# ---- filtn ----
File: src/rtl/filtn_pkg.sv
// Shared definitions for the filtn glitch filter: FSM state encoding and
// the counter-width helper used by each channel.
package filtn_pkg;

  localparam logic FS_IDLE = 1'b0;
  localparam logic FS_PEND = 1'b1;

  // Counter must hold 0..n-1 and is never narrower than one bit.
  function automatic int cnt_width(input int n);
    int w;
    w = $clog2(n);
    return (w < 1) ? 1 : w;
  endfunction

endpackage

File: src/rtl/filtn_ch.sv
// One filtn channel: optional synchroniser, run counter, two-state FSM,
// filtered level and (with FILTN_EDGE_EN defined) registered edge pulses.
module filtn_ch
  import filtn_pkg::*;
#(
  parameter int   N           = 3,
  parameter int   SYNC_STAGES = 2,
  parameter logic INIT        = 1'b0
) (
  input  logic clk,
  input  logic rst,
  input  logic ce,
  input  logic i,
  output logic y
`ifdef FILTN_EDGE_EN
  ,
  output logic rise,
  output logic fall
`endif
);

  localparam int              CW      = cnt_width(N);
  localparam logic [CW-1:0]   CNT_MAX = CW'(N - 1);

  logic d;

  generate
    if (SYNC_STAGES == 0) begin : g_nosync
      assign d = i;
    end else begin : g_sync
      logic [SYNC_STAGES-1:0] sync_q;
      logic [SYNC_STAGES-1:0] sync_d;

      assign sync_d[0] = i;
      for (genvar gi = 1; gi < SYNC_STAGES; gi++) begin : g_shift
        assign sync_d[gi] = sync_q[gi-1];
      end

      // Shifts every cycle; ce only gates the filter itself.
      always_ff @(posedge clk) begin
        if (rst) sync_q <= {SYNC_STAGES{INIT}};
        else     sync_q <= sync_d;
      end

      assign d = sync_q[SYNC_STAGES-1];
    end
  endgenerate

  logic          state_q, state_d;
  logic [CW-1:0] cnt_q, cnt_d;
  logic          y_q, y_d;
  logic          run_done;

  assign run_done = (state_q == FS_PEND) && (cnt_q == CNT_MAX);

  always_ff @(posedge clk) begin
    if (rst) begin
      state_q <= FS_IDLE;
      cnt_q   <= '0;
      y_q     <= INIT;
    end else begin
      state_q <= state_d;
      cnt_q   <= cnt_d;
      y_q     <= y_d;
    end
  end

  always_comb begin
    state_d = state_q;
    if (ce) begin
      if (d == y_q || run_done) state_d = FS_IDLE;
      else                      state_d = FS_PEND;
    end
  end

  always_comb begin
    cnt_d = cnt_q;
    y_d   = y_q;
    if (ce) begin
      if (d == y_q) begin
        cnt_d = '0;
      end else if (run_done) begin
        y_d   = d;
        cnt_d = '0;
      end else begin
        cnt_d = cnt_q + CW'(1);
      end
    end
  end

  assign y = y_q;

`ifdef FILTN_EDGE_EN
  logic rise_q, rise_d;
  logic fall_q, fall_d;

  always_comb begin
    rise_d = y_d & ~y_q;
    fall_d = ~y_d & y_q;
  end

  always_ff @(posedge clk) begin
    if (rst) begin
      rise_q <= 1'b0;
      fall_q <= 1'b0;
    end else begin
      rise_q <= rise_d;
      fall_q <= fall_d;
    end
  end

  assign rise = rise_q;
  assign fall = fall_q;
`endif

endmodule

File: src/rtl/filtn.sv
// Multi-channel hysteresis glitch filter: CH independent filtn_ch slices.
// Define FILTN_EDGE_EN to add the rise/fall pulse outputs.
module filtn
  import filtn_pkg::*;
#(
  parameter int   CH          = 4,
  parameter int   N           = 3,
  parameter int   SYNC_STAGES = 2,
  parameter logic INIT        = 1'b0
) (
  input  logic          clk,
  input  logic          rst,
  input  logic          ce,
  input  logic [CH-1:0] i,
  output logic [CH-1:0] y
`ifdef FILTN_EDGE_EN
  ,
  output logic [CH-1:0] rise,
  output logic [CH-1:0] fall
`endif
);

  generate
    for (genvar gi = 0; gi < CH; gi++) begin : g_ch
      filtn_ch #(
        .N           (N),
        .SYNC_STAGES (SYNC_STAGES),
        .INIT        (INIT)
      ) u_ch (
        .clk  (clk),
        .rst  (rst),
        .ce   (ce),
        .i    (i[gi]),
        .y    (y[gi])
`ifdef FILTN_EDGE_EN
        ,
        .rise (rise[gi]),
        .fall (fall[gi])
`endif
      );
    end
  endgenerate

endmodule

File: config.mk
export PLATFORM = sky130hd
export DESIGN_NAME = filtn
export DESIGN_NICKNAME = d
export VERILOG_FILES = /design/src/rtl/filtn_pkg.sv /design/src/rtl/filtn_ch.sv /design/src/rtl/filtn.sv
export SDC_FILE = /design/constraint.sdc
export NUM_CORES = 1
export LEC_CHECK = 0
export ABC_AREA = 1
export CORE_MARGIN = 2
export CORE_UTILIZATION = 45
export CTS_CLUSTER_SIZE = 40
export DETAILED_ROUTE_END_ITERATION = 6
export PLACE_DENSITY = 0.62
export SYNTH_ARGS = -nofsm -noshare
export SYNTH_HDL_FRONTEND = slang
export SYNTH_SLANG_ARGS = --single-unit
File: constraint.sdc
create_clock -name clk -period 1 [get_ports clk]
set_input_delay 0.1 -clock clk [delete_from_list [all_inputs] [get_ports clk]]
set_output_delay 0.1 -clock clk [all_outputs]
set_load 0.01 [all_outputs]
# ---- temp_scratchpad_check_flat ----
<file path="config.mk">
export PLATFORM = sky130hd
export DESIGN_NAME = temp_scratchpad_check_flat
export DESIGN_NICKNAME = d
export VERILOG_FILES = /design/src/rtl/temp_scratchpad_check_if.sv /design/src/rtl/temp_scratchpad_check.sv /design/src/flat_wrapper.sv
export SDC_FILE = /design/constraint.sdc
export NUM_CORES = 1
export LEC_CHECK = 0
export ABC_AREA = 1
export CAP_MARGIN = 15
export CORE_MARGIN = 1.5
export CORE_UTILIZATION = 50
export CTS_CLUSTER_SIZE = 28
export DETAILED_ROUTE_END_ITERATION = 12
export PLACE_DENSITY = 0.76
export SETUP_SLACK_MARGIN = 0.2
export SYNTH_ARGS = -nofsm -noshare
export SYNTH_HDL_FRONTEND = slang
export SYNTH_SLANG_ARGS = --single-unit
</file>
<file path="constraint.sdc">
create_clock -name clk -period 2 [get_ports clk]
set_input_delay 0.3 -clock clk [delete_from_list [all_inputs] [get_ports clk]]
set_output_delay 0.3 -clock clk [all_outputs]
set_load 0.005 [all_outputs]
</file>
<file path="src/rtl/temp_scratchpad_check_if.sv">
// Byte-stream handshake between the 1-wire temperature reader (master)
// and the scratchpad checker (slave).
//   frame_start : one-cycle pulse, begins a new 9-byte scratchpad frame
//   byte_valid  : byte_data is valid, held by the master until accepted
//   byte_data   : scratchpad byte, byte0..byte8 in order
//   in_ready    : slave can accept a byte this cycle
interface temp_scratchpad_check_if;
    logic       frame_start;
    logic       byte_valid;
    logic [7:0] byte_data;
    logic       in_ready;

    modport master (output frame_start, output byte_valid, output byte_data, input in_ready);
    modport slave  (input frame_start, input byte_valid, input byte_data, output in_ready);
endinterface

</file>
<file path="src/rtl/temp_scratchpad_check.sv">
// DS18B20 scratchpad checker: receives the 9-byte scratchpad, runs the
// Dallas/Maxim CRC-8 one bit per cycle, and on a good frame publishes the
// temperature and updates the hysteretic over/under-temperature alarms.
// Corrupt frames pulse crc_err and bump a saturating error counter.
//   clk, rst   : system clock, asynchronous active-low reset
//   up         : byte-stream handshake (slave side)
//   done       : one-cycle pulse, good frame published
//   crc_err    : one-cycle pulse, frame rejected
//   temp_raw   : signed 1/16 degC, {byte1, byte0}
//   temp_deg   : signed integer degC (floor, saturated)
//   temp_valid : sticky, a good frame has been seen
//   alarm_hi/lo: temperature alarms with hysteresis
//   err_cnt    : rejected-frame count, saturates at 255
//
// state | meaning
// IDLE  | waiting for frame_start, no bytes accepted
// RECV  | in_ready high, waiting for the next byte
// SHIFT | clocking the held byte through the CRC, LSB first, 8 cycles
// CHECK | all 9 bytes consumed, publish or reject
module temp_scratchpad_check #(
    parameter int T_HI = 85,
    parameter int T_LO = -10,
    parameter int HYST = 2
) (
    input  logic                   clk,
    input  logic                   rst,
    temp_scratchpad_check_if.slave up,
    output logic                   done,
    output logic                   crc_err,
    output logic [15:0]            temp_raw,
    output logic [7:0]             temp_deg,
    output logic                   temp_valid,
    output logic                   alarm_hi,
    output logic                   alarm_lo,
    output logic [7:0]             err_cnt
);

    typedef enum logic [1:0] {IDLE, RECV, SHIFT, CHECK} state_t;

    state_t             state, state_next;
    logic [7:0]         crc, crc_next, sreg;
    logic [2:0]         bit_cnt;
    logic [3:0]         byte_cnt;
    logic [7:0]         byte0, byte1;
    logic               any_nz;
    logic               accept, fb, frame_good;
    logic signed [15:0] raw_s, shifted;
    logic signed [7:0]  deg_new;
    logic               hi_next, lo_next;

    assign up.in_ready = (state == RECV);

    always_comb begin
        accept     = (state == RECV) && up.byte_valid && !up.frame_start;
        fb         = crc[0] ^ sreg[0];
        crc_next   = {1'b0, crc[7:1]} ^ (fb ? 8'h8C : 8'h00);
        // An all-zero frame has a zero CRC too; it is the stuck-low bus.
        frame_good = (crc == 8'h00) && any_nz;
    end

    always_comb begin
        raw_s   = {byte1, byte0};
        shifted = raw_s >>> 4;
        if (shifted > 16'sd127)
            deg_new = 8'sh7F;
        else if (shifted < -16'sd128)
            deg_new = -8'sd128;
        else
            deg_new = shifted[7:0];

        hi_next = alarm_hi;
        if (int'(deg_new) >= T_HI)
            hi_next = 1'b1;
        else if (int'(deg_new) <= T_HI - HYST)
            hi_next = 1'b0;

        lo_next = alarm_lo;
        if (int'(deg_new) <= T_LO)
            lo_next = 1'b1;
        else if (int'(deg_new) >= T_LO + HYST)
            lo_next = 1'b0;
    end

    always_ff @(posedge clk or negedge rst) begin
        if (!rst)
            state <= IDLE;
        else
            state <= state_next;
    end

    always_comb begin
        state_next = state;
        if (up.frame_start) begin
            state_next = RECV;
        end else begin
            case (state)
                IDLE:  state_next = IDLE;
                RECV:  if (accept) state_next = SHIFT;
                SHIFT: if (bit_cnt == 3'd7) state_next = (byte_cnt == 4'd8) ? CHECK : RECV;
                CHECK: state_next = IDLE;
                default: state_next = IDLE;
            endcase
        end
    end

    always_ff @(posedge clk or negedge rst) begin
        if (!rst) begin
            crc        <= 8'h00;
            sreg       <= 8'h00;
            bit_cnt    <= 3'd0;
            byte_cnt   <= 4'd0;
            byte0      <= 8'h00;
            byte1      <= 8'h00;
            any_nz     <= 1'b0;
            done       <= 1'b0;
            crc_err    <= 1'b0;
            temp_raw   <= 16'h0000;
            temp_deg   <= 8'h00;
            temp_valid <= 1'b0;
            alarm_hi   <= 1'b0;
            alarm_lo   <= 1'b0;
            err_cnt    <= 8'h00;
        end else begin
            done    <= 1'b0;
            crc_err <= 1'b0;
            if (up.frame_start) begin
                // Also covers a restart from CHECK: the old frame gets no verdict.
                crc      <= 8'h00;
                bit_cnt  <= 3'd0;
                byte_cnt <= 4'd0;
                byte0    <= 8'h00;
                byte1    <= 8'h00;
                any_nz   <= 1'b0;
            end else begin
                case (state)
                    RECV: begin
                        if (accept) begin
                            sreg    <= up.byte_data;
                            bit_cnt <= 3'd0;
                            if (up.byte_data != 8'h00) any_nz <= 1'b1;
                            if (byte_cnt == 4'd0) byte0 <= up.byte_data;
                            if (byte_cnt == 4'd1) byte1 <= up.byte_data;
                        end
                    end
                    SHIFT: begin
                        crc     <= crc_next;
                        sreg    <= {1'b0, sreg[7:1]};
                        bit_cnt <= bit_cnt + 3'd1;
                        if (bit_cnt == 3'd7 && byte_cnt != 4'd8)
                            byte_cnt <= byte_cnt + 4'd1;
                    end
                    CHECK: begin
                        if (frame_good) begin
                            temp_raw   <= raw_s;
                            temp_deg   <= deg_new;
                            temp_valid <= 1'b1;
                            alarm_hi   <= hi_next;
                            alarm_lo   <= lo_next;
                            done       <= 1'b1;
                        end else begin
                            crc_err <= 1'b1;
                            if (err_cnt != 8'hFF) err_cnt <= err_cnt + 8'd1;
                        end
                    end
                    default: ;
                endcase
            end
        end
    end

endmodule
</file>
<file path="src/flat_wrapper.sv">
// flat-port wrapper written by rule: the top's interface ports become plain ports
module temp_scratchpad_check_flat 
#(
    parameter int T_HI = 85,
    parameter int T_LO = -10,
    parameter int HYST = 2
)
  (clk, rst, done, crc_err, temp_raw, temp_deg, temp_valid, alarm_hi, alarm_lo, err_cnt, up_frame_start, up_byte_valid, up_byte_data, up_in_ready);
  temp_scratchpad_check_if up_i ();
  input  logic clk;
  input  logic rst;
  output logic done;
  output logic crc_err;
  output logic [15:0] temp_raw;
  output logic [7:0] temp_deg;
  output logic temp_valid;
  output logic alarm_hi;
  output logic alarm_lo;
  output logic [7:0] err_cnt;
  input wire logic [$bits(up_i.frame_start)-1:0] up_frame_start;
  input wire logic [$bits(up_i.byte_valid)-1:0] up_byte_valid;
  input wire logic [$bits(up_i.byte_data)-1:0] up_byte_data;
  output wire logic [$bits(up_i.in_ready)-1:0] up_in_ready;
  assign up_i.frame_start = up_frame_start;
  assign up_i.byte_valid = up_byte_valid;
  assign up_i.byte_data = up_byte_data;
  assign up_in_ready = up_i.in_ready;
  temp_scratchpad_check #(.T_HI(T_HI), .T_LO(T_LO), .HYST(HYST)) u_core (.clk(clk), .rst(rst), .up(up_i), .done(done), .crc_err(crc_err), .temp_raw(temp_raw), .temp_deg(temp_deg), .temp_valid(temp_valid), .alarm_hi(alarm_hi), .alarm_lo(alarm_lo), .err_cnt(err_cnt));
endmodule
</file>
# ---- mult_div_unit ----
**src/rtl/mult_div_unit_pkg.sv**
```systemverilog
// Shared arithmetic definitions: operation codes, sequencer states and the
// default iteration count of the iterative multiply/divide datapath.
package mult_div_unit_pkg;

  typedef enum logic [1:0] {
    OP_MULT  = 2'b00,
    OP_MULTU = 2'b01,
    OP_DIV   = 2'b10,
    OP_DIVU  = 2'b11
  } md_op_e;

  typedef enum logic [1:0] {
    ST_IDLE  = 2'b00,
    ST_RUN   = 2'b01,
    ST_FIXUP = 2'b10
  } md_state_e;

  localparam int MD_ITERS = 32;

endpackage

```
**src/rtl/mult_div_unit_twos_negate.sv**
```systemverilog
// Conditional two's-complement negate: result = en ? -value : value.
module twos_negate #(
  parameter int WIDTH = 32
) (
  input  logic             en,
  input  logic [WIDTH-1:0] value,
  output logic [WIDTH-1:0] result
);

  assign result = en ? (~value + WIDTH'(1)) : value;

endmodule

```
**src/rtl/mult_div_unit.sv**
```systemverilog
// Iterative multiply/divide unit: one shift-add or restoring shift-subtract
// step per cycle on magnitudes, with sign correction in a final fixup cycle.
module mult_div_unit
  import mult_div_unit_pkg::*;
#(
  parameter int WIDTH = MD_ITERS
) (
  input  logic             clock,
  input  logic             reset,
  input  logic             start,
  input  logic [1:0]       op,
  input  logic [WIDTH-1:0] input_a,
  input  logic [WIDTH-1:0] input_b,
  output logic             busy,
  output logic             done,
  output logic [WIDTH-1:0] hi,
  output logic [WIDTH-1:0] lo,
  output logic             div_by_zero
);

  localparam int CNT_W = $clog2(WIDTH + 1);

  md_state_e        state_q, state_d;
  logic [CNT_W-1:0] count_q;
  logic             accept, last_step;

  logic             is_div_q, dz_q, neg_lo_q, neg_hi_q;
  logic [WIDTH-1:0] acc_q, mq_q, opb_q;

  logic             in_signed, in_div, in_dz, sign_a, sign_b;
  logic [WIDTH-1:0] abs_a, abs_b;

  logic [WIDTH:0]   mul_sum, div_part, div_diff;
  logic             div_ge;
  logic [WIDTH-1:0] lo_neg, hi_neg, hi_fix, lo_fix;

  assign in_signed = (op == OP_MULT) || (op == OP_DIV);
  assign in_div    = (op == OP_DIV)  || (op == OP_DIVU);
  assign in_dz     = in_div && (input_b == '0);
  assign sign_a    = in_signed && input_a[WIDTH-1];
  assign sign_b    = in_signed && input_b[WIDTH-1];

  twos_negate #(.WIDTH(WIDTH)) u_abs_a (.en(sign_a), .value(input_a), .result(abs_a));
  twos_negate #(.WIDTH(WIDTH)) u_abs_b (.en(sign_b), .value(input_b), .result(abs_b));

  assign accept    = (state_q == ST_IDLE) && start;
  assign last_step = (state_q == ST_RUN) && (count_q == CNT_W'(WIDTH - 1));
  assign busy      = (state_q != ST_IDLE);

  always_comb begin
    state_d = state_q;
    case (state_q)
      ST_IDLE:  if (start) state_d = in_dz ? ST_FIXUP : ST_RUN;
      ST_RUN:   if (last_step) state_d = ST_FIXUP;
      ST_FIXUP: state_d = ST_IDLE;
      default:  state_d = ST_IDLE;
    endcase
  end

  always_ff @(posedge clock or posedge reset) begin
    if (reset) begin
      state_q     <= ST_IDLE;
      count_q     <= '0;
      done        <= 1'b0;
      div_by_zero <= 1'b0;
      hi          <= '0;
      lo          <= '0;
    end else begin
      state_q <= state_d;
      done    <= (state_q == ST_FIXUP);
      if (accept) begin
        count_q     <= '0;
        div_by_zero <= 1'b0;
      end else if (state_q == ST_RUN) begin
        count_q <= count_q + CNT_W'(1);
      end
      if (state_q == ST_FIXUP) begin
        hi          <= hi_fix;
        lo          <= lo_fix;
        div_by_zero <= dz_q;
      end
    end
  end

  // Per-step arithmetic: {acc,mq} is the product shifter for multiply and
  // {remainder,dividend/quotient} shifter for divide.
  assign mul_sum  = {1'b0, acc_q} + (mq_q[0] ? {1'b0, opb_q} : '0);
  assign div_part = {acc_q, mq_q[WIDTH-1]};
  assign div_ge   = (div_part >= {1'b0, opb_q});
  assign div_diff = div_part - {1'b0, opb_q};

  always_ff @(posedge clock) begin
    if (accept) begin
      is_div_q <= in_div;
      dz_q     <= in_dz;
      neg_lo_q <= sign_a ^ sign_b;
      neg_hi_q <= in_div ? sign_a : (sign_a ^ sign_b);
      opb_q    <= abs_b;
      acc_q    <= '0;
      mq_q     <= in_dz ? input_a : abs_a;
    end else if (state_q == ST_RUN) begin
      if (is_div_q) begin
        acc_q <= div_ge ? div_diff[WIDTH-1:0] : div_part[WIDTH-1:0];
        mq_q  <= {mq_q[WIDTH-2:0], div_ge};
      end else begin
        acc_q <= mul_sum[WIDTH:1];
        mq_q  <= {mul_sum[0], mq_q[WIDTH-1:1]};
      end
    end
  end

  // Sign fixup: a negated 2*WIDTH product only borrows into hi when lo is zero.
  twos_negate #(.WIDTH(WIDTH)) u_fix_lo (.en(neg_lo_q), .value(mq_q),  .result(lo_neg));
  twos_negate #(.WIDTH(WIDTH)) u_fix_hi (.en(neg_hi_q), .value(acc_q), .result(hi_neg));

  always_comb begin
    hi_fix = hi_neg;
    lo_fix = lo_neg;
    if (dz_q) begin
      hi_fix = mq_q;
      lo_fix = '1;
    end else if (!is_div_q && neg_hi_q && (mq_q != '0)) begin
      hi_fix = ~acc_q;
    end
  end

endmodule

```
**config.mk**
```make
export PLATFORM = sky130hd
export DESIGN_NAME = mult_div_unit
export DESIGN_NICKNAME = d
export VERILOG_FILES = /design/src/rtl/mult_div_unit_pkg.sv /design/src/rtl/mult_div_unit_twos_negate.sv /design/src/rtl/mult_div_unit.sv
export SDC_FILE = /design/constraint.sdc
export NUM_CORES = 1
export LEC_CHECK = 0
export ABC_AREA = 1
export CAP_MARGIN = 20
export CORE_ASPECT_RATIO = 1.4
export CORE_MARGIN = 10
export CORE_UTILIZATION = 60
export DETAILED_ROUTE_END_ITERATION = 8
export DONT_BUFFER_PORTS = 1
export PLACE_DENSITY = 0.8
export SETUP_SLACK_MARGIN = 0.2
export SLEW_MARGIN = 20
export SYNTH_ARGS = -nofsm -noshare
export SYNTH_HDL_FRONTEND = slang
export SYNTH_HIERARCHICAL = 1
export SYNTH_SLANG_ARGS = --single-unit
```
**constraint.sdc**
```tcl
create_clock -name clock -period 5 [get_ports clock]
set_input_delay 0.5 -clock clock [delete_from_list [all_inputs] [get_ports clock]]
set_output_delay 0.5 -clock clock [all_outputs]
set_load 0.05 [all_outputs]
```
# ---- cacheline_adapter ----
<file path="src/rtl/rv32i_types.sv">
// Shared RV32I types: line/word aliases and cacheline adapter definitions.
// Provides adapter_state_t, BURST_BEATS and BEAT_W for the burst adapter.
package rv32i_types;

    typedef logic [255:0] rv32i_line;
    typedef logic [31:0]  rv32i_word;

    localparam int BURST_BEATS = 4;
    localparam int BEAT_W      = 64;

    typedef enum logic [1:0] {
        IDLE,
        RD,
        WR,
        DONE
    } adapter_state_t;

endpackage

</file>
<file path="src/rtl/cacheline_adapter.sv">
// Line <-> 4-beat 64-bit burst adapter between the L1 arbiter and memory.
// Ports: line_i/line_o/address_i/read_i/write_i/resp_o face the arbiter;
// burst_i/burst_o/address_o/read_o/write_o/resp_i face physical memory.
module cacheline_adapter
    import rv32i_types::*;
#(
    parameter int BEATS = BURST_BEATS
) (
    input  logic                clk,
    input  logic                rst,
    input  rv32i_line           line_i,
    output rv32i_line           line_o,
    input  rv32i_word           address_i,
    input  logic                read_i,
    input  logic                write_i,
    output logic                resp_o,
    input  logic [BEAT_W-1:0]   burst_i,
    output logic [BEAT_W-1:0]   burst_o,
    output rv32i_word           address_o,
    output logic                read_o,
    output logic                write_o,
    input  logic                resp_i
);

    localparam int CW = $clog2(BEATS);
    localparam rv32i_word ALIGN = 32'hFFFF_FFE0;

    adapter_state_t  state, state_d;
    logic [CW-1:0]   cnt;
    rv32i_line       line_buf;
    rv32i_line       line_q;
    rv32i_line       rd_line;
    rv32i_word       addr_q;
    logic            last;

    assign last = (cnt == CW'(BEATS - 1));

    always_comb begin
        state_d = state;
        unique case (state)
            IDLE: begin
                if (write_i)
                    state_d = WR;
                else if (read_i)
                    state_d = RD;
            end
            RD, WR: begin
                if (resp_i && last)
                    state_d = DONE;
            end
            DONE: state_d = IDLE;
            default: state_d = IDLE;
        endcase
    end

    // Buffer with the incoming beat merged in; also the completed
    // line on the final beat, so line_o is ready during DONE.
    always_comb begin
        rd_line = line_buf;
        rd_line[BEAT_W*cnt +: BEAT_W] = burst_i;
    end

    always_ff @(posedge clk or negedge rst) begin
        if (!rst)
            state <= IDLE;
        else
            state <= state_d;
    end

    always_ff @(posedge clk or negedge rst) begin
        if (!rst) begin
            cnt      <= '0;
            line_buf <= '0;
            line_q   <= '0;
            addr_q   <= '0;
        end else begin
            unique case (state)
                IDLE: begin
                    if (write_i || read_i) begin
                        addr_q <= address_i & ALIGN;
                        cnt    <= '0;
                    end
                    if (write_i)
                        line_buf <= line_i;
                end
                RD: begin
                    if (resp_i) begin
                        line_buf <= rd_line;
                        cnt      <= cnt + 1'b1;
                        if (last)
                            line_q <= rd_line;
                    end
                end
                WR: begin
                    if (resp_i)
                        cnt <= cnt + 1'b1;
                end
                default: ;
            endcase
        end
    end

    assign read_o    = (state == RD);
    assign write_o   = (state == WR);
    assign resp_o    = (state == DONE);
    assign address_o = addr_q;
    assign burst_o   = line_buf[BEAT_W*cnt +: BEAT_W];
    assign line_o    = line_q;

endmodule

</file>
<file path="config.mk">
export PLATFORM = sky130hd
export DESIGN_NAME = cacheline_adapter
export DESIGN_NICKNAME = d
export VERILOG_FILES = /design/src/rtl/rv32i_types.sv /design/src/rtl/cacheline_adapter.sv
export SDC_FILE = /design/constraint.sdc
export NUM_CORES = 1
export LEC_CHECK = 0
export CELL_PAD_IN_SITES_DETAIL_PLACEMENT = 0
export CELL_PAD_IN_SITES_GLOBAL_PLACEMENT = 1
export CORE_MARGIN = 10
export CORE_UTILIZATION = 45
export DETAILED_ROUTE_END_ITERATION = 10
export DONT_BUFFER_PORTS = 1
export GPL_TIMING_DRIVEN = 0
export PLACE_DENSITY = 0.74
export SYNTH_ARGS = -nofsm -noshare
export SYNTH_HDL_FRONTEND = slang
export SYNTH_SLANG_ARGS = --single-unit
</file>
<file path="constraint.sdc">
create_clock -name clk -period 6.6 [get_ports clk]
set_input_delay 0.66 -clock clk [delete_from_list [all_inputs] [get_ports clk]]
set_output_delay 0.66 -clock clk [all_outputs]
set_load 0.05 [all_outputs]
</file>
==> filtn/final_clocks.png <==
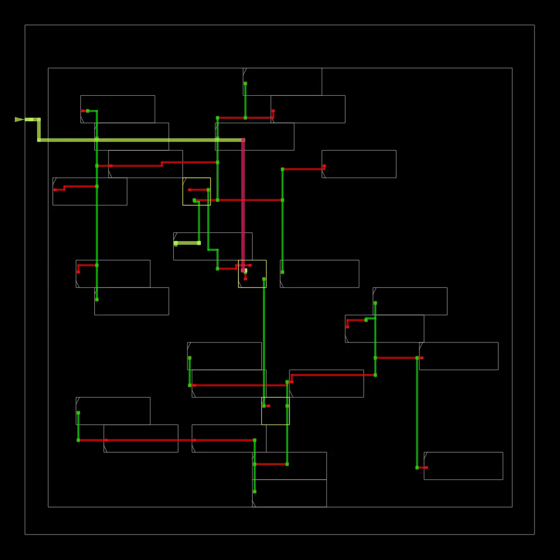
Late-Pin Clk Latency: 300 ps
clock buf count: 3

==> filtn/cell_classes.png <==
Bar = 20 um.
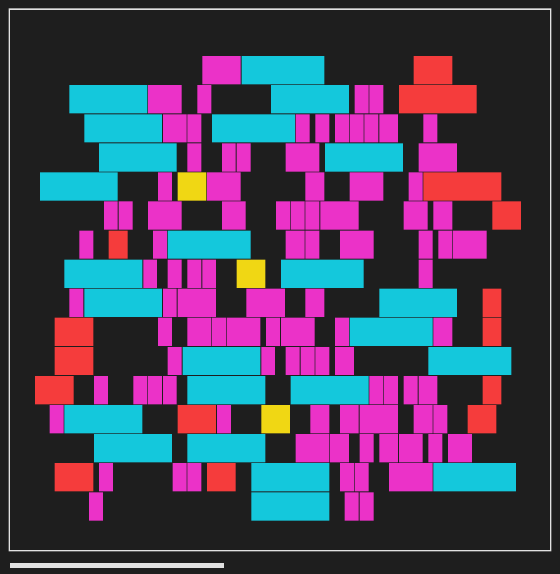
Key: magenta = all other logic [cells 97, share of their area 43%]; cyan = flip-flops [cells 24, share of their area 43%]; red = other buffers and delay cells [cells 15, share of their area 12%]; yellow = cells driving clock nets [cells 3, share of their area 2.0%]

==> results.py, filtn <==
# Generated from Yosys and OpenROAD reports
metrics = {
    "status": {
        "status": "completed",
    },
    "final_layout": {
        "flop_area_um2": 489,
        "fin_area_um2": 1180,
        "final_core_util": 0.589,
        "comb_area_um2": 423,
        "layout_top_cell": "nor2_1",
    },
    "place": {
        "port_buffers": 10,
        "dp.cells": 162,
    },
    "worst_setup_path": {
        "crit_chain": "or2_4, nand3_2, nand2_1, nand2_2, nor2_1",
        "slowest_delay_ps": 350,
        "cp.depth": 5,
        "crit_family": "simple AND/OR/NAND/NOR gates",
    },
    "grt": {
        "grt.total_usage": 0.143,
        "top_usage_layer": "met2",
        "antenna_found_initial": 0,
    },
    "synth": {
        "top_area_cell": "dfxtp_1",
        "syn_inst": 128,
        "ys_sh_simple": 0.284,
    },
    "clock_network": {
        "cts_setup_buffers": 0,
        "cts.sinks": 24,
    },
    "flow_run": {
        "warning_count": 26,
    },
    "power_and_ir_drop": {
        "power-top-group": "sequential cells",
        "p_seq_frac": 0.645,
    },
    "die": {
        "die_y_um": 50.5,
    },
    "route": {
        "wl_um": 1630,
        "ant_nets": 0,
    },
}
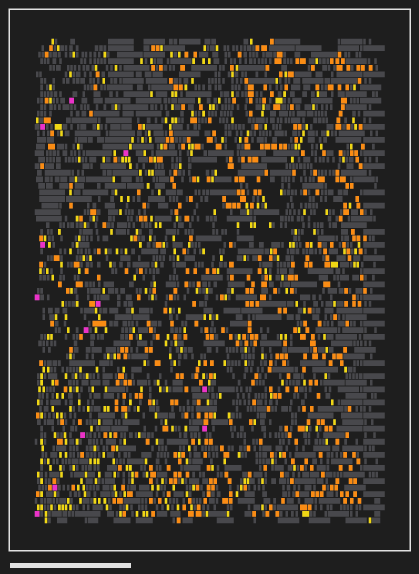
(mult_div_unit/gate_families.png)
Bar = 50 um.
Key: yellow = inverters [cells 390, where all over the die]; magenta = AND and OR gates [cells 12]; orange = inverting AOI/OAI gates [cells 459]

==> results.py, mult_div_unit <==
# Generated from Yosys and OpenROAD reports
metrics = {
    "die": {
        "taps": 380,
        "ios": 136,
        "floorplan.core_util": 0.609,
        "fp.coreArea_um2": 29300,
    },
    "grt": {
        "grt_overflow_total": 0,
    },
    "route": {
        "num_vias": 19700,
        "viasPerCell": 5.95,
        "top_layer": "met4",
    },
    "sta": {
        "period_used_share": 0.692,
        "period_minus_slack_ps": 3460,
    },
    "clock_network": {
        "cts_setup_buffers": 0,
        "clock_latency_ps": 470,
        "holdBufCountCts": 1,
        "clockBufferDepth": 2,
    },
    "power_and_ir_drop": {
        "pg_clk_mw": 1.44,
        "total_leakage_power_nw": 9.75,
        "max-vdd-ir-drop_mv": 0.506,
    },
    "place": {
        "dp_slack_ps": 1740,
    },
    "worst_setup_path": {
        "rrSetupSlack_ps": 1540,
        "path_common_cell": "nand2_1",
        "crit_family": "simple AND/OR/NAND/NOR gates",
    },
    "flow_run": {
        "maxCapViolCount": 0,
    },
    "synth": {
        "top_area_cell": "nand2_1",
        "ys_types": 52,
    },
    "final_layout": {
        "fin_area_um2": 18700,
        "n_fill_cell": 2899,
    },
    "min_path": {
        "min_from": "input_b[0]",
    },
    "status": {
        "status": "completed",
    },
}
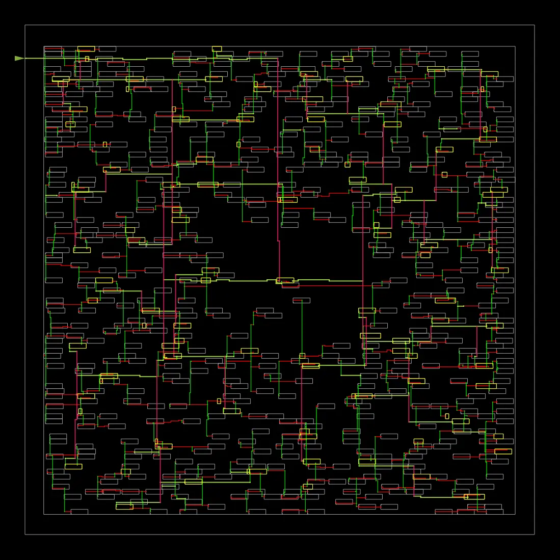
(cacheline_adapter/final_clocks.png)
Flop Count: 543
clock buf count: 87
Final Skew: 10.1 ps

==> cacheline_adapter/cell_classes.png <==
Bar = 100 um.
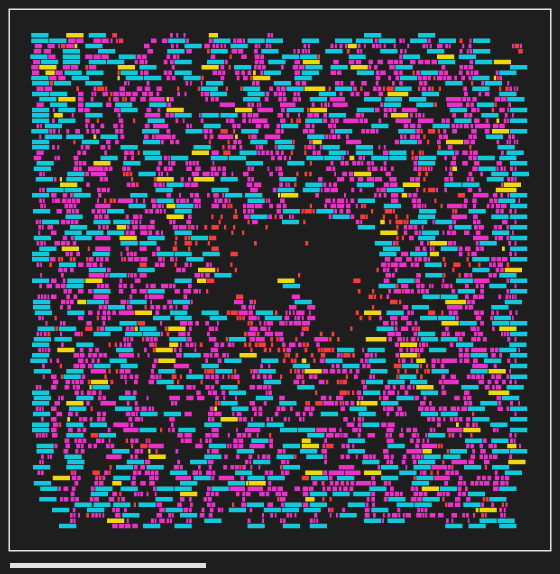
Key: red = other buffers and delay cells [cells 361, share of their area 5.6%]; yellow = clock drivers and dummy loads [cells 112, share of their area 6.8%]; magenta = all other logic [cells 2061, share of their area 44%]; cyan = flip-flops [cells 543, share of their area 43%]

==> results.py, cacheline_adapter <==
# Generated from Yosys and OpenROAD reports
metrics = {
    "status": {
        "violations": "negative hold slack, max-capacitance violations, max-slew violations",
        "status": "finished, violations left",
    },
    "final_layout": {
        "bufAreaShareNonClock": 0.0543,
        "inv_count": 70,
        "comb_area_share": 0.421,
    },
    "place": {
        "port_buffers": 0,
    },
    "die": {
        "rows": 93,
    },
    "sta": {
        "hold_ws_ps": -292,
        "period_minus_slack_ps": 4620,
        "drv_slew": 308,
        "hold_viol": 230,
    },
    "flow_run": {
        "maxCapViolCount": 2,
    },
    "worst_setup_path": {
        "r2r_end": "line_buf[218]$_DFFE_PN0P_",
        "reg2reg_depth": 9,
    },
    "clock_network": {
        "clock_latency_ps": 650,
    },
    "power_and_ir_drop": {
        "total_power_mw": 21.8,
        "combPwrFrac": 0.414,
    },
    "synth": {
        "synth.top_cells.by_count": "dfrtp_1, o21ai_0, a31oi_1, clkbuf_1, nand2_1",
    },
}
==> temp_scratchpad_check_flat/clock_map.png <==
Bar = 20 um.
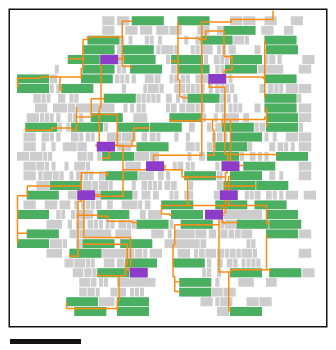
Key: orange = clock wires [length 904 um]; green = flip-flops [count 79]; purple = cells driving clock nets [count 9]
Position of the flops: all over the die. There are 10 routed clock nets.

==> results.py, temp_scratchpad_check_flat <==
# Generated from Yosys and OpenROAD reports
metrics = {
    "status": {
        "status": "completed",
    },
    "sta": {
        "period_minus_slack_ps": 1730,
        "period_used_share": 0.866,
        "hold_ws_ps": 452,
        "finalClockSkew_ps": 6.82,
    },
    "power_and_ir_drop": {
        "power-top-group": "sequential cells",
    },
    "route": {
        "wl_met3_um": 331,
        "routedWlPerCell_um": 12.8,
        "wl_um": 7270,
        "num_vias": 2844,
        "drt_first_pass_iters": 5,
    },
    "clock_network": {
        "cts_tree": "yes",
        "clk_pin_slew_ps": 70,
    },
    "final_layout": {
        "largest_reg_flops": 16,
        "nClkBuffers": 12,
        "seq_share": 0.433,
        "final_core_util": 0.636,
    },
    "die": {
        "floorplan.core_util": 0.512,
        "ios": 50,
    },
    "worst_setup_path": {
        "regToRegStartpoint": "u_core.state[1]$_DFFE_PN0P_",
        "crit_end": "u_core.byte1[4]$_DFFE_PN0P_",
        "crit_chain": "inv_2, ha_4, nand2_1, o21ai_1, buf_4, mux2_2",
    },
    "grt": {
        "grt_pass1_vias": 2727,
    },
    "synth": {
        "syn_inst": 404,
        "ys_seq_share": 0.539,
        "fp_nets": 425,
        "ff_type": "dfrtp_1",
    },
}

# ---- board_input_conditioner ----
==> config.mk <==
export PLATFORM = sky130hd
export DESIGN_NAME = board_input_conditioner
export DESIGN_NICKNAME = d
export VERILOG_FILES = /design/src/rtl/board_input_conditioner.sv
export SDC_FILE = /design/constraint.sdc
export NUM_CORES = 1
export LEC_CHECK = 0
export CORE_MARGIN = 2
export CORE_UTILIZATION = 45
export CTS_CLUSTER_DIAMETER = 50
export DETAILED_ROUTE_END_ITERATION = 8
export PLACE_DENSITY = 0.67
export SLEW_MARGIN = 20
export SYNTH_ARGS = -nofsm -noshare
export SYNTH_HDL_FRONTEND = slang
export SYNTH_SLANG_ARGS = --single-unit
==> constraint.sdc <==
create_clock -name clk_i -period 2.8 [get_ports clk_i]
set_clock_uncertainty 0.05 [all_clocks]
set_input_delay 0.56 -clock clk_i [delete_from_list [all_inputs] [get_ports clk_i]]
set_output_delay 0.56 -clock clk_i [all_outputs]
set_load 0.05 [all_outputs]
==> src/rtl/board_input_conditioner.sv <==
// board_input_conditioner
//   Cleans up raw board switches and buttons before they reach the pipeline
//   control board. Each raw bit passes through a 2-flop synchronizer and then
//   a saturating debounce filter. The filter publishes clean levels, one-cycle
//   press pulses per button, and a one-cycle "something changed" pulse.
//
//   Optional feature macro: AUTOREPEAT_EN
//     defined   -> a held button re-pulses every REPEAT_CYCLES cycles
//     undefined -> exactly one pulse per press, no repeat counters exist
module board_input_conditioner #(
  parameter int unsigned DEBOUNCE_CYCLES = 4,
  parameter int unsigned REPEAT_CYCLES   = 8,
  parameter int unsigned N_SW            = 4,
  parameter int unsigned N_BTN           = 3
) (
  input  logic             clk_i,
  input  logic             reset_n_i,
  input  logic [N_SW-1:0]  switches_raw_i,
  input  logic [N_BTN-1:0] buttons_raw_i,
  output logic [N_SW-1:0]  switches_o,
  output logic [N_BTN-1:0] buttons_o,
  output logic [N_BTN-1:0] button_pulse_o,
  output logic             input_changed_o
);

  // Switches and buttons share one filter path; buttons occupy the upper bits.
  localparam int unsigned N_IN  = N_SW + N_BTN;
  localparam int unsigned CNT_W = $clog2(DEBOUNCE_CYCLES) + 1;
  localparam logic [CNT_W-1:0] CNT_LAST = CNT_W'(DEBOUNCE_CYCLES - 1);

  logic [N_IN-1:0]  rawAll;
  logic [N_IN-1:0]  sync1_q;
  logic [N_IN-1:0]  sync2_q;
  logic [N_IN-1:0]  stable_q;
  logic [N_IN-1:0]  stable_d;
  logic [CNT_W-1:0] cnt_q [N_IN];
  logic [CNT_W-1:0] cnt_d [N_IN];
  logic [N_IN-1:0]  accept;

  logic [N_BTN-1:0] btnStable;
  logic [N_BTN-1:0] btnAccept;
  logic [N_BTN-1:0] btnRise;
  logic [N_BTN-1:0] pulse_q;
  logic [N_BTN-1:0] pulse_d;
  logic             changed_q;
  logic             changed_d;

  assign rawAll = {buttons_raw_i, switches_raw_i};

  // Two-flop synchronizer per bit; only the second stage feeds the filter.
  always_ff @(posedge clk_i or negedge reset_n_i) begin
    if (!reset_n_i) begin
      sync1_q <= '0;
      sync2_q <= '0;
    end else begin
      sync1_q <= rawAll;
      sync2_q <= sync1_q;
    end
  end

  // Debounce filter: count consecutive disagreeing cycles, accept on the last one.
  always_comb begin
    stable_d = stable_q;
    accept   = '0;
    for (int i = 0; i < N_IN; i++) begin
      cnt_d[i] = '0;
      if (sync2_q[i] != stable_q[i]) begin
        if (cnt_q[i] == CNT_LAST) begin
          accept[i]   = 1'b1;
          stable_d[i] = sync2_q[i];
        end else begin
          cnt_d[i] = cnt_q[i] + 1'b1;
        end
      end
    end
  end

  // Filter state: accepted levels and per-bit disagreement counters.
  always_ff @(posedge clk_i or negedge reset_n_i) begin
    if (!reset_n_i) begin
      stable_q <= '0;
      for (int i = 0; i < N_IN; i++) begin
        cnt_q[i] <= '0;
      end
    end else begin
      stable_q <= stable_d;
      for (int i = 0; i < N_IN; i++) begin
        cnt_q[i] <= cnt_d[i];
      end
    end
  end

  assign btnStable = stable_q[N_IN-1:N_SW];
  assign btnAccept = accept[N_IN-1:N_SW];
  assign btnRise   = btnAccept & sync2_q[N_IN-1:N_SW];
  assign changed_d = |accept;

`ifdef AUTOREPEAT_EN
  localparam int unsigned REP_W = (REPEAT_CYCLES > 2) ? $clog2(REPEAT_CYCLES) : 1;
  localparam logic [REP_W-1:0] REP_LAST = REP_W'(REPEAT_CYCLES - 1);

  logic [REP_W-1:0] rep_q [N_BTN];
  logic [REP_W-1:0] rep_d [N_BTN];
  logic [N_BTN-1:0] repFire;

  // Repeat timer: runs only while a button stays accepted as pressed, and is
  // zero on the press edge and on release so each hold starts a fresh period.
  always_comb begin
    repFire = '0;
    for (int i = 0; i < N_BTN; i++) begin
      rep_d[i] = '0;
      if (btnStable[i] && !btnAccept[i]) begin
        if (rep_q[i] == REP_LAST) begin
          repFire[i] = 1'b1;
        end else begin
          rep_d[i] = rep_q[i] + 1'b1;
        end
      end
    end
    pulse_d = btnRise | repFire;
  end

  // Repeat timer registers, one per button.
  always_ff @(posedge clk_i or negedge reset_n_i) begin
    if (!reset_n_i) begin
      for (int i = 0; i < N_BTN; i++) begin
        rep_q[i] <= '0;
      end
    end else begin
      for (int i = 0; i < N_BTN; i++) begin
        rep_q[i] <= rep_d[i];
      end
    end
  end
`else
  // Without auto-repeat a press pulses only on its accepted rising edge.
  always_comb begin
    pulse_d = btnRise;
  end
`endif

  // Pulse outputs are registered so they line up with the new stable levels.
  always_ff @(posedge clk_i or negedge reset_n_i) begin
    if (!reset_n_i) begin
      pulse_q   <= '0;
      changed_q <= 1'b0;
    end else begin
      pulse_q   <= pulse_d;
      changed_q <= changed_d;
    end
  end

  assign switches_o      = stable_q[N_SW-1:0];
  assign buttons_o       = btnStable;
  assign button_pulse_o  = pulse_q;
  assign input_changed_o = changed_q;

endmodule

# ---- crc16_stream ----
### src/rtl/crc16_pkg.sv
// crc16_pkg: shared types and helpers for the byte-serial CRC-16 engine.
//   crc_state_e  : engine FSM states (IDLE, SHIFT, DONE)
//   CRC16_MODBUS_POLY / CRC16_MODBUS_INIT : CRC-16/MODBUS defaults
//   crc_bit_step : one reflected (LSB-first) CRC shift step
package crc16_pkg;

  localparam int unsigned CRC_W  = 16;
  localparam int unsigned BYTE_W = 8;

  localparam logic [CRC_W-1:0] CRC16_MODBUS_POLY = 16'hA001;
  localparam logic [CRC_W-1:0] CRC16_MODBUS_INIT = 16'hFFFF;

  typedef enum logic [1:0] {
    IDLE  = 2'd0,
    SHIFT = 2'd1,
    DONE  = 2'd2
  } crc_state_e;

  // One reflected step: shift right, fold the polynomial in when a 1 drops out.
  function automatic logic [CRC_W-1:0] crc_bit_step(input logic [CRC_W-1:0] crc,
                                                     input logic [CRC_W-1:0] poly);
    return crc[0] ? ((crc >> 1) ^ poly) : (crc >> 1);
  endfunction

endpackage

### src/rtl/crc16_step.sv
// crc16_step: combinational BITS-deep unrolled chain of crc_bit_step.
// Ports:
//   crc        in  16  current CRC register value
//   crc_next_c out 16  CRC after BITS reflected shift steps (combinational)
module crc16_step
  import crc16_pkg::*;
#(
  parameter logic [CRC_W-1:0] POLY = CRC16_MODBUS_POLY,
  parameter int unsigned      BITS = 1
) (
  input  logic [CRC_W-1:0] crc,
  output logic [CRC_W-1:0] crc_next_c
);

  always_comb begin
    crc_next_c = crc;
    for (int unsigned i = 0; i < BITS; i++) begin
      crc_next_c = crc_bit_step(crc_next_c, POLY);
    end
  end

endmodule

### src/rtl/crc16_stream.sv
// crc16_stream: byte-serial reflected CRC-16 engine with valid/ready input,
// frame start/end markers, saturating per-frame byte counter and an
// end-of-frame result strobe. Defaults give CRC-16/MODBUS.
// Optional feature macro: CRC16_CHECK_EN builds the zero-residue receive
// check driving crc_ok; without it crc_ok is tied low.
// Ports:
//   clk, rst        clock, synchronous active-high reset
//   clear           abort frame, reload INIT, zero byte_cnt
//   in_valid/in_ready/in_data  byte handshake (in_ready is combinational)
//   sof, eof        first / last byte of frame, qualify in_data
//   crc_out         current CRC register, [7:0] transmitted first
//   crc_valid       one-cycle strobe, crc_out is the frame result
//   crc_ok          residue == 0 check, valid with crc_valid
//   busy            engine not idle
//   byte_cnt        bytes accepted in current frame (saturating)
module crc16_stream
  import crc16_pkg::*;
#(
  parameter logic [CRC_W-1:0] POLY         = CRC16_MODBUS_POLY,
  parameter logic [CRC_W-1:0] INIT         = CRC16_MODBUS_INIT,
  parameter int unsigned      BITS_PER_CYC = 1,
  parameter int unsigned      CNT_W        = 8
) (
  input  logic              clk,
  input  logic              rst,
  input  logic              clear,
  input  logic              in_valid,
  output logic              in_ready,
  input  logic [BYTE_W-1:0] in_data,
  input  logic              sof,
  input  logic              eof,
  output logic [CRC_W-1:0]  crc_out,
  output logic              crc_valid,
  output logic              crc_ok,
  output logic              busy,
  output logic [CNT_W-1:0]  byte_cnt
);

  localparam bit          BPC_LEGAL = (BITS_PER_CYC == 1) || (BITS_PER_CYC == 2) ||
                                      (BITS_PER_CYC == 4) || (BITS_PER_CYC == 8);
  localparam int unsigned N_CYC     = BPC_LEGAL ? (BYTE_W / BITS_PER_CYC) : 1;
  localparam int unsigned SC_W      = 3;

  if (!BPC_LEGAL) begin : g_bad_bpc
    $error("crc16_stream: BITS_PER_CYC must be 1, 2, 4 or 8");
  end

  crc_state_e       state_q, state_d;
  logic [CRC_W-1:0] crc_q, crc_d, crc_step_c;
  logic [SC_W-1:0]  shift_cnt_q, shift_cnt_d;
  logic [CNT_W-1:0] byte_cnt_q, byte_cnt_d;
  logic             eof_q, eof_d;
  logic             crc_valid_q, crc_valid_d;
  logic             busy_q, busy_d;
  logic             accept_c;
  logic             last_shift_c;

  crc16_step #(
    .POLY (POLY),
    .BITS (BITS_PER_CYC)
  ) u_step (
    .crc        (crc_q),
    .crc_next_c (crc_step_c)
  );

  // Ready is gated combinationally so a same-cycle clear or reset never accepts.
  assign in_ready     = (state_q == IDLE) && !clear && !rst;
  assign accept_c     = in_valid && in_ready;
  assign last_shift_c = (shift_cnt_q == SC_W'(N_CYC - 1));

`ifdef CRC16_CHECK_EN
  logic crc_ok_q, crc_ok_d;
`endif

  // Next-state and datapath update.
  always_comb begin
    state_d     = state_q;
    crc_d       = crc_q;
    shift_cnt_d = shift_cnt_q;
    byte_cnt_d  = byte_cnt_q;
    eof_d       = eof_q;
    crc_valid_d = 1'b0;
`ifdef CRC16_CHECK_EN
    crc_ok_d    = 1'b0;
`endif
    if (clear) begin
      state_d     = IDLE;
      crc_d       = INIT;
      shift_cnt_d = '0;
      byte_cnt_d  = '0;
      eof_d       = 1'b0;
    end else begin
      case (state_q)
        IDLE: begin
          if (accept_c) begin
            crc_d       = (sof ? INIT : crc_q) ^ {8'h00, in_data};
            eof_d       = eof;
            shift_cnt_d = '0;
            if (sof)              byte_cnt_d = CNT_W'(1);
            else if (!(&byte_cnt_q)) byte_cnt_d = byte_cnt_q + CNT_W'(1);
            state_d     = SHIFT;
          end
        end
        SHIFT: begin
          crc_d       = crc_step_c;
          shift_cnt_d = shift_cnt_q + SC_W'(1);
          if (last_shift_c) begin
            state_d     = eof_q ? DONE : IDLE;
            crc_valid_d = eof_q;
`ifdef CRC16_CHECK_EN
            // Residue of frame plus appended CRC is zero when intact.
            crc_ok_d    = eof_q && (crc_step_c == '0);
`endif
          end
        end
        DONE:    state_d = IDLE;
        default: state_d = IDLE;
      endcase
    end
    busy_d = (state_d != IDLE);
  end

  // State and output registers.
  always_ff @(posedge clk) begin
    if (rst) begin
      state_q     <= IDLE;
      crc_q       <= INIT;
      shift_cnt_q <= '0;
      byte_cnt_q  <= '0;
      eof_q       <= 1'b0;
      crc_valid_q <= 1'b0;
      busy_q      <= 1'b0;
`ifdef CRC16_CHECK_EN
      crc_ok_q    <= 1'b0;
`endif
    end else begin
      state_q     <= state_d;
      crc_q       <= crc_d;
      shift_cnt_q <= shift_cnt_d;
      byte_cnt_q  <= byte_cnt_d;
      eof_q       <= eof_d;
      crc_valid_q <= crc_valid_d;
      busy_q      <= busy_d;
`ifdef CRC16_CHECK_EN
      crc_ok_q    <= crc_ok_d;
`endif
    end
  end

  assign crc_out   = crc_q;
  assign crc_valid = crc_valid_q;
  assign busy      = busy_q;
  assign byte_cnt  = byte_cnt_q;
`ifdef CRC16_CHECK_EN
  assign crc_ok    = crc_ok_q;
`else
  assign crc_ok    = 1'b0;
`endif

endmodule

### config.mk
export PLATFORM = sky130hd
export DESIGN_NAME = crc16_stream
export DESIGN_NICKNAME = d
export VERILOG_FILES = /design/src/rtl/crc16_pkg.sv /design/src/rtl/crc16_step.sv /design/src/rtl/crc16_stream.sv
export SDC_FILE = /design/constraint.sdc
export NUM_CORES = 1
export LEC_CHECK = 0
export CAP_MARGIN = 20
export CORE_MARGIN = 1
export CORE_UTILIZATION = 35
export CTS_BUF_LIST = sky130_fd_sc_hd__clkbuf_4 sky130_fd_sc_hd__clkbuf_8
export CTS_CLUSTER_DIAMETER = 100
export DETAILED_ROUTE_END_ITERATION = 10
export PLACE_DENSITY_LB_ADDON = 0.25
export SLEW_MARGIN = 20
export SYNTH_ARGS = -nofsm -noshare
export SYNTH_HDL_FRONTEND = slang
export SYNTH_SLANG_ARGS = --single-unit
### constraint.sdc
create_clock -name clk -period 2.7 [get_ports clk]
set_clock_uncertainty 0.2 [all_clocks]
set_input_delay 0.54 -clock clk [delete_from_list [all_inputs] [get_ports clk]]
set_output_delay 0.54 -clock clk [all_outputs]
set_load 0.02 [all_outputs]
# ---- seq_controle_flat ----
==> src/rtl/seq_controle_if.sv <==
// RAM and ULA connection bundle for the seq_controle sequencer.
// The master side (sequencer) drives addresses, strobes and ULA operands.
interface seq_controle_if #(
  parameter int ADDR_W = 4,
  parameter int DATA_W = 8
);
  logic [ADDR_W-1:0] endMem;
  logic              rd;
  logic              we;
  logic [DATA_W-1:0] dataInMem;
  logic [DATA_W-1:0] dataOutMem;
  logic [3:0]        ulaOpcode;
  logic [DATA_W-1:0] ulaA;
  logic [DATA_W-1:0] ulaB;
  logic [DATA_W-1:0] saidaULA;

  modport master (
    output endMem, rd, we, dataInMem, ulaOpcode, ulaA, ulaB,
    input  dataOutMem, saidaULA
  );

  modport slave (
    input  endMem, rd, we, dataInMem, ulaOpcode, ulaA, ulaB,
    output dataOutMem, saidaULA
  );
endinterface

==> src/rtl/seq_controle.sv <==
// Fetch/decode/execute sequencer for the 8-bit simple processor: owns pc, ir,
// accumulator and memory-data register, and drives the RAM and the ULA.
module seq_controle #(
  parameter int ADDR_W = 4,
  parameter int DATA_W = 8
) (
  input  logic              clock,
  input  logic              resetN,
  input  logic              run,
  input  logic              step,
  seq_controle_if.master    bus,
  output logic [DATA_W-1:0] regA,
  output logic [ADDR_W-1:0] pc,
  output logic [DATA_W-1:0] ir,
  output logic [3:0]        estado,
  output logic              halted
);

  typedef enum logic [3:0] {
    IDLE       = 4'd0,
    FETCH      = 4'd1,
    FETCH_WAIT = 4'd2,
    DECODE     = 4'd3,
    MEM_READ   = 4'd4,
    MEM_WAIT   = 4'd5,
    EXECUTE    = 4'd6,
    STORE      = 4'd7,
    HALT       = 4'd8
  } state_t;

  localparam logic [3:0] OP_NOP = 4'h0;
  localparam logic [3:0] OP_LDA = 4'h1;
  localparam logic [3:0] OP_STA = 4'h2;
  localparam logic [3:0] OP_LDI = 4'h3;
  localparam logic [3:0] OP_ADD = 4'h4;
  localparam logic [3:0] OP_SUB = 4'h5;
  localparam logic [3:0] OP_AND = 4'h6;
  localparam logic [3:0] OP_OR  = 4'h7;
  localparam logic [3:0] OP_JMP = 4'h8;
  localparam logic [3:0] OP_JZ  = 4'h9;
  localparam logic [3:0] OP_HLT = 4'hF;

  state_t            state_q, state_d;
  logic [ADDR_W-1:0] pc_q, pc_d;
  logic [DATA_W-1:0] ir_q, ir_d;
  logic [DATA_W-1:0] rega_q, rega_d;
  logic [DATA_W-1:0] mdr_q, mdr_d;
  logic              rd_q, rd_d;
  logic              we_q, we_d;
  logic [ADDR_W-1:0] endmem_q, endmem_d;
  logic              halted_q, halted_d;

  logic [3:0]        opcode;
  logic [ADDR_W-1:0] operando;
  state_t            done_state;

  assign opcode     = ir_q[DATA_W-1 -: 4];
  assign operando   = ir_q[ADDR_W-1:0];
  assign done_state = run ? FETCH : IDLE;

  always_comb begin
    state_d = state_q;
    pc_d    = pc_q;
    ir_d    = ir_q;
    rega_d  = rega_q;
    mdr_d   = mdr_q;
    case (state_q)
      IDLE:       if (run || step) state_d = FETCH;
      FETCH:      state_d = FETCH_WAIT;
      FETCH_WAIT: begin
        ir_d    = bus.dataOutMem;
        pc_d    = pc_q + ADDR_W'(1);
        state_d = DECODE;
      end
      DECODE: begin
        case (opcode)
          OP_LDA, OP_ADD, OP_SUB, OP_AND, OP_OR: state_d = MEM_READ;
          OP_STA: state_d = STORE;
          OP_LDI: begin
            rega_d  = DATA_W'(operando);
            state_d = done_state;
          end
          OP_JMP: begin
            pc_d    = operando;
            state_d = done_state;
          end
          OP_JZ: begin
            if (rega_q == '0) pc_d = operando;
            state_d = done_state;
          end
          OP_HLT:  state_d = HALT;
          default: state_d = done_state;  // NOP and unused opcodes
        endcase
      end
      MEM_READ:   state_d = MEM_WAIT;
      MEM_WAIT: begin
        mdr_d   = bus.dataOutMem;
        state_d = EXECUTE;
      end
      EXECUTE: begin
        rega_d  = (opcode == OP_LDA) ? mdr_q : bus.saidaULA;
        state_d = done_state;
      end
      STORE:      state_d = done_state;
      HALT:       state_d = HALT;
      default:    state_d = IDLE;
    endcase

    // Strobes and address are registered from the next state so they line up with it
    rd_d     = (state_d == FETCH) || (state_d == MEM_READ);
    we_d     = (state_d == STORE);
    halted_d = (state_d == HALT);
    if (state_d == FETCH)
      endmem_d = pc_d;
    else if ((state_d == MEM_READ) || (state_d == STORE))
      endmem_d = ir_d[ADDR_W-1:0];
    else
      endmem_d = '0;
  end

  always_ff @(posedge clock or negedge resetN) begin
    if (!resetN) begin
      state_q  <= IDLE;
      pc_q     <= '0;
      ir_q     <= '0;
      rega_q   <= '0;
      mdr_q    <= '0;
      rd_q     <= 1'b0;
      we_q     <= 1'b0;
      endmem_q <= '0;
      halted_q <= 1'b0;
    end else begin
      state_q  <= state_d;
      pc_q     <= pc_d;
      ir_q     <= ir_d;
      rega_q   <= rega_d;
      mdr_q    <= mdr_d;
      rd_q     <= rd_d;
      we_q     <= we_d;
      endmem_q <= endmem_d;
      halted_q <= halted_d;
    end
  end

  assign bus.endMem    = endmem_q;
  assign bus.rd        = rd_q;
  assign bus.we        = we_q;
  assign bus.dataInMem = rega_q;
  assign bus.ulaOpcode = opcode;
  assign bus.ulaA      = rega_q;
  assign bus.ulaB      = mdr_q;

  assign regA   = rega_q;
  assign pc     = pc_q;
  assign ir     = ir_q;
  assign estado = state_q;
  assign halted = halted_q;

endmodule

==> src/flat_wrapper.sv <==
// flat-port wrapper written by rule: the top's interface ports become plain ports
module seq_controle_flat 
#(
  parameter int ADDR_W = 4,
  parameter int DATA_W = 8
)
  (clock, resetN, run, step, regA, pc, ir, estado, halted, bus_endMem, bus_rd, bus_we, bus_dataInMem, bus_ulaOpcode, bus_ulaA, bus_ulaB, bus_dataOutMem, bus_saidaULA);
  seq_controle_if #(.ADDR_W(ADDR_W), .DATA_W(DATA_W)) bus_i ();
  input  logic clock;
  input  logic resetN;
  input  logic run;
  input  logic step;
  output logic [DATA_W-1:0] regA;
  output logic [ADDR_W-1:0] pc;
  output logic [DATA_W-1:0] ir;
  output logic [3:0] estado;
  output logic halted;
  output wire logic [$bits(bus_i.endMem)-1:0] bus_endMem;
  output wire logic [$bits(bus_i.rd)-1:0] bus_rd;
  output wire logic [$bits(bus_i.we)-1:0] bus_we;
  output wire logic [$bits(bus_i.dataInMem)-1:0] bus_dataInMem;
  output wire logic [$bits(bus_i.ulaOpcode)-1:0] bus_ulaOpcode;
  output wire logic [$bits(bus_i.ulaA)-1:0] bus_ulaA;
  output wire logic [$bits(bus_i.ulaB)-1:0] bus_ulaB;
  input wire logic [$bits(bus_i.dataOutMem)-1:0] bus_dataOutMem;
  input wire logic [$bits(bus_i.saidaULA)-1:0] bus_saidaULA;
  assign bus_endMem = bus_i.endMem;
  assign bus_rd = bus_i.rd;
  assign bus_we = bus_i.we;
  assign bus_dataInMem = bus_i.dataInMem;
  assign bus_ulaOpcode = bus_i.ulaOpcode;
  assign bus_ulaA = bus_i.ulaA;
  assign bus_ulaB = bus_i.ulaB;
  assign bus_i.dataOutMem = bus_dataOutMem;
  assign bus_i.saidaULA = bus_saidaULA;
  seq_controle #(.ADDR_W(ADDR_W), .DATA_W(DATA_W)) u_core (.clock(clock), .resetN(resetN), .run(run), .step(step), .bus(bus_i), .regA(regA), .pc(pc), .ir(ir), .estado(estado), .halted(halted));
endmodule
==> config.mk <==
export PLATFORM = sky130hd
export DESIGN_NAME = seq_controle_flat
export DESIGN_NICKNAME = d
export VERILOG_FILES = /design/src/rtl/seq_controle_if.sv /design/src/rtl/seq_controle.sv /design/src/flat_wrapper.sv
export SDC_FILE = /design/constraint.sdc
export NUM_CORES = 1
export LEC_CHECK = 0
export CAP_MARGIN = 30
export CORE_MARGIN = 2
export CORE_UTILIZATION = 48
export DETAILED_ROUTE_END_ITERATION = 8
export PLACE_DENSITY = 0.88
export SYNTH_ARGS = -nofsm -noshare
export SYNTH_HDL_FRONTEND = slang
export SYNTH_SLANG_ARGS = --single-unit
==> constraint.sdc <==
create_clock -name clock -period 4.2 [get_ports clock]
set_input_delay 0.84 -clock clock [delete_from_list [all_inputs] [get_ports clock]]
set_output_delay 0.84 -clock clock [all_outputs]
set_load 0.01 [all_outputs]
# ---- uart_tx_fifo_flat ----
--- config.mk ---
export PLATFORM = sky130hd
export DESIGN_NAME = uart_tx_fifo_flat
export DESIGN_NICKNAME = d
export VERILOG_FILES = /design/src/rtl/uart_tx_fifo_if.sv /design/src/rtl/uart_tx_fifo.sv /design/src/flat_wrapper.sv
export SDC_FILE = /design/constraint.sdc
export NUM_CORES = 1
export LEC_CHECK = 0
export CAP_MARGIN = 25
export CORE_MARGIN = 1.5
export CORE_UTILIZATION = 53
export DETAILED_ROUTE_END_ITERATION = 7
export HOLD_SLACK_MARGIN = 0.12
export PLACE_DENSITY = 0.75
export REMOVE_ABC_BUFFERS = 1
export SLEW_MARGIN = 30
export SYNTH_ARGS = -nofsm -noshare
export SYNTH_HDL_FRONTEND = slang
export SYNTH_SLANG_ARGS = --single-unit
--- constraint.sdc ---
create_clock -name clk_i -period 2.81 [get_ports clk_i]
set_input_delay 0.562 -clock clk_i [delete_from_list [all_inputs] [get_ports clk_i]]
set_output_delay 0.562 -clock clk_i [all_outputs]
set_load 0.02 [all_outputs]
--- src/rtl/uart_tx_fifo_if.sv ---
`default_nettype none
// ============================================================================
// uart_tx_fifo_if: valid/ready word handshake between producer and UART TX.
// Revision 1.0
// ============================================================================
interface uart_tx_fifo_if #(
  parameter int DATA_BITS = 8
);
  logic [DATA_BITS-1:0] tx_data;
  logic                 tx_valid;
  logic                 tx_ready;

  modport master (output tx_data, output tx_valid, input tx_ready);
  modport slave  (input tx_data, input tx_valid, output tx_ready);
endinterface
`default_nettype wire

--- src/rtl/uart_tx_fifo.sv ---
`default_nettype none
// ============================================================================
// uart_tx_fifo: FIFO-buffered UART transmitter, LSB first, optional parity.
// Revision 1.0
// ============================================================================
module uart_tx_fifo #(
  parameter int CLOCK_FREQ = 50000000,
  parameter int BAUD_RATE  = 9600,
  parameter int DATA_BITS  = 8,
  parameter int PARITY     = 0,
  parameter int STOP_BITS  = 1,
  parameter int FIFO_DEPTH = 4
) (
  input  logic                          clk_i,
  input  logic                          rst_i,
  uart_tx_fifo_if.slave                 bus,
  output logic                          tx_busy_o,
  output logic                          tx_done_o,
  output logic [$clog2(FIFO_DEPTH):0]   fifo_count_o,
  output logic                          tx_o
);
  localparam int BIT_CYCLES = CLOCK_FREQ / BAUD_RATE;
  localparam int CNT_W      = $clog2(BIT_CYCLES);
  localparam int PTR_W      = $clog2(FIFO_DEPTH);

  localparam logic [CNT_W-1:0] BIT_LAST   = CNT_W'(BIT_CYCLES - 1);
  localparam logic [CNT_W-1:0] CNT_ONE    = CNT_W'(1);
  localparam logic [3:0]       DATA_LAST  = 4'(DATA_BITS - 1);
  localparam logic [3:0]       STOP_LAST  = 4'(STOP_BITS - 1);
  localparam logic [PTR_W-1:0] PTR_ONE    = PTR_W'(1);
  localparam logic [PTR_W:0]   COUNT_ONE  = (PTR_W+1)'(1);
  localparam logic [PTR_W:0]   FULL_COUNT = (PTR_W+1)'(FIFO_DEPTH);
  localparam logic             ODD_PAR    = (PARITY == 2);

  typedef enum logic [2:0] {
    S_IDLE   = 3'd0,
    S_START  = 3'd1,
    S_DATA   = 3'd2,
    S_PARITY = 3'd3,
    S_STOP   = 3'd4
  } state_t;

  logic [DATA_BITS-1:0] mem_q [FIFO_DEPTH];
  logic [PTR_W-1:0]     wr_ptr_q;
  logic [PTR_W-1:0]     rd_ptr_q;
  logic [PTR_W:0]       count_q;
  logic [PTR_W:0]       count_d;

  state_t               state_q;
  logic [CNT_W-1:0]     clk_cnt_q;
  logic [3:0]           bit_cnt_q;
  logic [DATA_BITS-1:0] shift_q;
  logic                 parity_q;
  logic                 tx_q;
  logic                 busy_q;
  logic                 done_q;

  logic                 w_push;
  logic                 w_pop;
  logic                 w_bit_end;
  logic                 w_frame_end;
  logic [DATA_BITS-1:0] w_head;

  // Ready looks at full only, so a same-edge pop never frees a slot early.
  assign bus.tx_ready = (count_q != FULL_COUNT);
  assign w_push       = bus.tx_valid && bus.tx_ready;
  assign w_bit_end    = (clk_cnt_q == BIT_LAST);
  assign w_frame_end  = (state_q == S_STOP) && w_bit_end && (bit_cnt_q == STOP_LAST);
  assign w_pop        = (count_q != '0) && ((state_q == S_IDLE) || w_frame_end);
  assign w_head       = mem_q[rd_ptr_q];

  always_comb begin
    count_d = count_q;
    if (w_push && !w_pop) begin
      count_d = count_q + COUNT_ONE;
    end else if (w_pop && !w_push) begin
      count_d = count_q - COUNT_ONE;
    end
  end

  always_ff @(posedge clk_i) begin
    if (w_push) begin
      mem_q[wr_ptr_q] <= bus.tx_data;
    end
  end

  always_ff @(posedge clk_i) begin
    if (rst_i) begin
      wr_ptr_q <= '0;
      rd_ptr_q <= '0;
      count_q  <= '0;
    end else begin
      count_q <= count_d;
      if (w_push) begin
        wr_ptr_q <= wr_ptr_q + PTR_ONE;
      end
      if (w_pop) begin
        rd_ptr_q <= rd_ptr_q + PTR_ONE;
      end
    end
  end

  always_ff @(posedge clk_i) begin
    if (rst_i) begin
      state_q   <= S_IDLE;
      clk_cnt_q <= '0;
      bit_cnt_q <= '0;
      shift_q   <= '0;
      parity_q  <= 1'b0;
      tx_q      <= 1'b1;
      busy_q    <= 1'b0;
      done_q    <= 1'b0;
    end else begin
      done_q    <= 1'b0;
      clk_cnt_q <= (state_q == S_IDLE || w_bit_end) ? '0 : clk_cnt_q + CNT_ONE;
      unique case (state_q)
        S_IDLE: begin
          tx_q   <= 1'b1;
          busy_q <= 1'b0;
          if (w_pop) begin
            state_q  <= S_START;
            shift_q  <= w_head;
            parity_q <= (^w_head) ^ ODD_PAR;
            tx_q     <= 1'b0;
            busy_q   <= 1'b1;
          end
        end
        S_START: begin
          if (w_bit_end) begin
            state_q   <= S_DATA;
            bit_cnt_q <= '0;
            tx_q      <= shift_q[0];
          end
        end
        S_DATA: begin
          if (w_bit_end) begin
            if (bit_cnt_q == DATA_LAST) begin
              bit_cnt_q <= '0;
              if (PARITY != 0) begin
                state_q <= S_PARITY;
                tx_q    <= parity_q;
              end else begin
                state_q <= S_STOP;
                tx_q    <= 1'b1;
              end
            end else begin
              bit_cnt_q <= bit_cnt_q + 4'd1;
              shift_q   <= shift_q >> 1;
              tx_q      <= shift_q[1];
            end
          end
        end
        S_PARITY: begin
          if (w_bit_end) begin
            state_q <= S_STOP;
            tx_q    <= 1'b1;
          end
        end
        S_STOP: begin
          if (w_bit_end) begin
            if (bit_cnt_q == STOP_LAST) begin
              done_q <= 1'b1;
              // A queued word starts straight away so the line never idles between frames.
              if (w_pop) begin
                state_q  <= S_START;
                shift_q  <= w_head;
                parity_q <= (^w_head) ^ ODD_PAR;
                tx_q     <= 1'b0;
              end else begin
                state_q <= S_IDLE;
                busy_q  <= 1'b0;
              end
            end else begin
              bit_cnt_q <= bit_cnt_q + 4'd1;
            end
          end
        end
        default: state_q <= S_IDLE;
      endcase
    end
  end

  assign tx_o         = tx_q;
  assign tx_busy_o    = busy_q;
  assign tx_done_o    = done_q;
  assign fifo_count_o = count_q;
endmodule
`default_nettype wire

--- src/flat_wrapper.sv ---
// flat-port wrapper written by rule: the top's interface ports become plain ports
module uart_tx_fifo_flat 
#(
  parameter int CLOCK_FREQ = 50000000,
  parameter int BAUD_RATE  = 9600,
  parameter int DATA_BITS  = 8,
  parameter int PARITY     = 0,
  parameter int STOP_BITS  = 1,
  parameter int FIFO_DEPTH = 4
)
  (clk_i, rst_i, tx_busy_o, tx_done_o, fifo_count_o, tx_o, bus_tx_data, bus_tx_valid, bus_tx_ready);
  uart_tx_fifo_if #(.DATA_BITS(DATA_BITS)) bus_i ();
  input  logic clk_i;
  input  logic rst_i;
  output logic tx_busy_o;
  output logic tx_done_o;
  output logic [$clog2(FIFO_DEPTH):0] fifo_count_o;
  output logic tx_o;
  input wire logic [$bits(bus_i.tx_data)-1:0] bus_tx_data;
  input wire logic [$bits(bus_i.tx_valid)-1:0] bus_tx_valid;
  output wire logic [$bits(bus_i.tx_ready)-1:0] bus_tx_ready;
  assign bus_i.tx_data = bus_tx_data;
  assign bus_i.tx_valid = bus_tx_valid;
  assign bus_tx_ready = bus_i.tx_ready;
  uart_tx_fifo #(.CLOCK_FREQ(CLOCK_FREQ), .BAUD_RATE(BAUD_RATE), .DATA_BITS(DATA_BITS), .PARITY(PARITY), .STOP_BITS(STOP_BITS), .FIFO_DEPTH(FIFO_DEPTH)) u_core (.clk_i(clk_i), .rst_i(rst_i), .bus(bus_i), .tx_busy_o(tx_busy_o), .tx_done_o(tx_done_o), .fifo_count_o(fifo_count_o), .tx_o(tx_o));
endmodule

==> notes/layouts.md <==
Pictures saved along the way, in no particular order.

PDN straps and rails.
Pins as bars on the die edge. Tap cells in gray.
picture 1
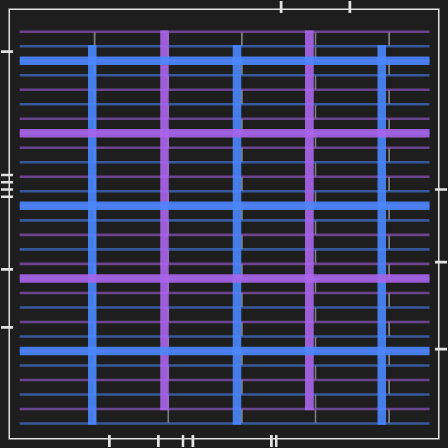
picture 2
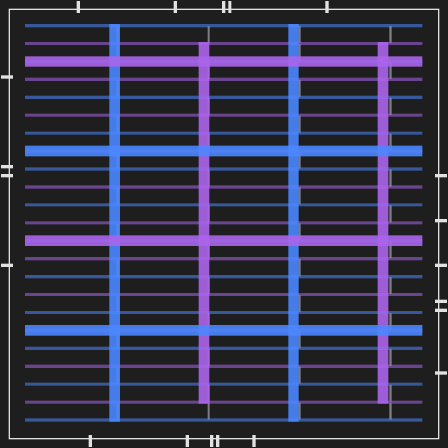
picture 3
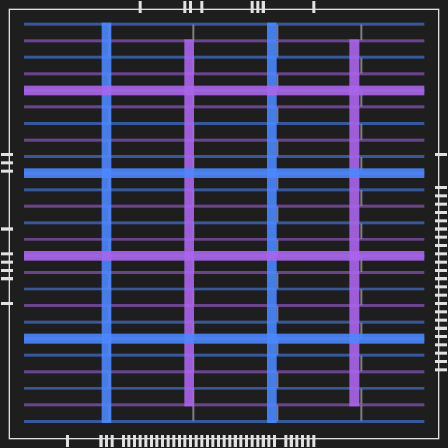
picture 4
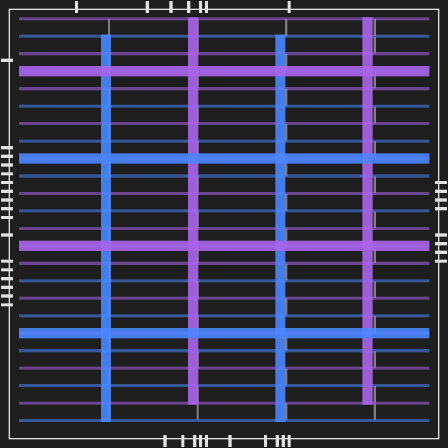
| from | picture |
|---|---|
| seq_controle_flat | picture 3 |
| crc16_stream | picture 4 |
| board_input_conditioner | picture 2 |
| uart_tx_fifo_flat | picture 1 |

==> crc16_stream/cell_classes.png <==
Bar = 20 um.
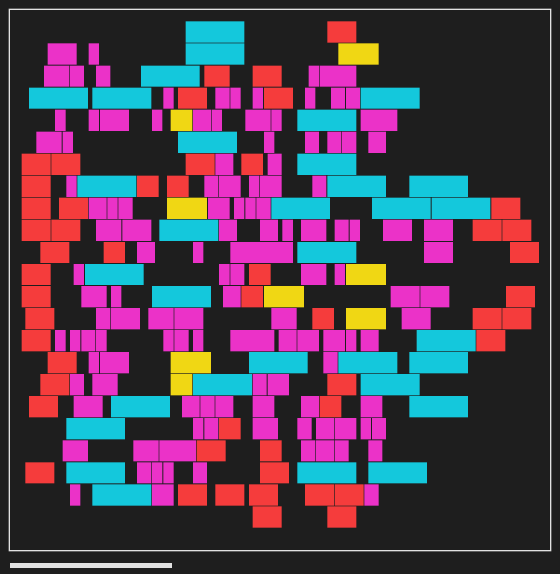
Key: cyan = flip-flops [cells 32, share of their area 32%]; red = other buffers and delay cells [cells 50, share of their area 24%]; yellow = clock drivers and dummy loads [cells 8, share of their area 4.9%]; magenta = all other logic [cells 124, share of their area 39%]
Core Area: 4000 um2
sequential share of cell area: 0.312
final design instance area without fill: 2060 um2

==> results.py, crc16_stream <==
# Generated from Yosys and OpenROAD reports
metrics = {
    "status": {
        "status": "completed",
    },
    "power_and_ir_drop": {
        "comb_cell_power_mw": 0.0962,
        "clkPwrFrac": 0.401,
    },
    "worst_setup_path": {
        "reg2reg_depth": 6,
    },
    "synth": {
        "area_leaders": "dfxtp_1, a21oi_1, nor2_1",
        "ys_cells": 163,
        "syn_area_per_cell_um2": 8.97,
        "netlist.area_leader.share": 0.438,
        "xor_area_frac": 0.0539,
    },
    "final_layout": {
        "buffers": 50,
        "clk_share": 0.0475,
    },
    "flow_run": {
        "maxCapViolCount": 0,
    },
    "min_path": {
        "hold_depth": 2,
    },
    "place": {
        "dp.cells": 256,
    },
    "route": {
        "drt_first_pass_iters": 4,
        "viasPerCell": 5.23,
        "num_vias": 1381,
    },
    "clock_network": {
        "clock_latency_ps": 270,
    },
}
==> seq_controle_flat/final_clocks.png <==
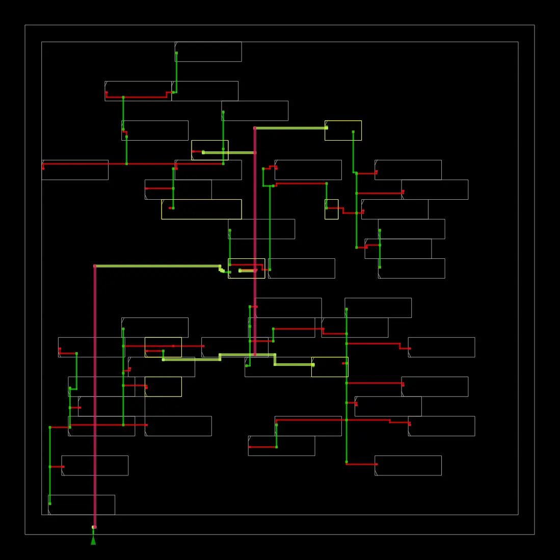
Late-Pin Clk Latency: 290 ps
clock buf count: 6
Flop Count: 39

==> results.py, seq_controle_flat <==
# Generated from Yosys and OpenROAD reports
metrics = {
    "grt": {
        "antenna_found_initial": 0,
        "met3_usage": 0.0433,
    },
    "die": {
        "rows": 24,
    },
    "worst_setup_path": {
        "crit_start": "u_core.estado[0]$_DFF_PN0_",
        "worst-path-buf-inv": 1,
        "cp.depth": 1,
    },
    "sta": {
        "worst_slew_pin_slew_ps": 927,
    },
    "status": {
        "status": "completed",
    },
    "final_layout": {
        "bufAreaShareNonClock": 0.276,
        "fin_area_um2": 2890,
    },
    "synth": {
        "synth.top_cells.by_count": "dfrtp_1, buf_4, nand2_1, o21ai_0, nor2_1",
        "most_common_cell": "dfrtp_1",
        "ys_types": 44,
        "fp_nets": 234,
    },
    "clock_network": {
        "root_buffer": "clkbuf_8",
    },
    "power_and_ir_drop": {
        "power_sequential_mw": 0.786,
    },
}
==> board_input_conditioner/cell_classes.png <==
Bar = 20 um.
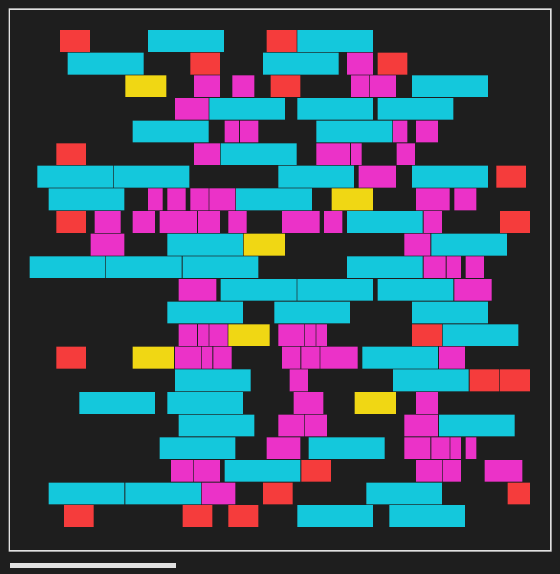
Key: red = other buffers and delay cells [cells 19, share of their area 9.7%]; cyan = flip-flops [cells 46, share of their area 59%]; yellow = clock drivers and dummy loads [cells 6, share of their area 4.3%]; magenta = all other logic [cells 66, share of their area 27%]
Layout Utilization: 0.555
sequential share of cell area: 0.575
row count: 22
Core Area: 3610 um2
final design instance area without fill: 2000 um2

==> results.py, board_input_conditioner <==
# Generated from Yosys and OpenROAD reports
metrics = {
    "power_and_ir_drop": {
        "p_seq_frac": 0.464,
    },
    "synth": {
        "ys_seq_share": 0.689,
        "ys_types": 18,
        "ys_cells": 112,
        "xor_area_frac": 0.0472,
        "synthTopLogicFamily": "simple AND/OR/NAND/NOR gates",
    },
    "min_path": {
        "hp-class": "input port to async pin",
    },
    "grt": {
        "grt_overflow_total": 0,
        "met3_usage": 0.0556,
    },
    "worst_setup_path": {
        "crit_family": "buffers and inverters",
        "crit_start": "stable_q[1]$_DFFE_PN0P_",
    },
    "clock_network": {
        "cts_setup_buffers": 0,
    },
    "final_layout": {
        "drive_gt1_frac": 0.0584,
    },
    "sta": {
        "hold_ws_ps": 217,
    },
    "status": {
        "status": "completed",
    },
}
==> uart_tx_fifo_flat/clock_map.png <==
Bar = 20 um.
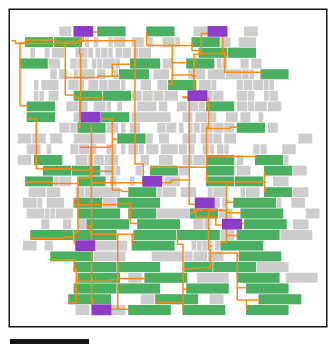
Key: purple = cells driving clock nets [count 9]; green = flip-flops [count 72]; orange = clock wires [length 848 um]
Position of the flops: all over the die. There are 10 routed clock nets.
Late-Pin Clk Latency: 340 ps
clk pwr: 0.703 mW

==> results.py, uart_tx_fifo_flat <==
# Generated from Yosys and OpenROAD reports
metrics = {
    "clock_network": {
        "root_buffer": "clkbuf_8",
        "cts_tree": "yes",
    },
    "route": {
        "drc": 0,
        "routedWlPerCell_um": 14.9,
    },
    "status": {
        "status": "finished, violations left",
        "violations": "negative setup slack",
    },
    "sta": {
        "period_used_share": 1.01,
        "setup_ws_ps": -36.5,
        "worst_slew_pin_slew_ps": 609,
        "setup_viol": 2,
    },
    "die": {
        "rows": 27,
        "chipArea_um2": 6440,
        "floorplan.core_util": 0.560,
        "ios": 18,
    },
    "grt": {
        "grt_first_pass_wirelength_um": 9670,
        "met3_usage": 0.0375,
        "top_usage_layer": "met2",
    },
    "power_and_ir_drop": {
        "intPower_mw": 2.06,
        "total_power_mw": 3.00,
        "max-vdd-ir-drop_mv": 0.506,
    },
    "synth": {
        "edf_count": 32,
        "ys_types": 48,
    },
    "min_path": {
        "hold_depth": 2,
        "min_to": "u_core.tx_o$_SDFFE_PP1P_",
    },
    "place": {
        "dp.cells": 364,
    },
    "worst_setup_path": {
        "critical_path_required_ps": 3040,
        "regToRegStartpoint": "u_core.clk_cnt_q[11]$_SDFF_PP0_",
        "crit_arrival_ps": 3080,
    },
}


==> gallery <==
Placement by cell class.
panel A
Bar = 20 um.
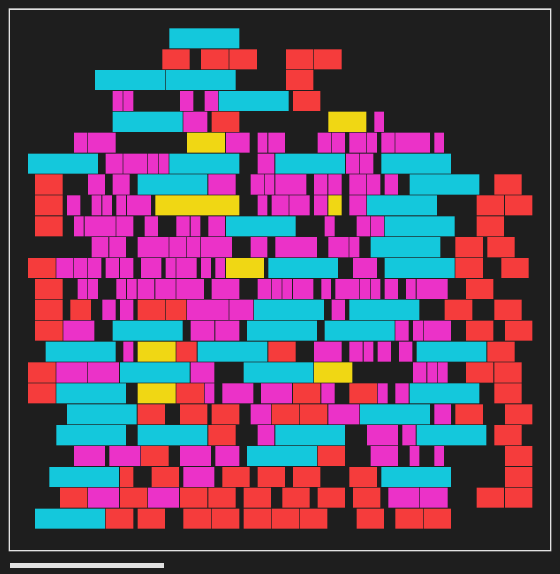
panel B
Bar = 50 um.
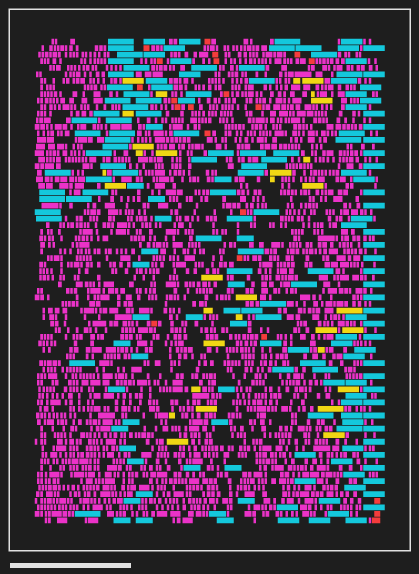
panel C
Bar = 20 um.
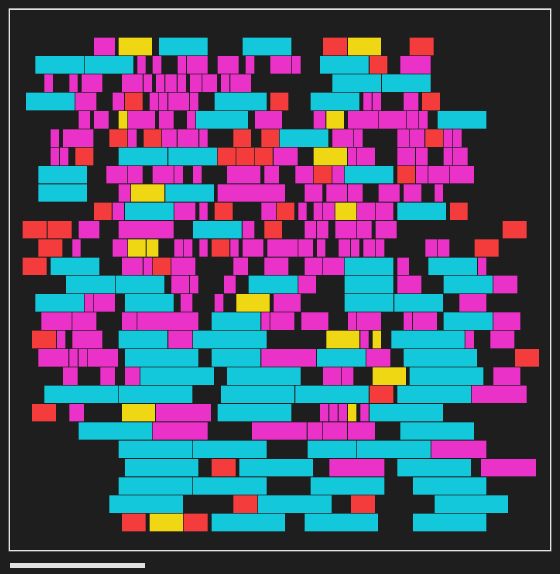
panel D
Bar = 20 um.
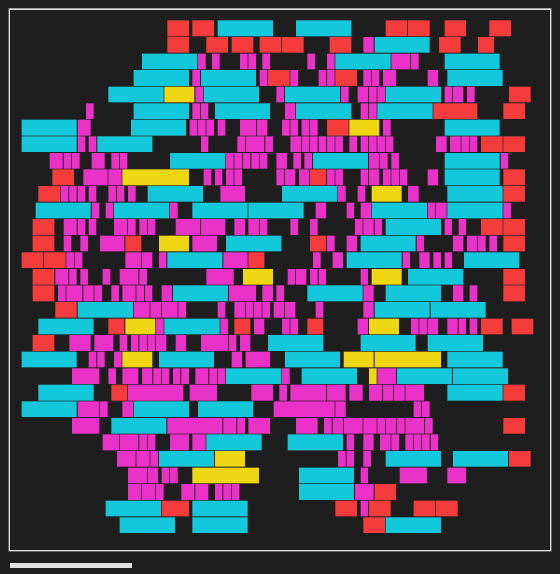
- panel D = temp_scratchpad_check_flat
- panel C = uart_tx_fifo_flat
- panel B = mult_div_unit
- panel A = seq_controle_flat
Of these, fewest sequential cells: panel A
Of these, smallest die: panel A

Key to panel A:
Key: yellow = clock drivers and dummy loads [cells 8, share of their area 4.2%]; cyan = flip-flops [cells 39, share of their area 35%]; magenta = all other logic [cells 143, share of their area 33%]; red = other buffers and delay cells [cells 81, share of their area 28%]


==> layout pictures side by side <==
PDN straps and rails.
Pins as bars on the die edge. Tap cells in gray.
shot_01.png
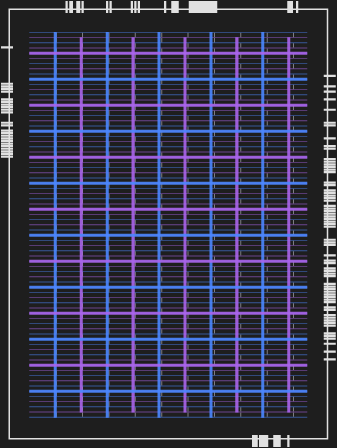
shot_02.png
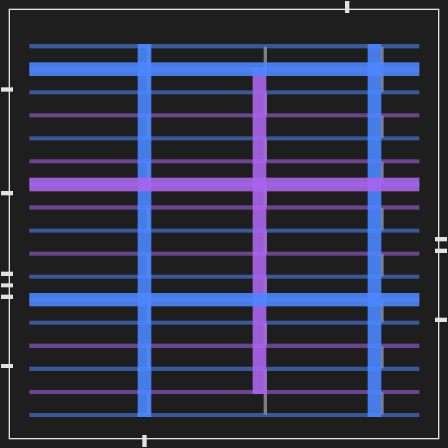
shot_03.png
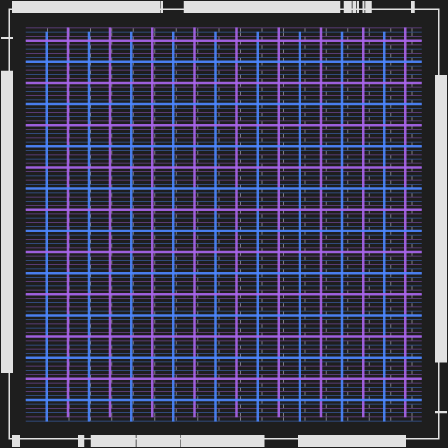
shot_04.png
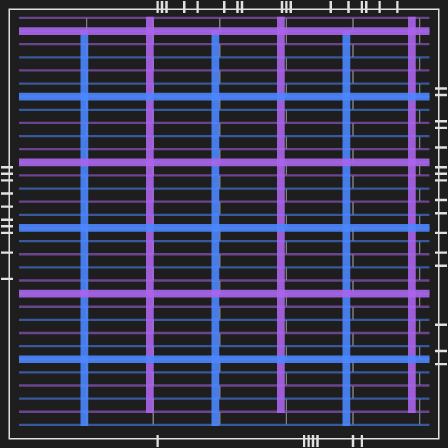
filtn -> shot_02.png
mult_div_unit -> shot_01.png
cacheline_adapter -> shot_03.png
temp_scratchpad_check_flat -> shot_04.png

Key to shot_03.png:
Key: purple = VDD; blue = VSS
94 met1 rails follow the rows. 18 straps on met5. 18 straps on met4.

Power is estimated from default activity; no workload was simulated.
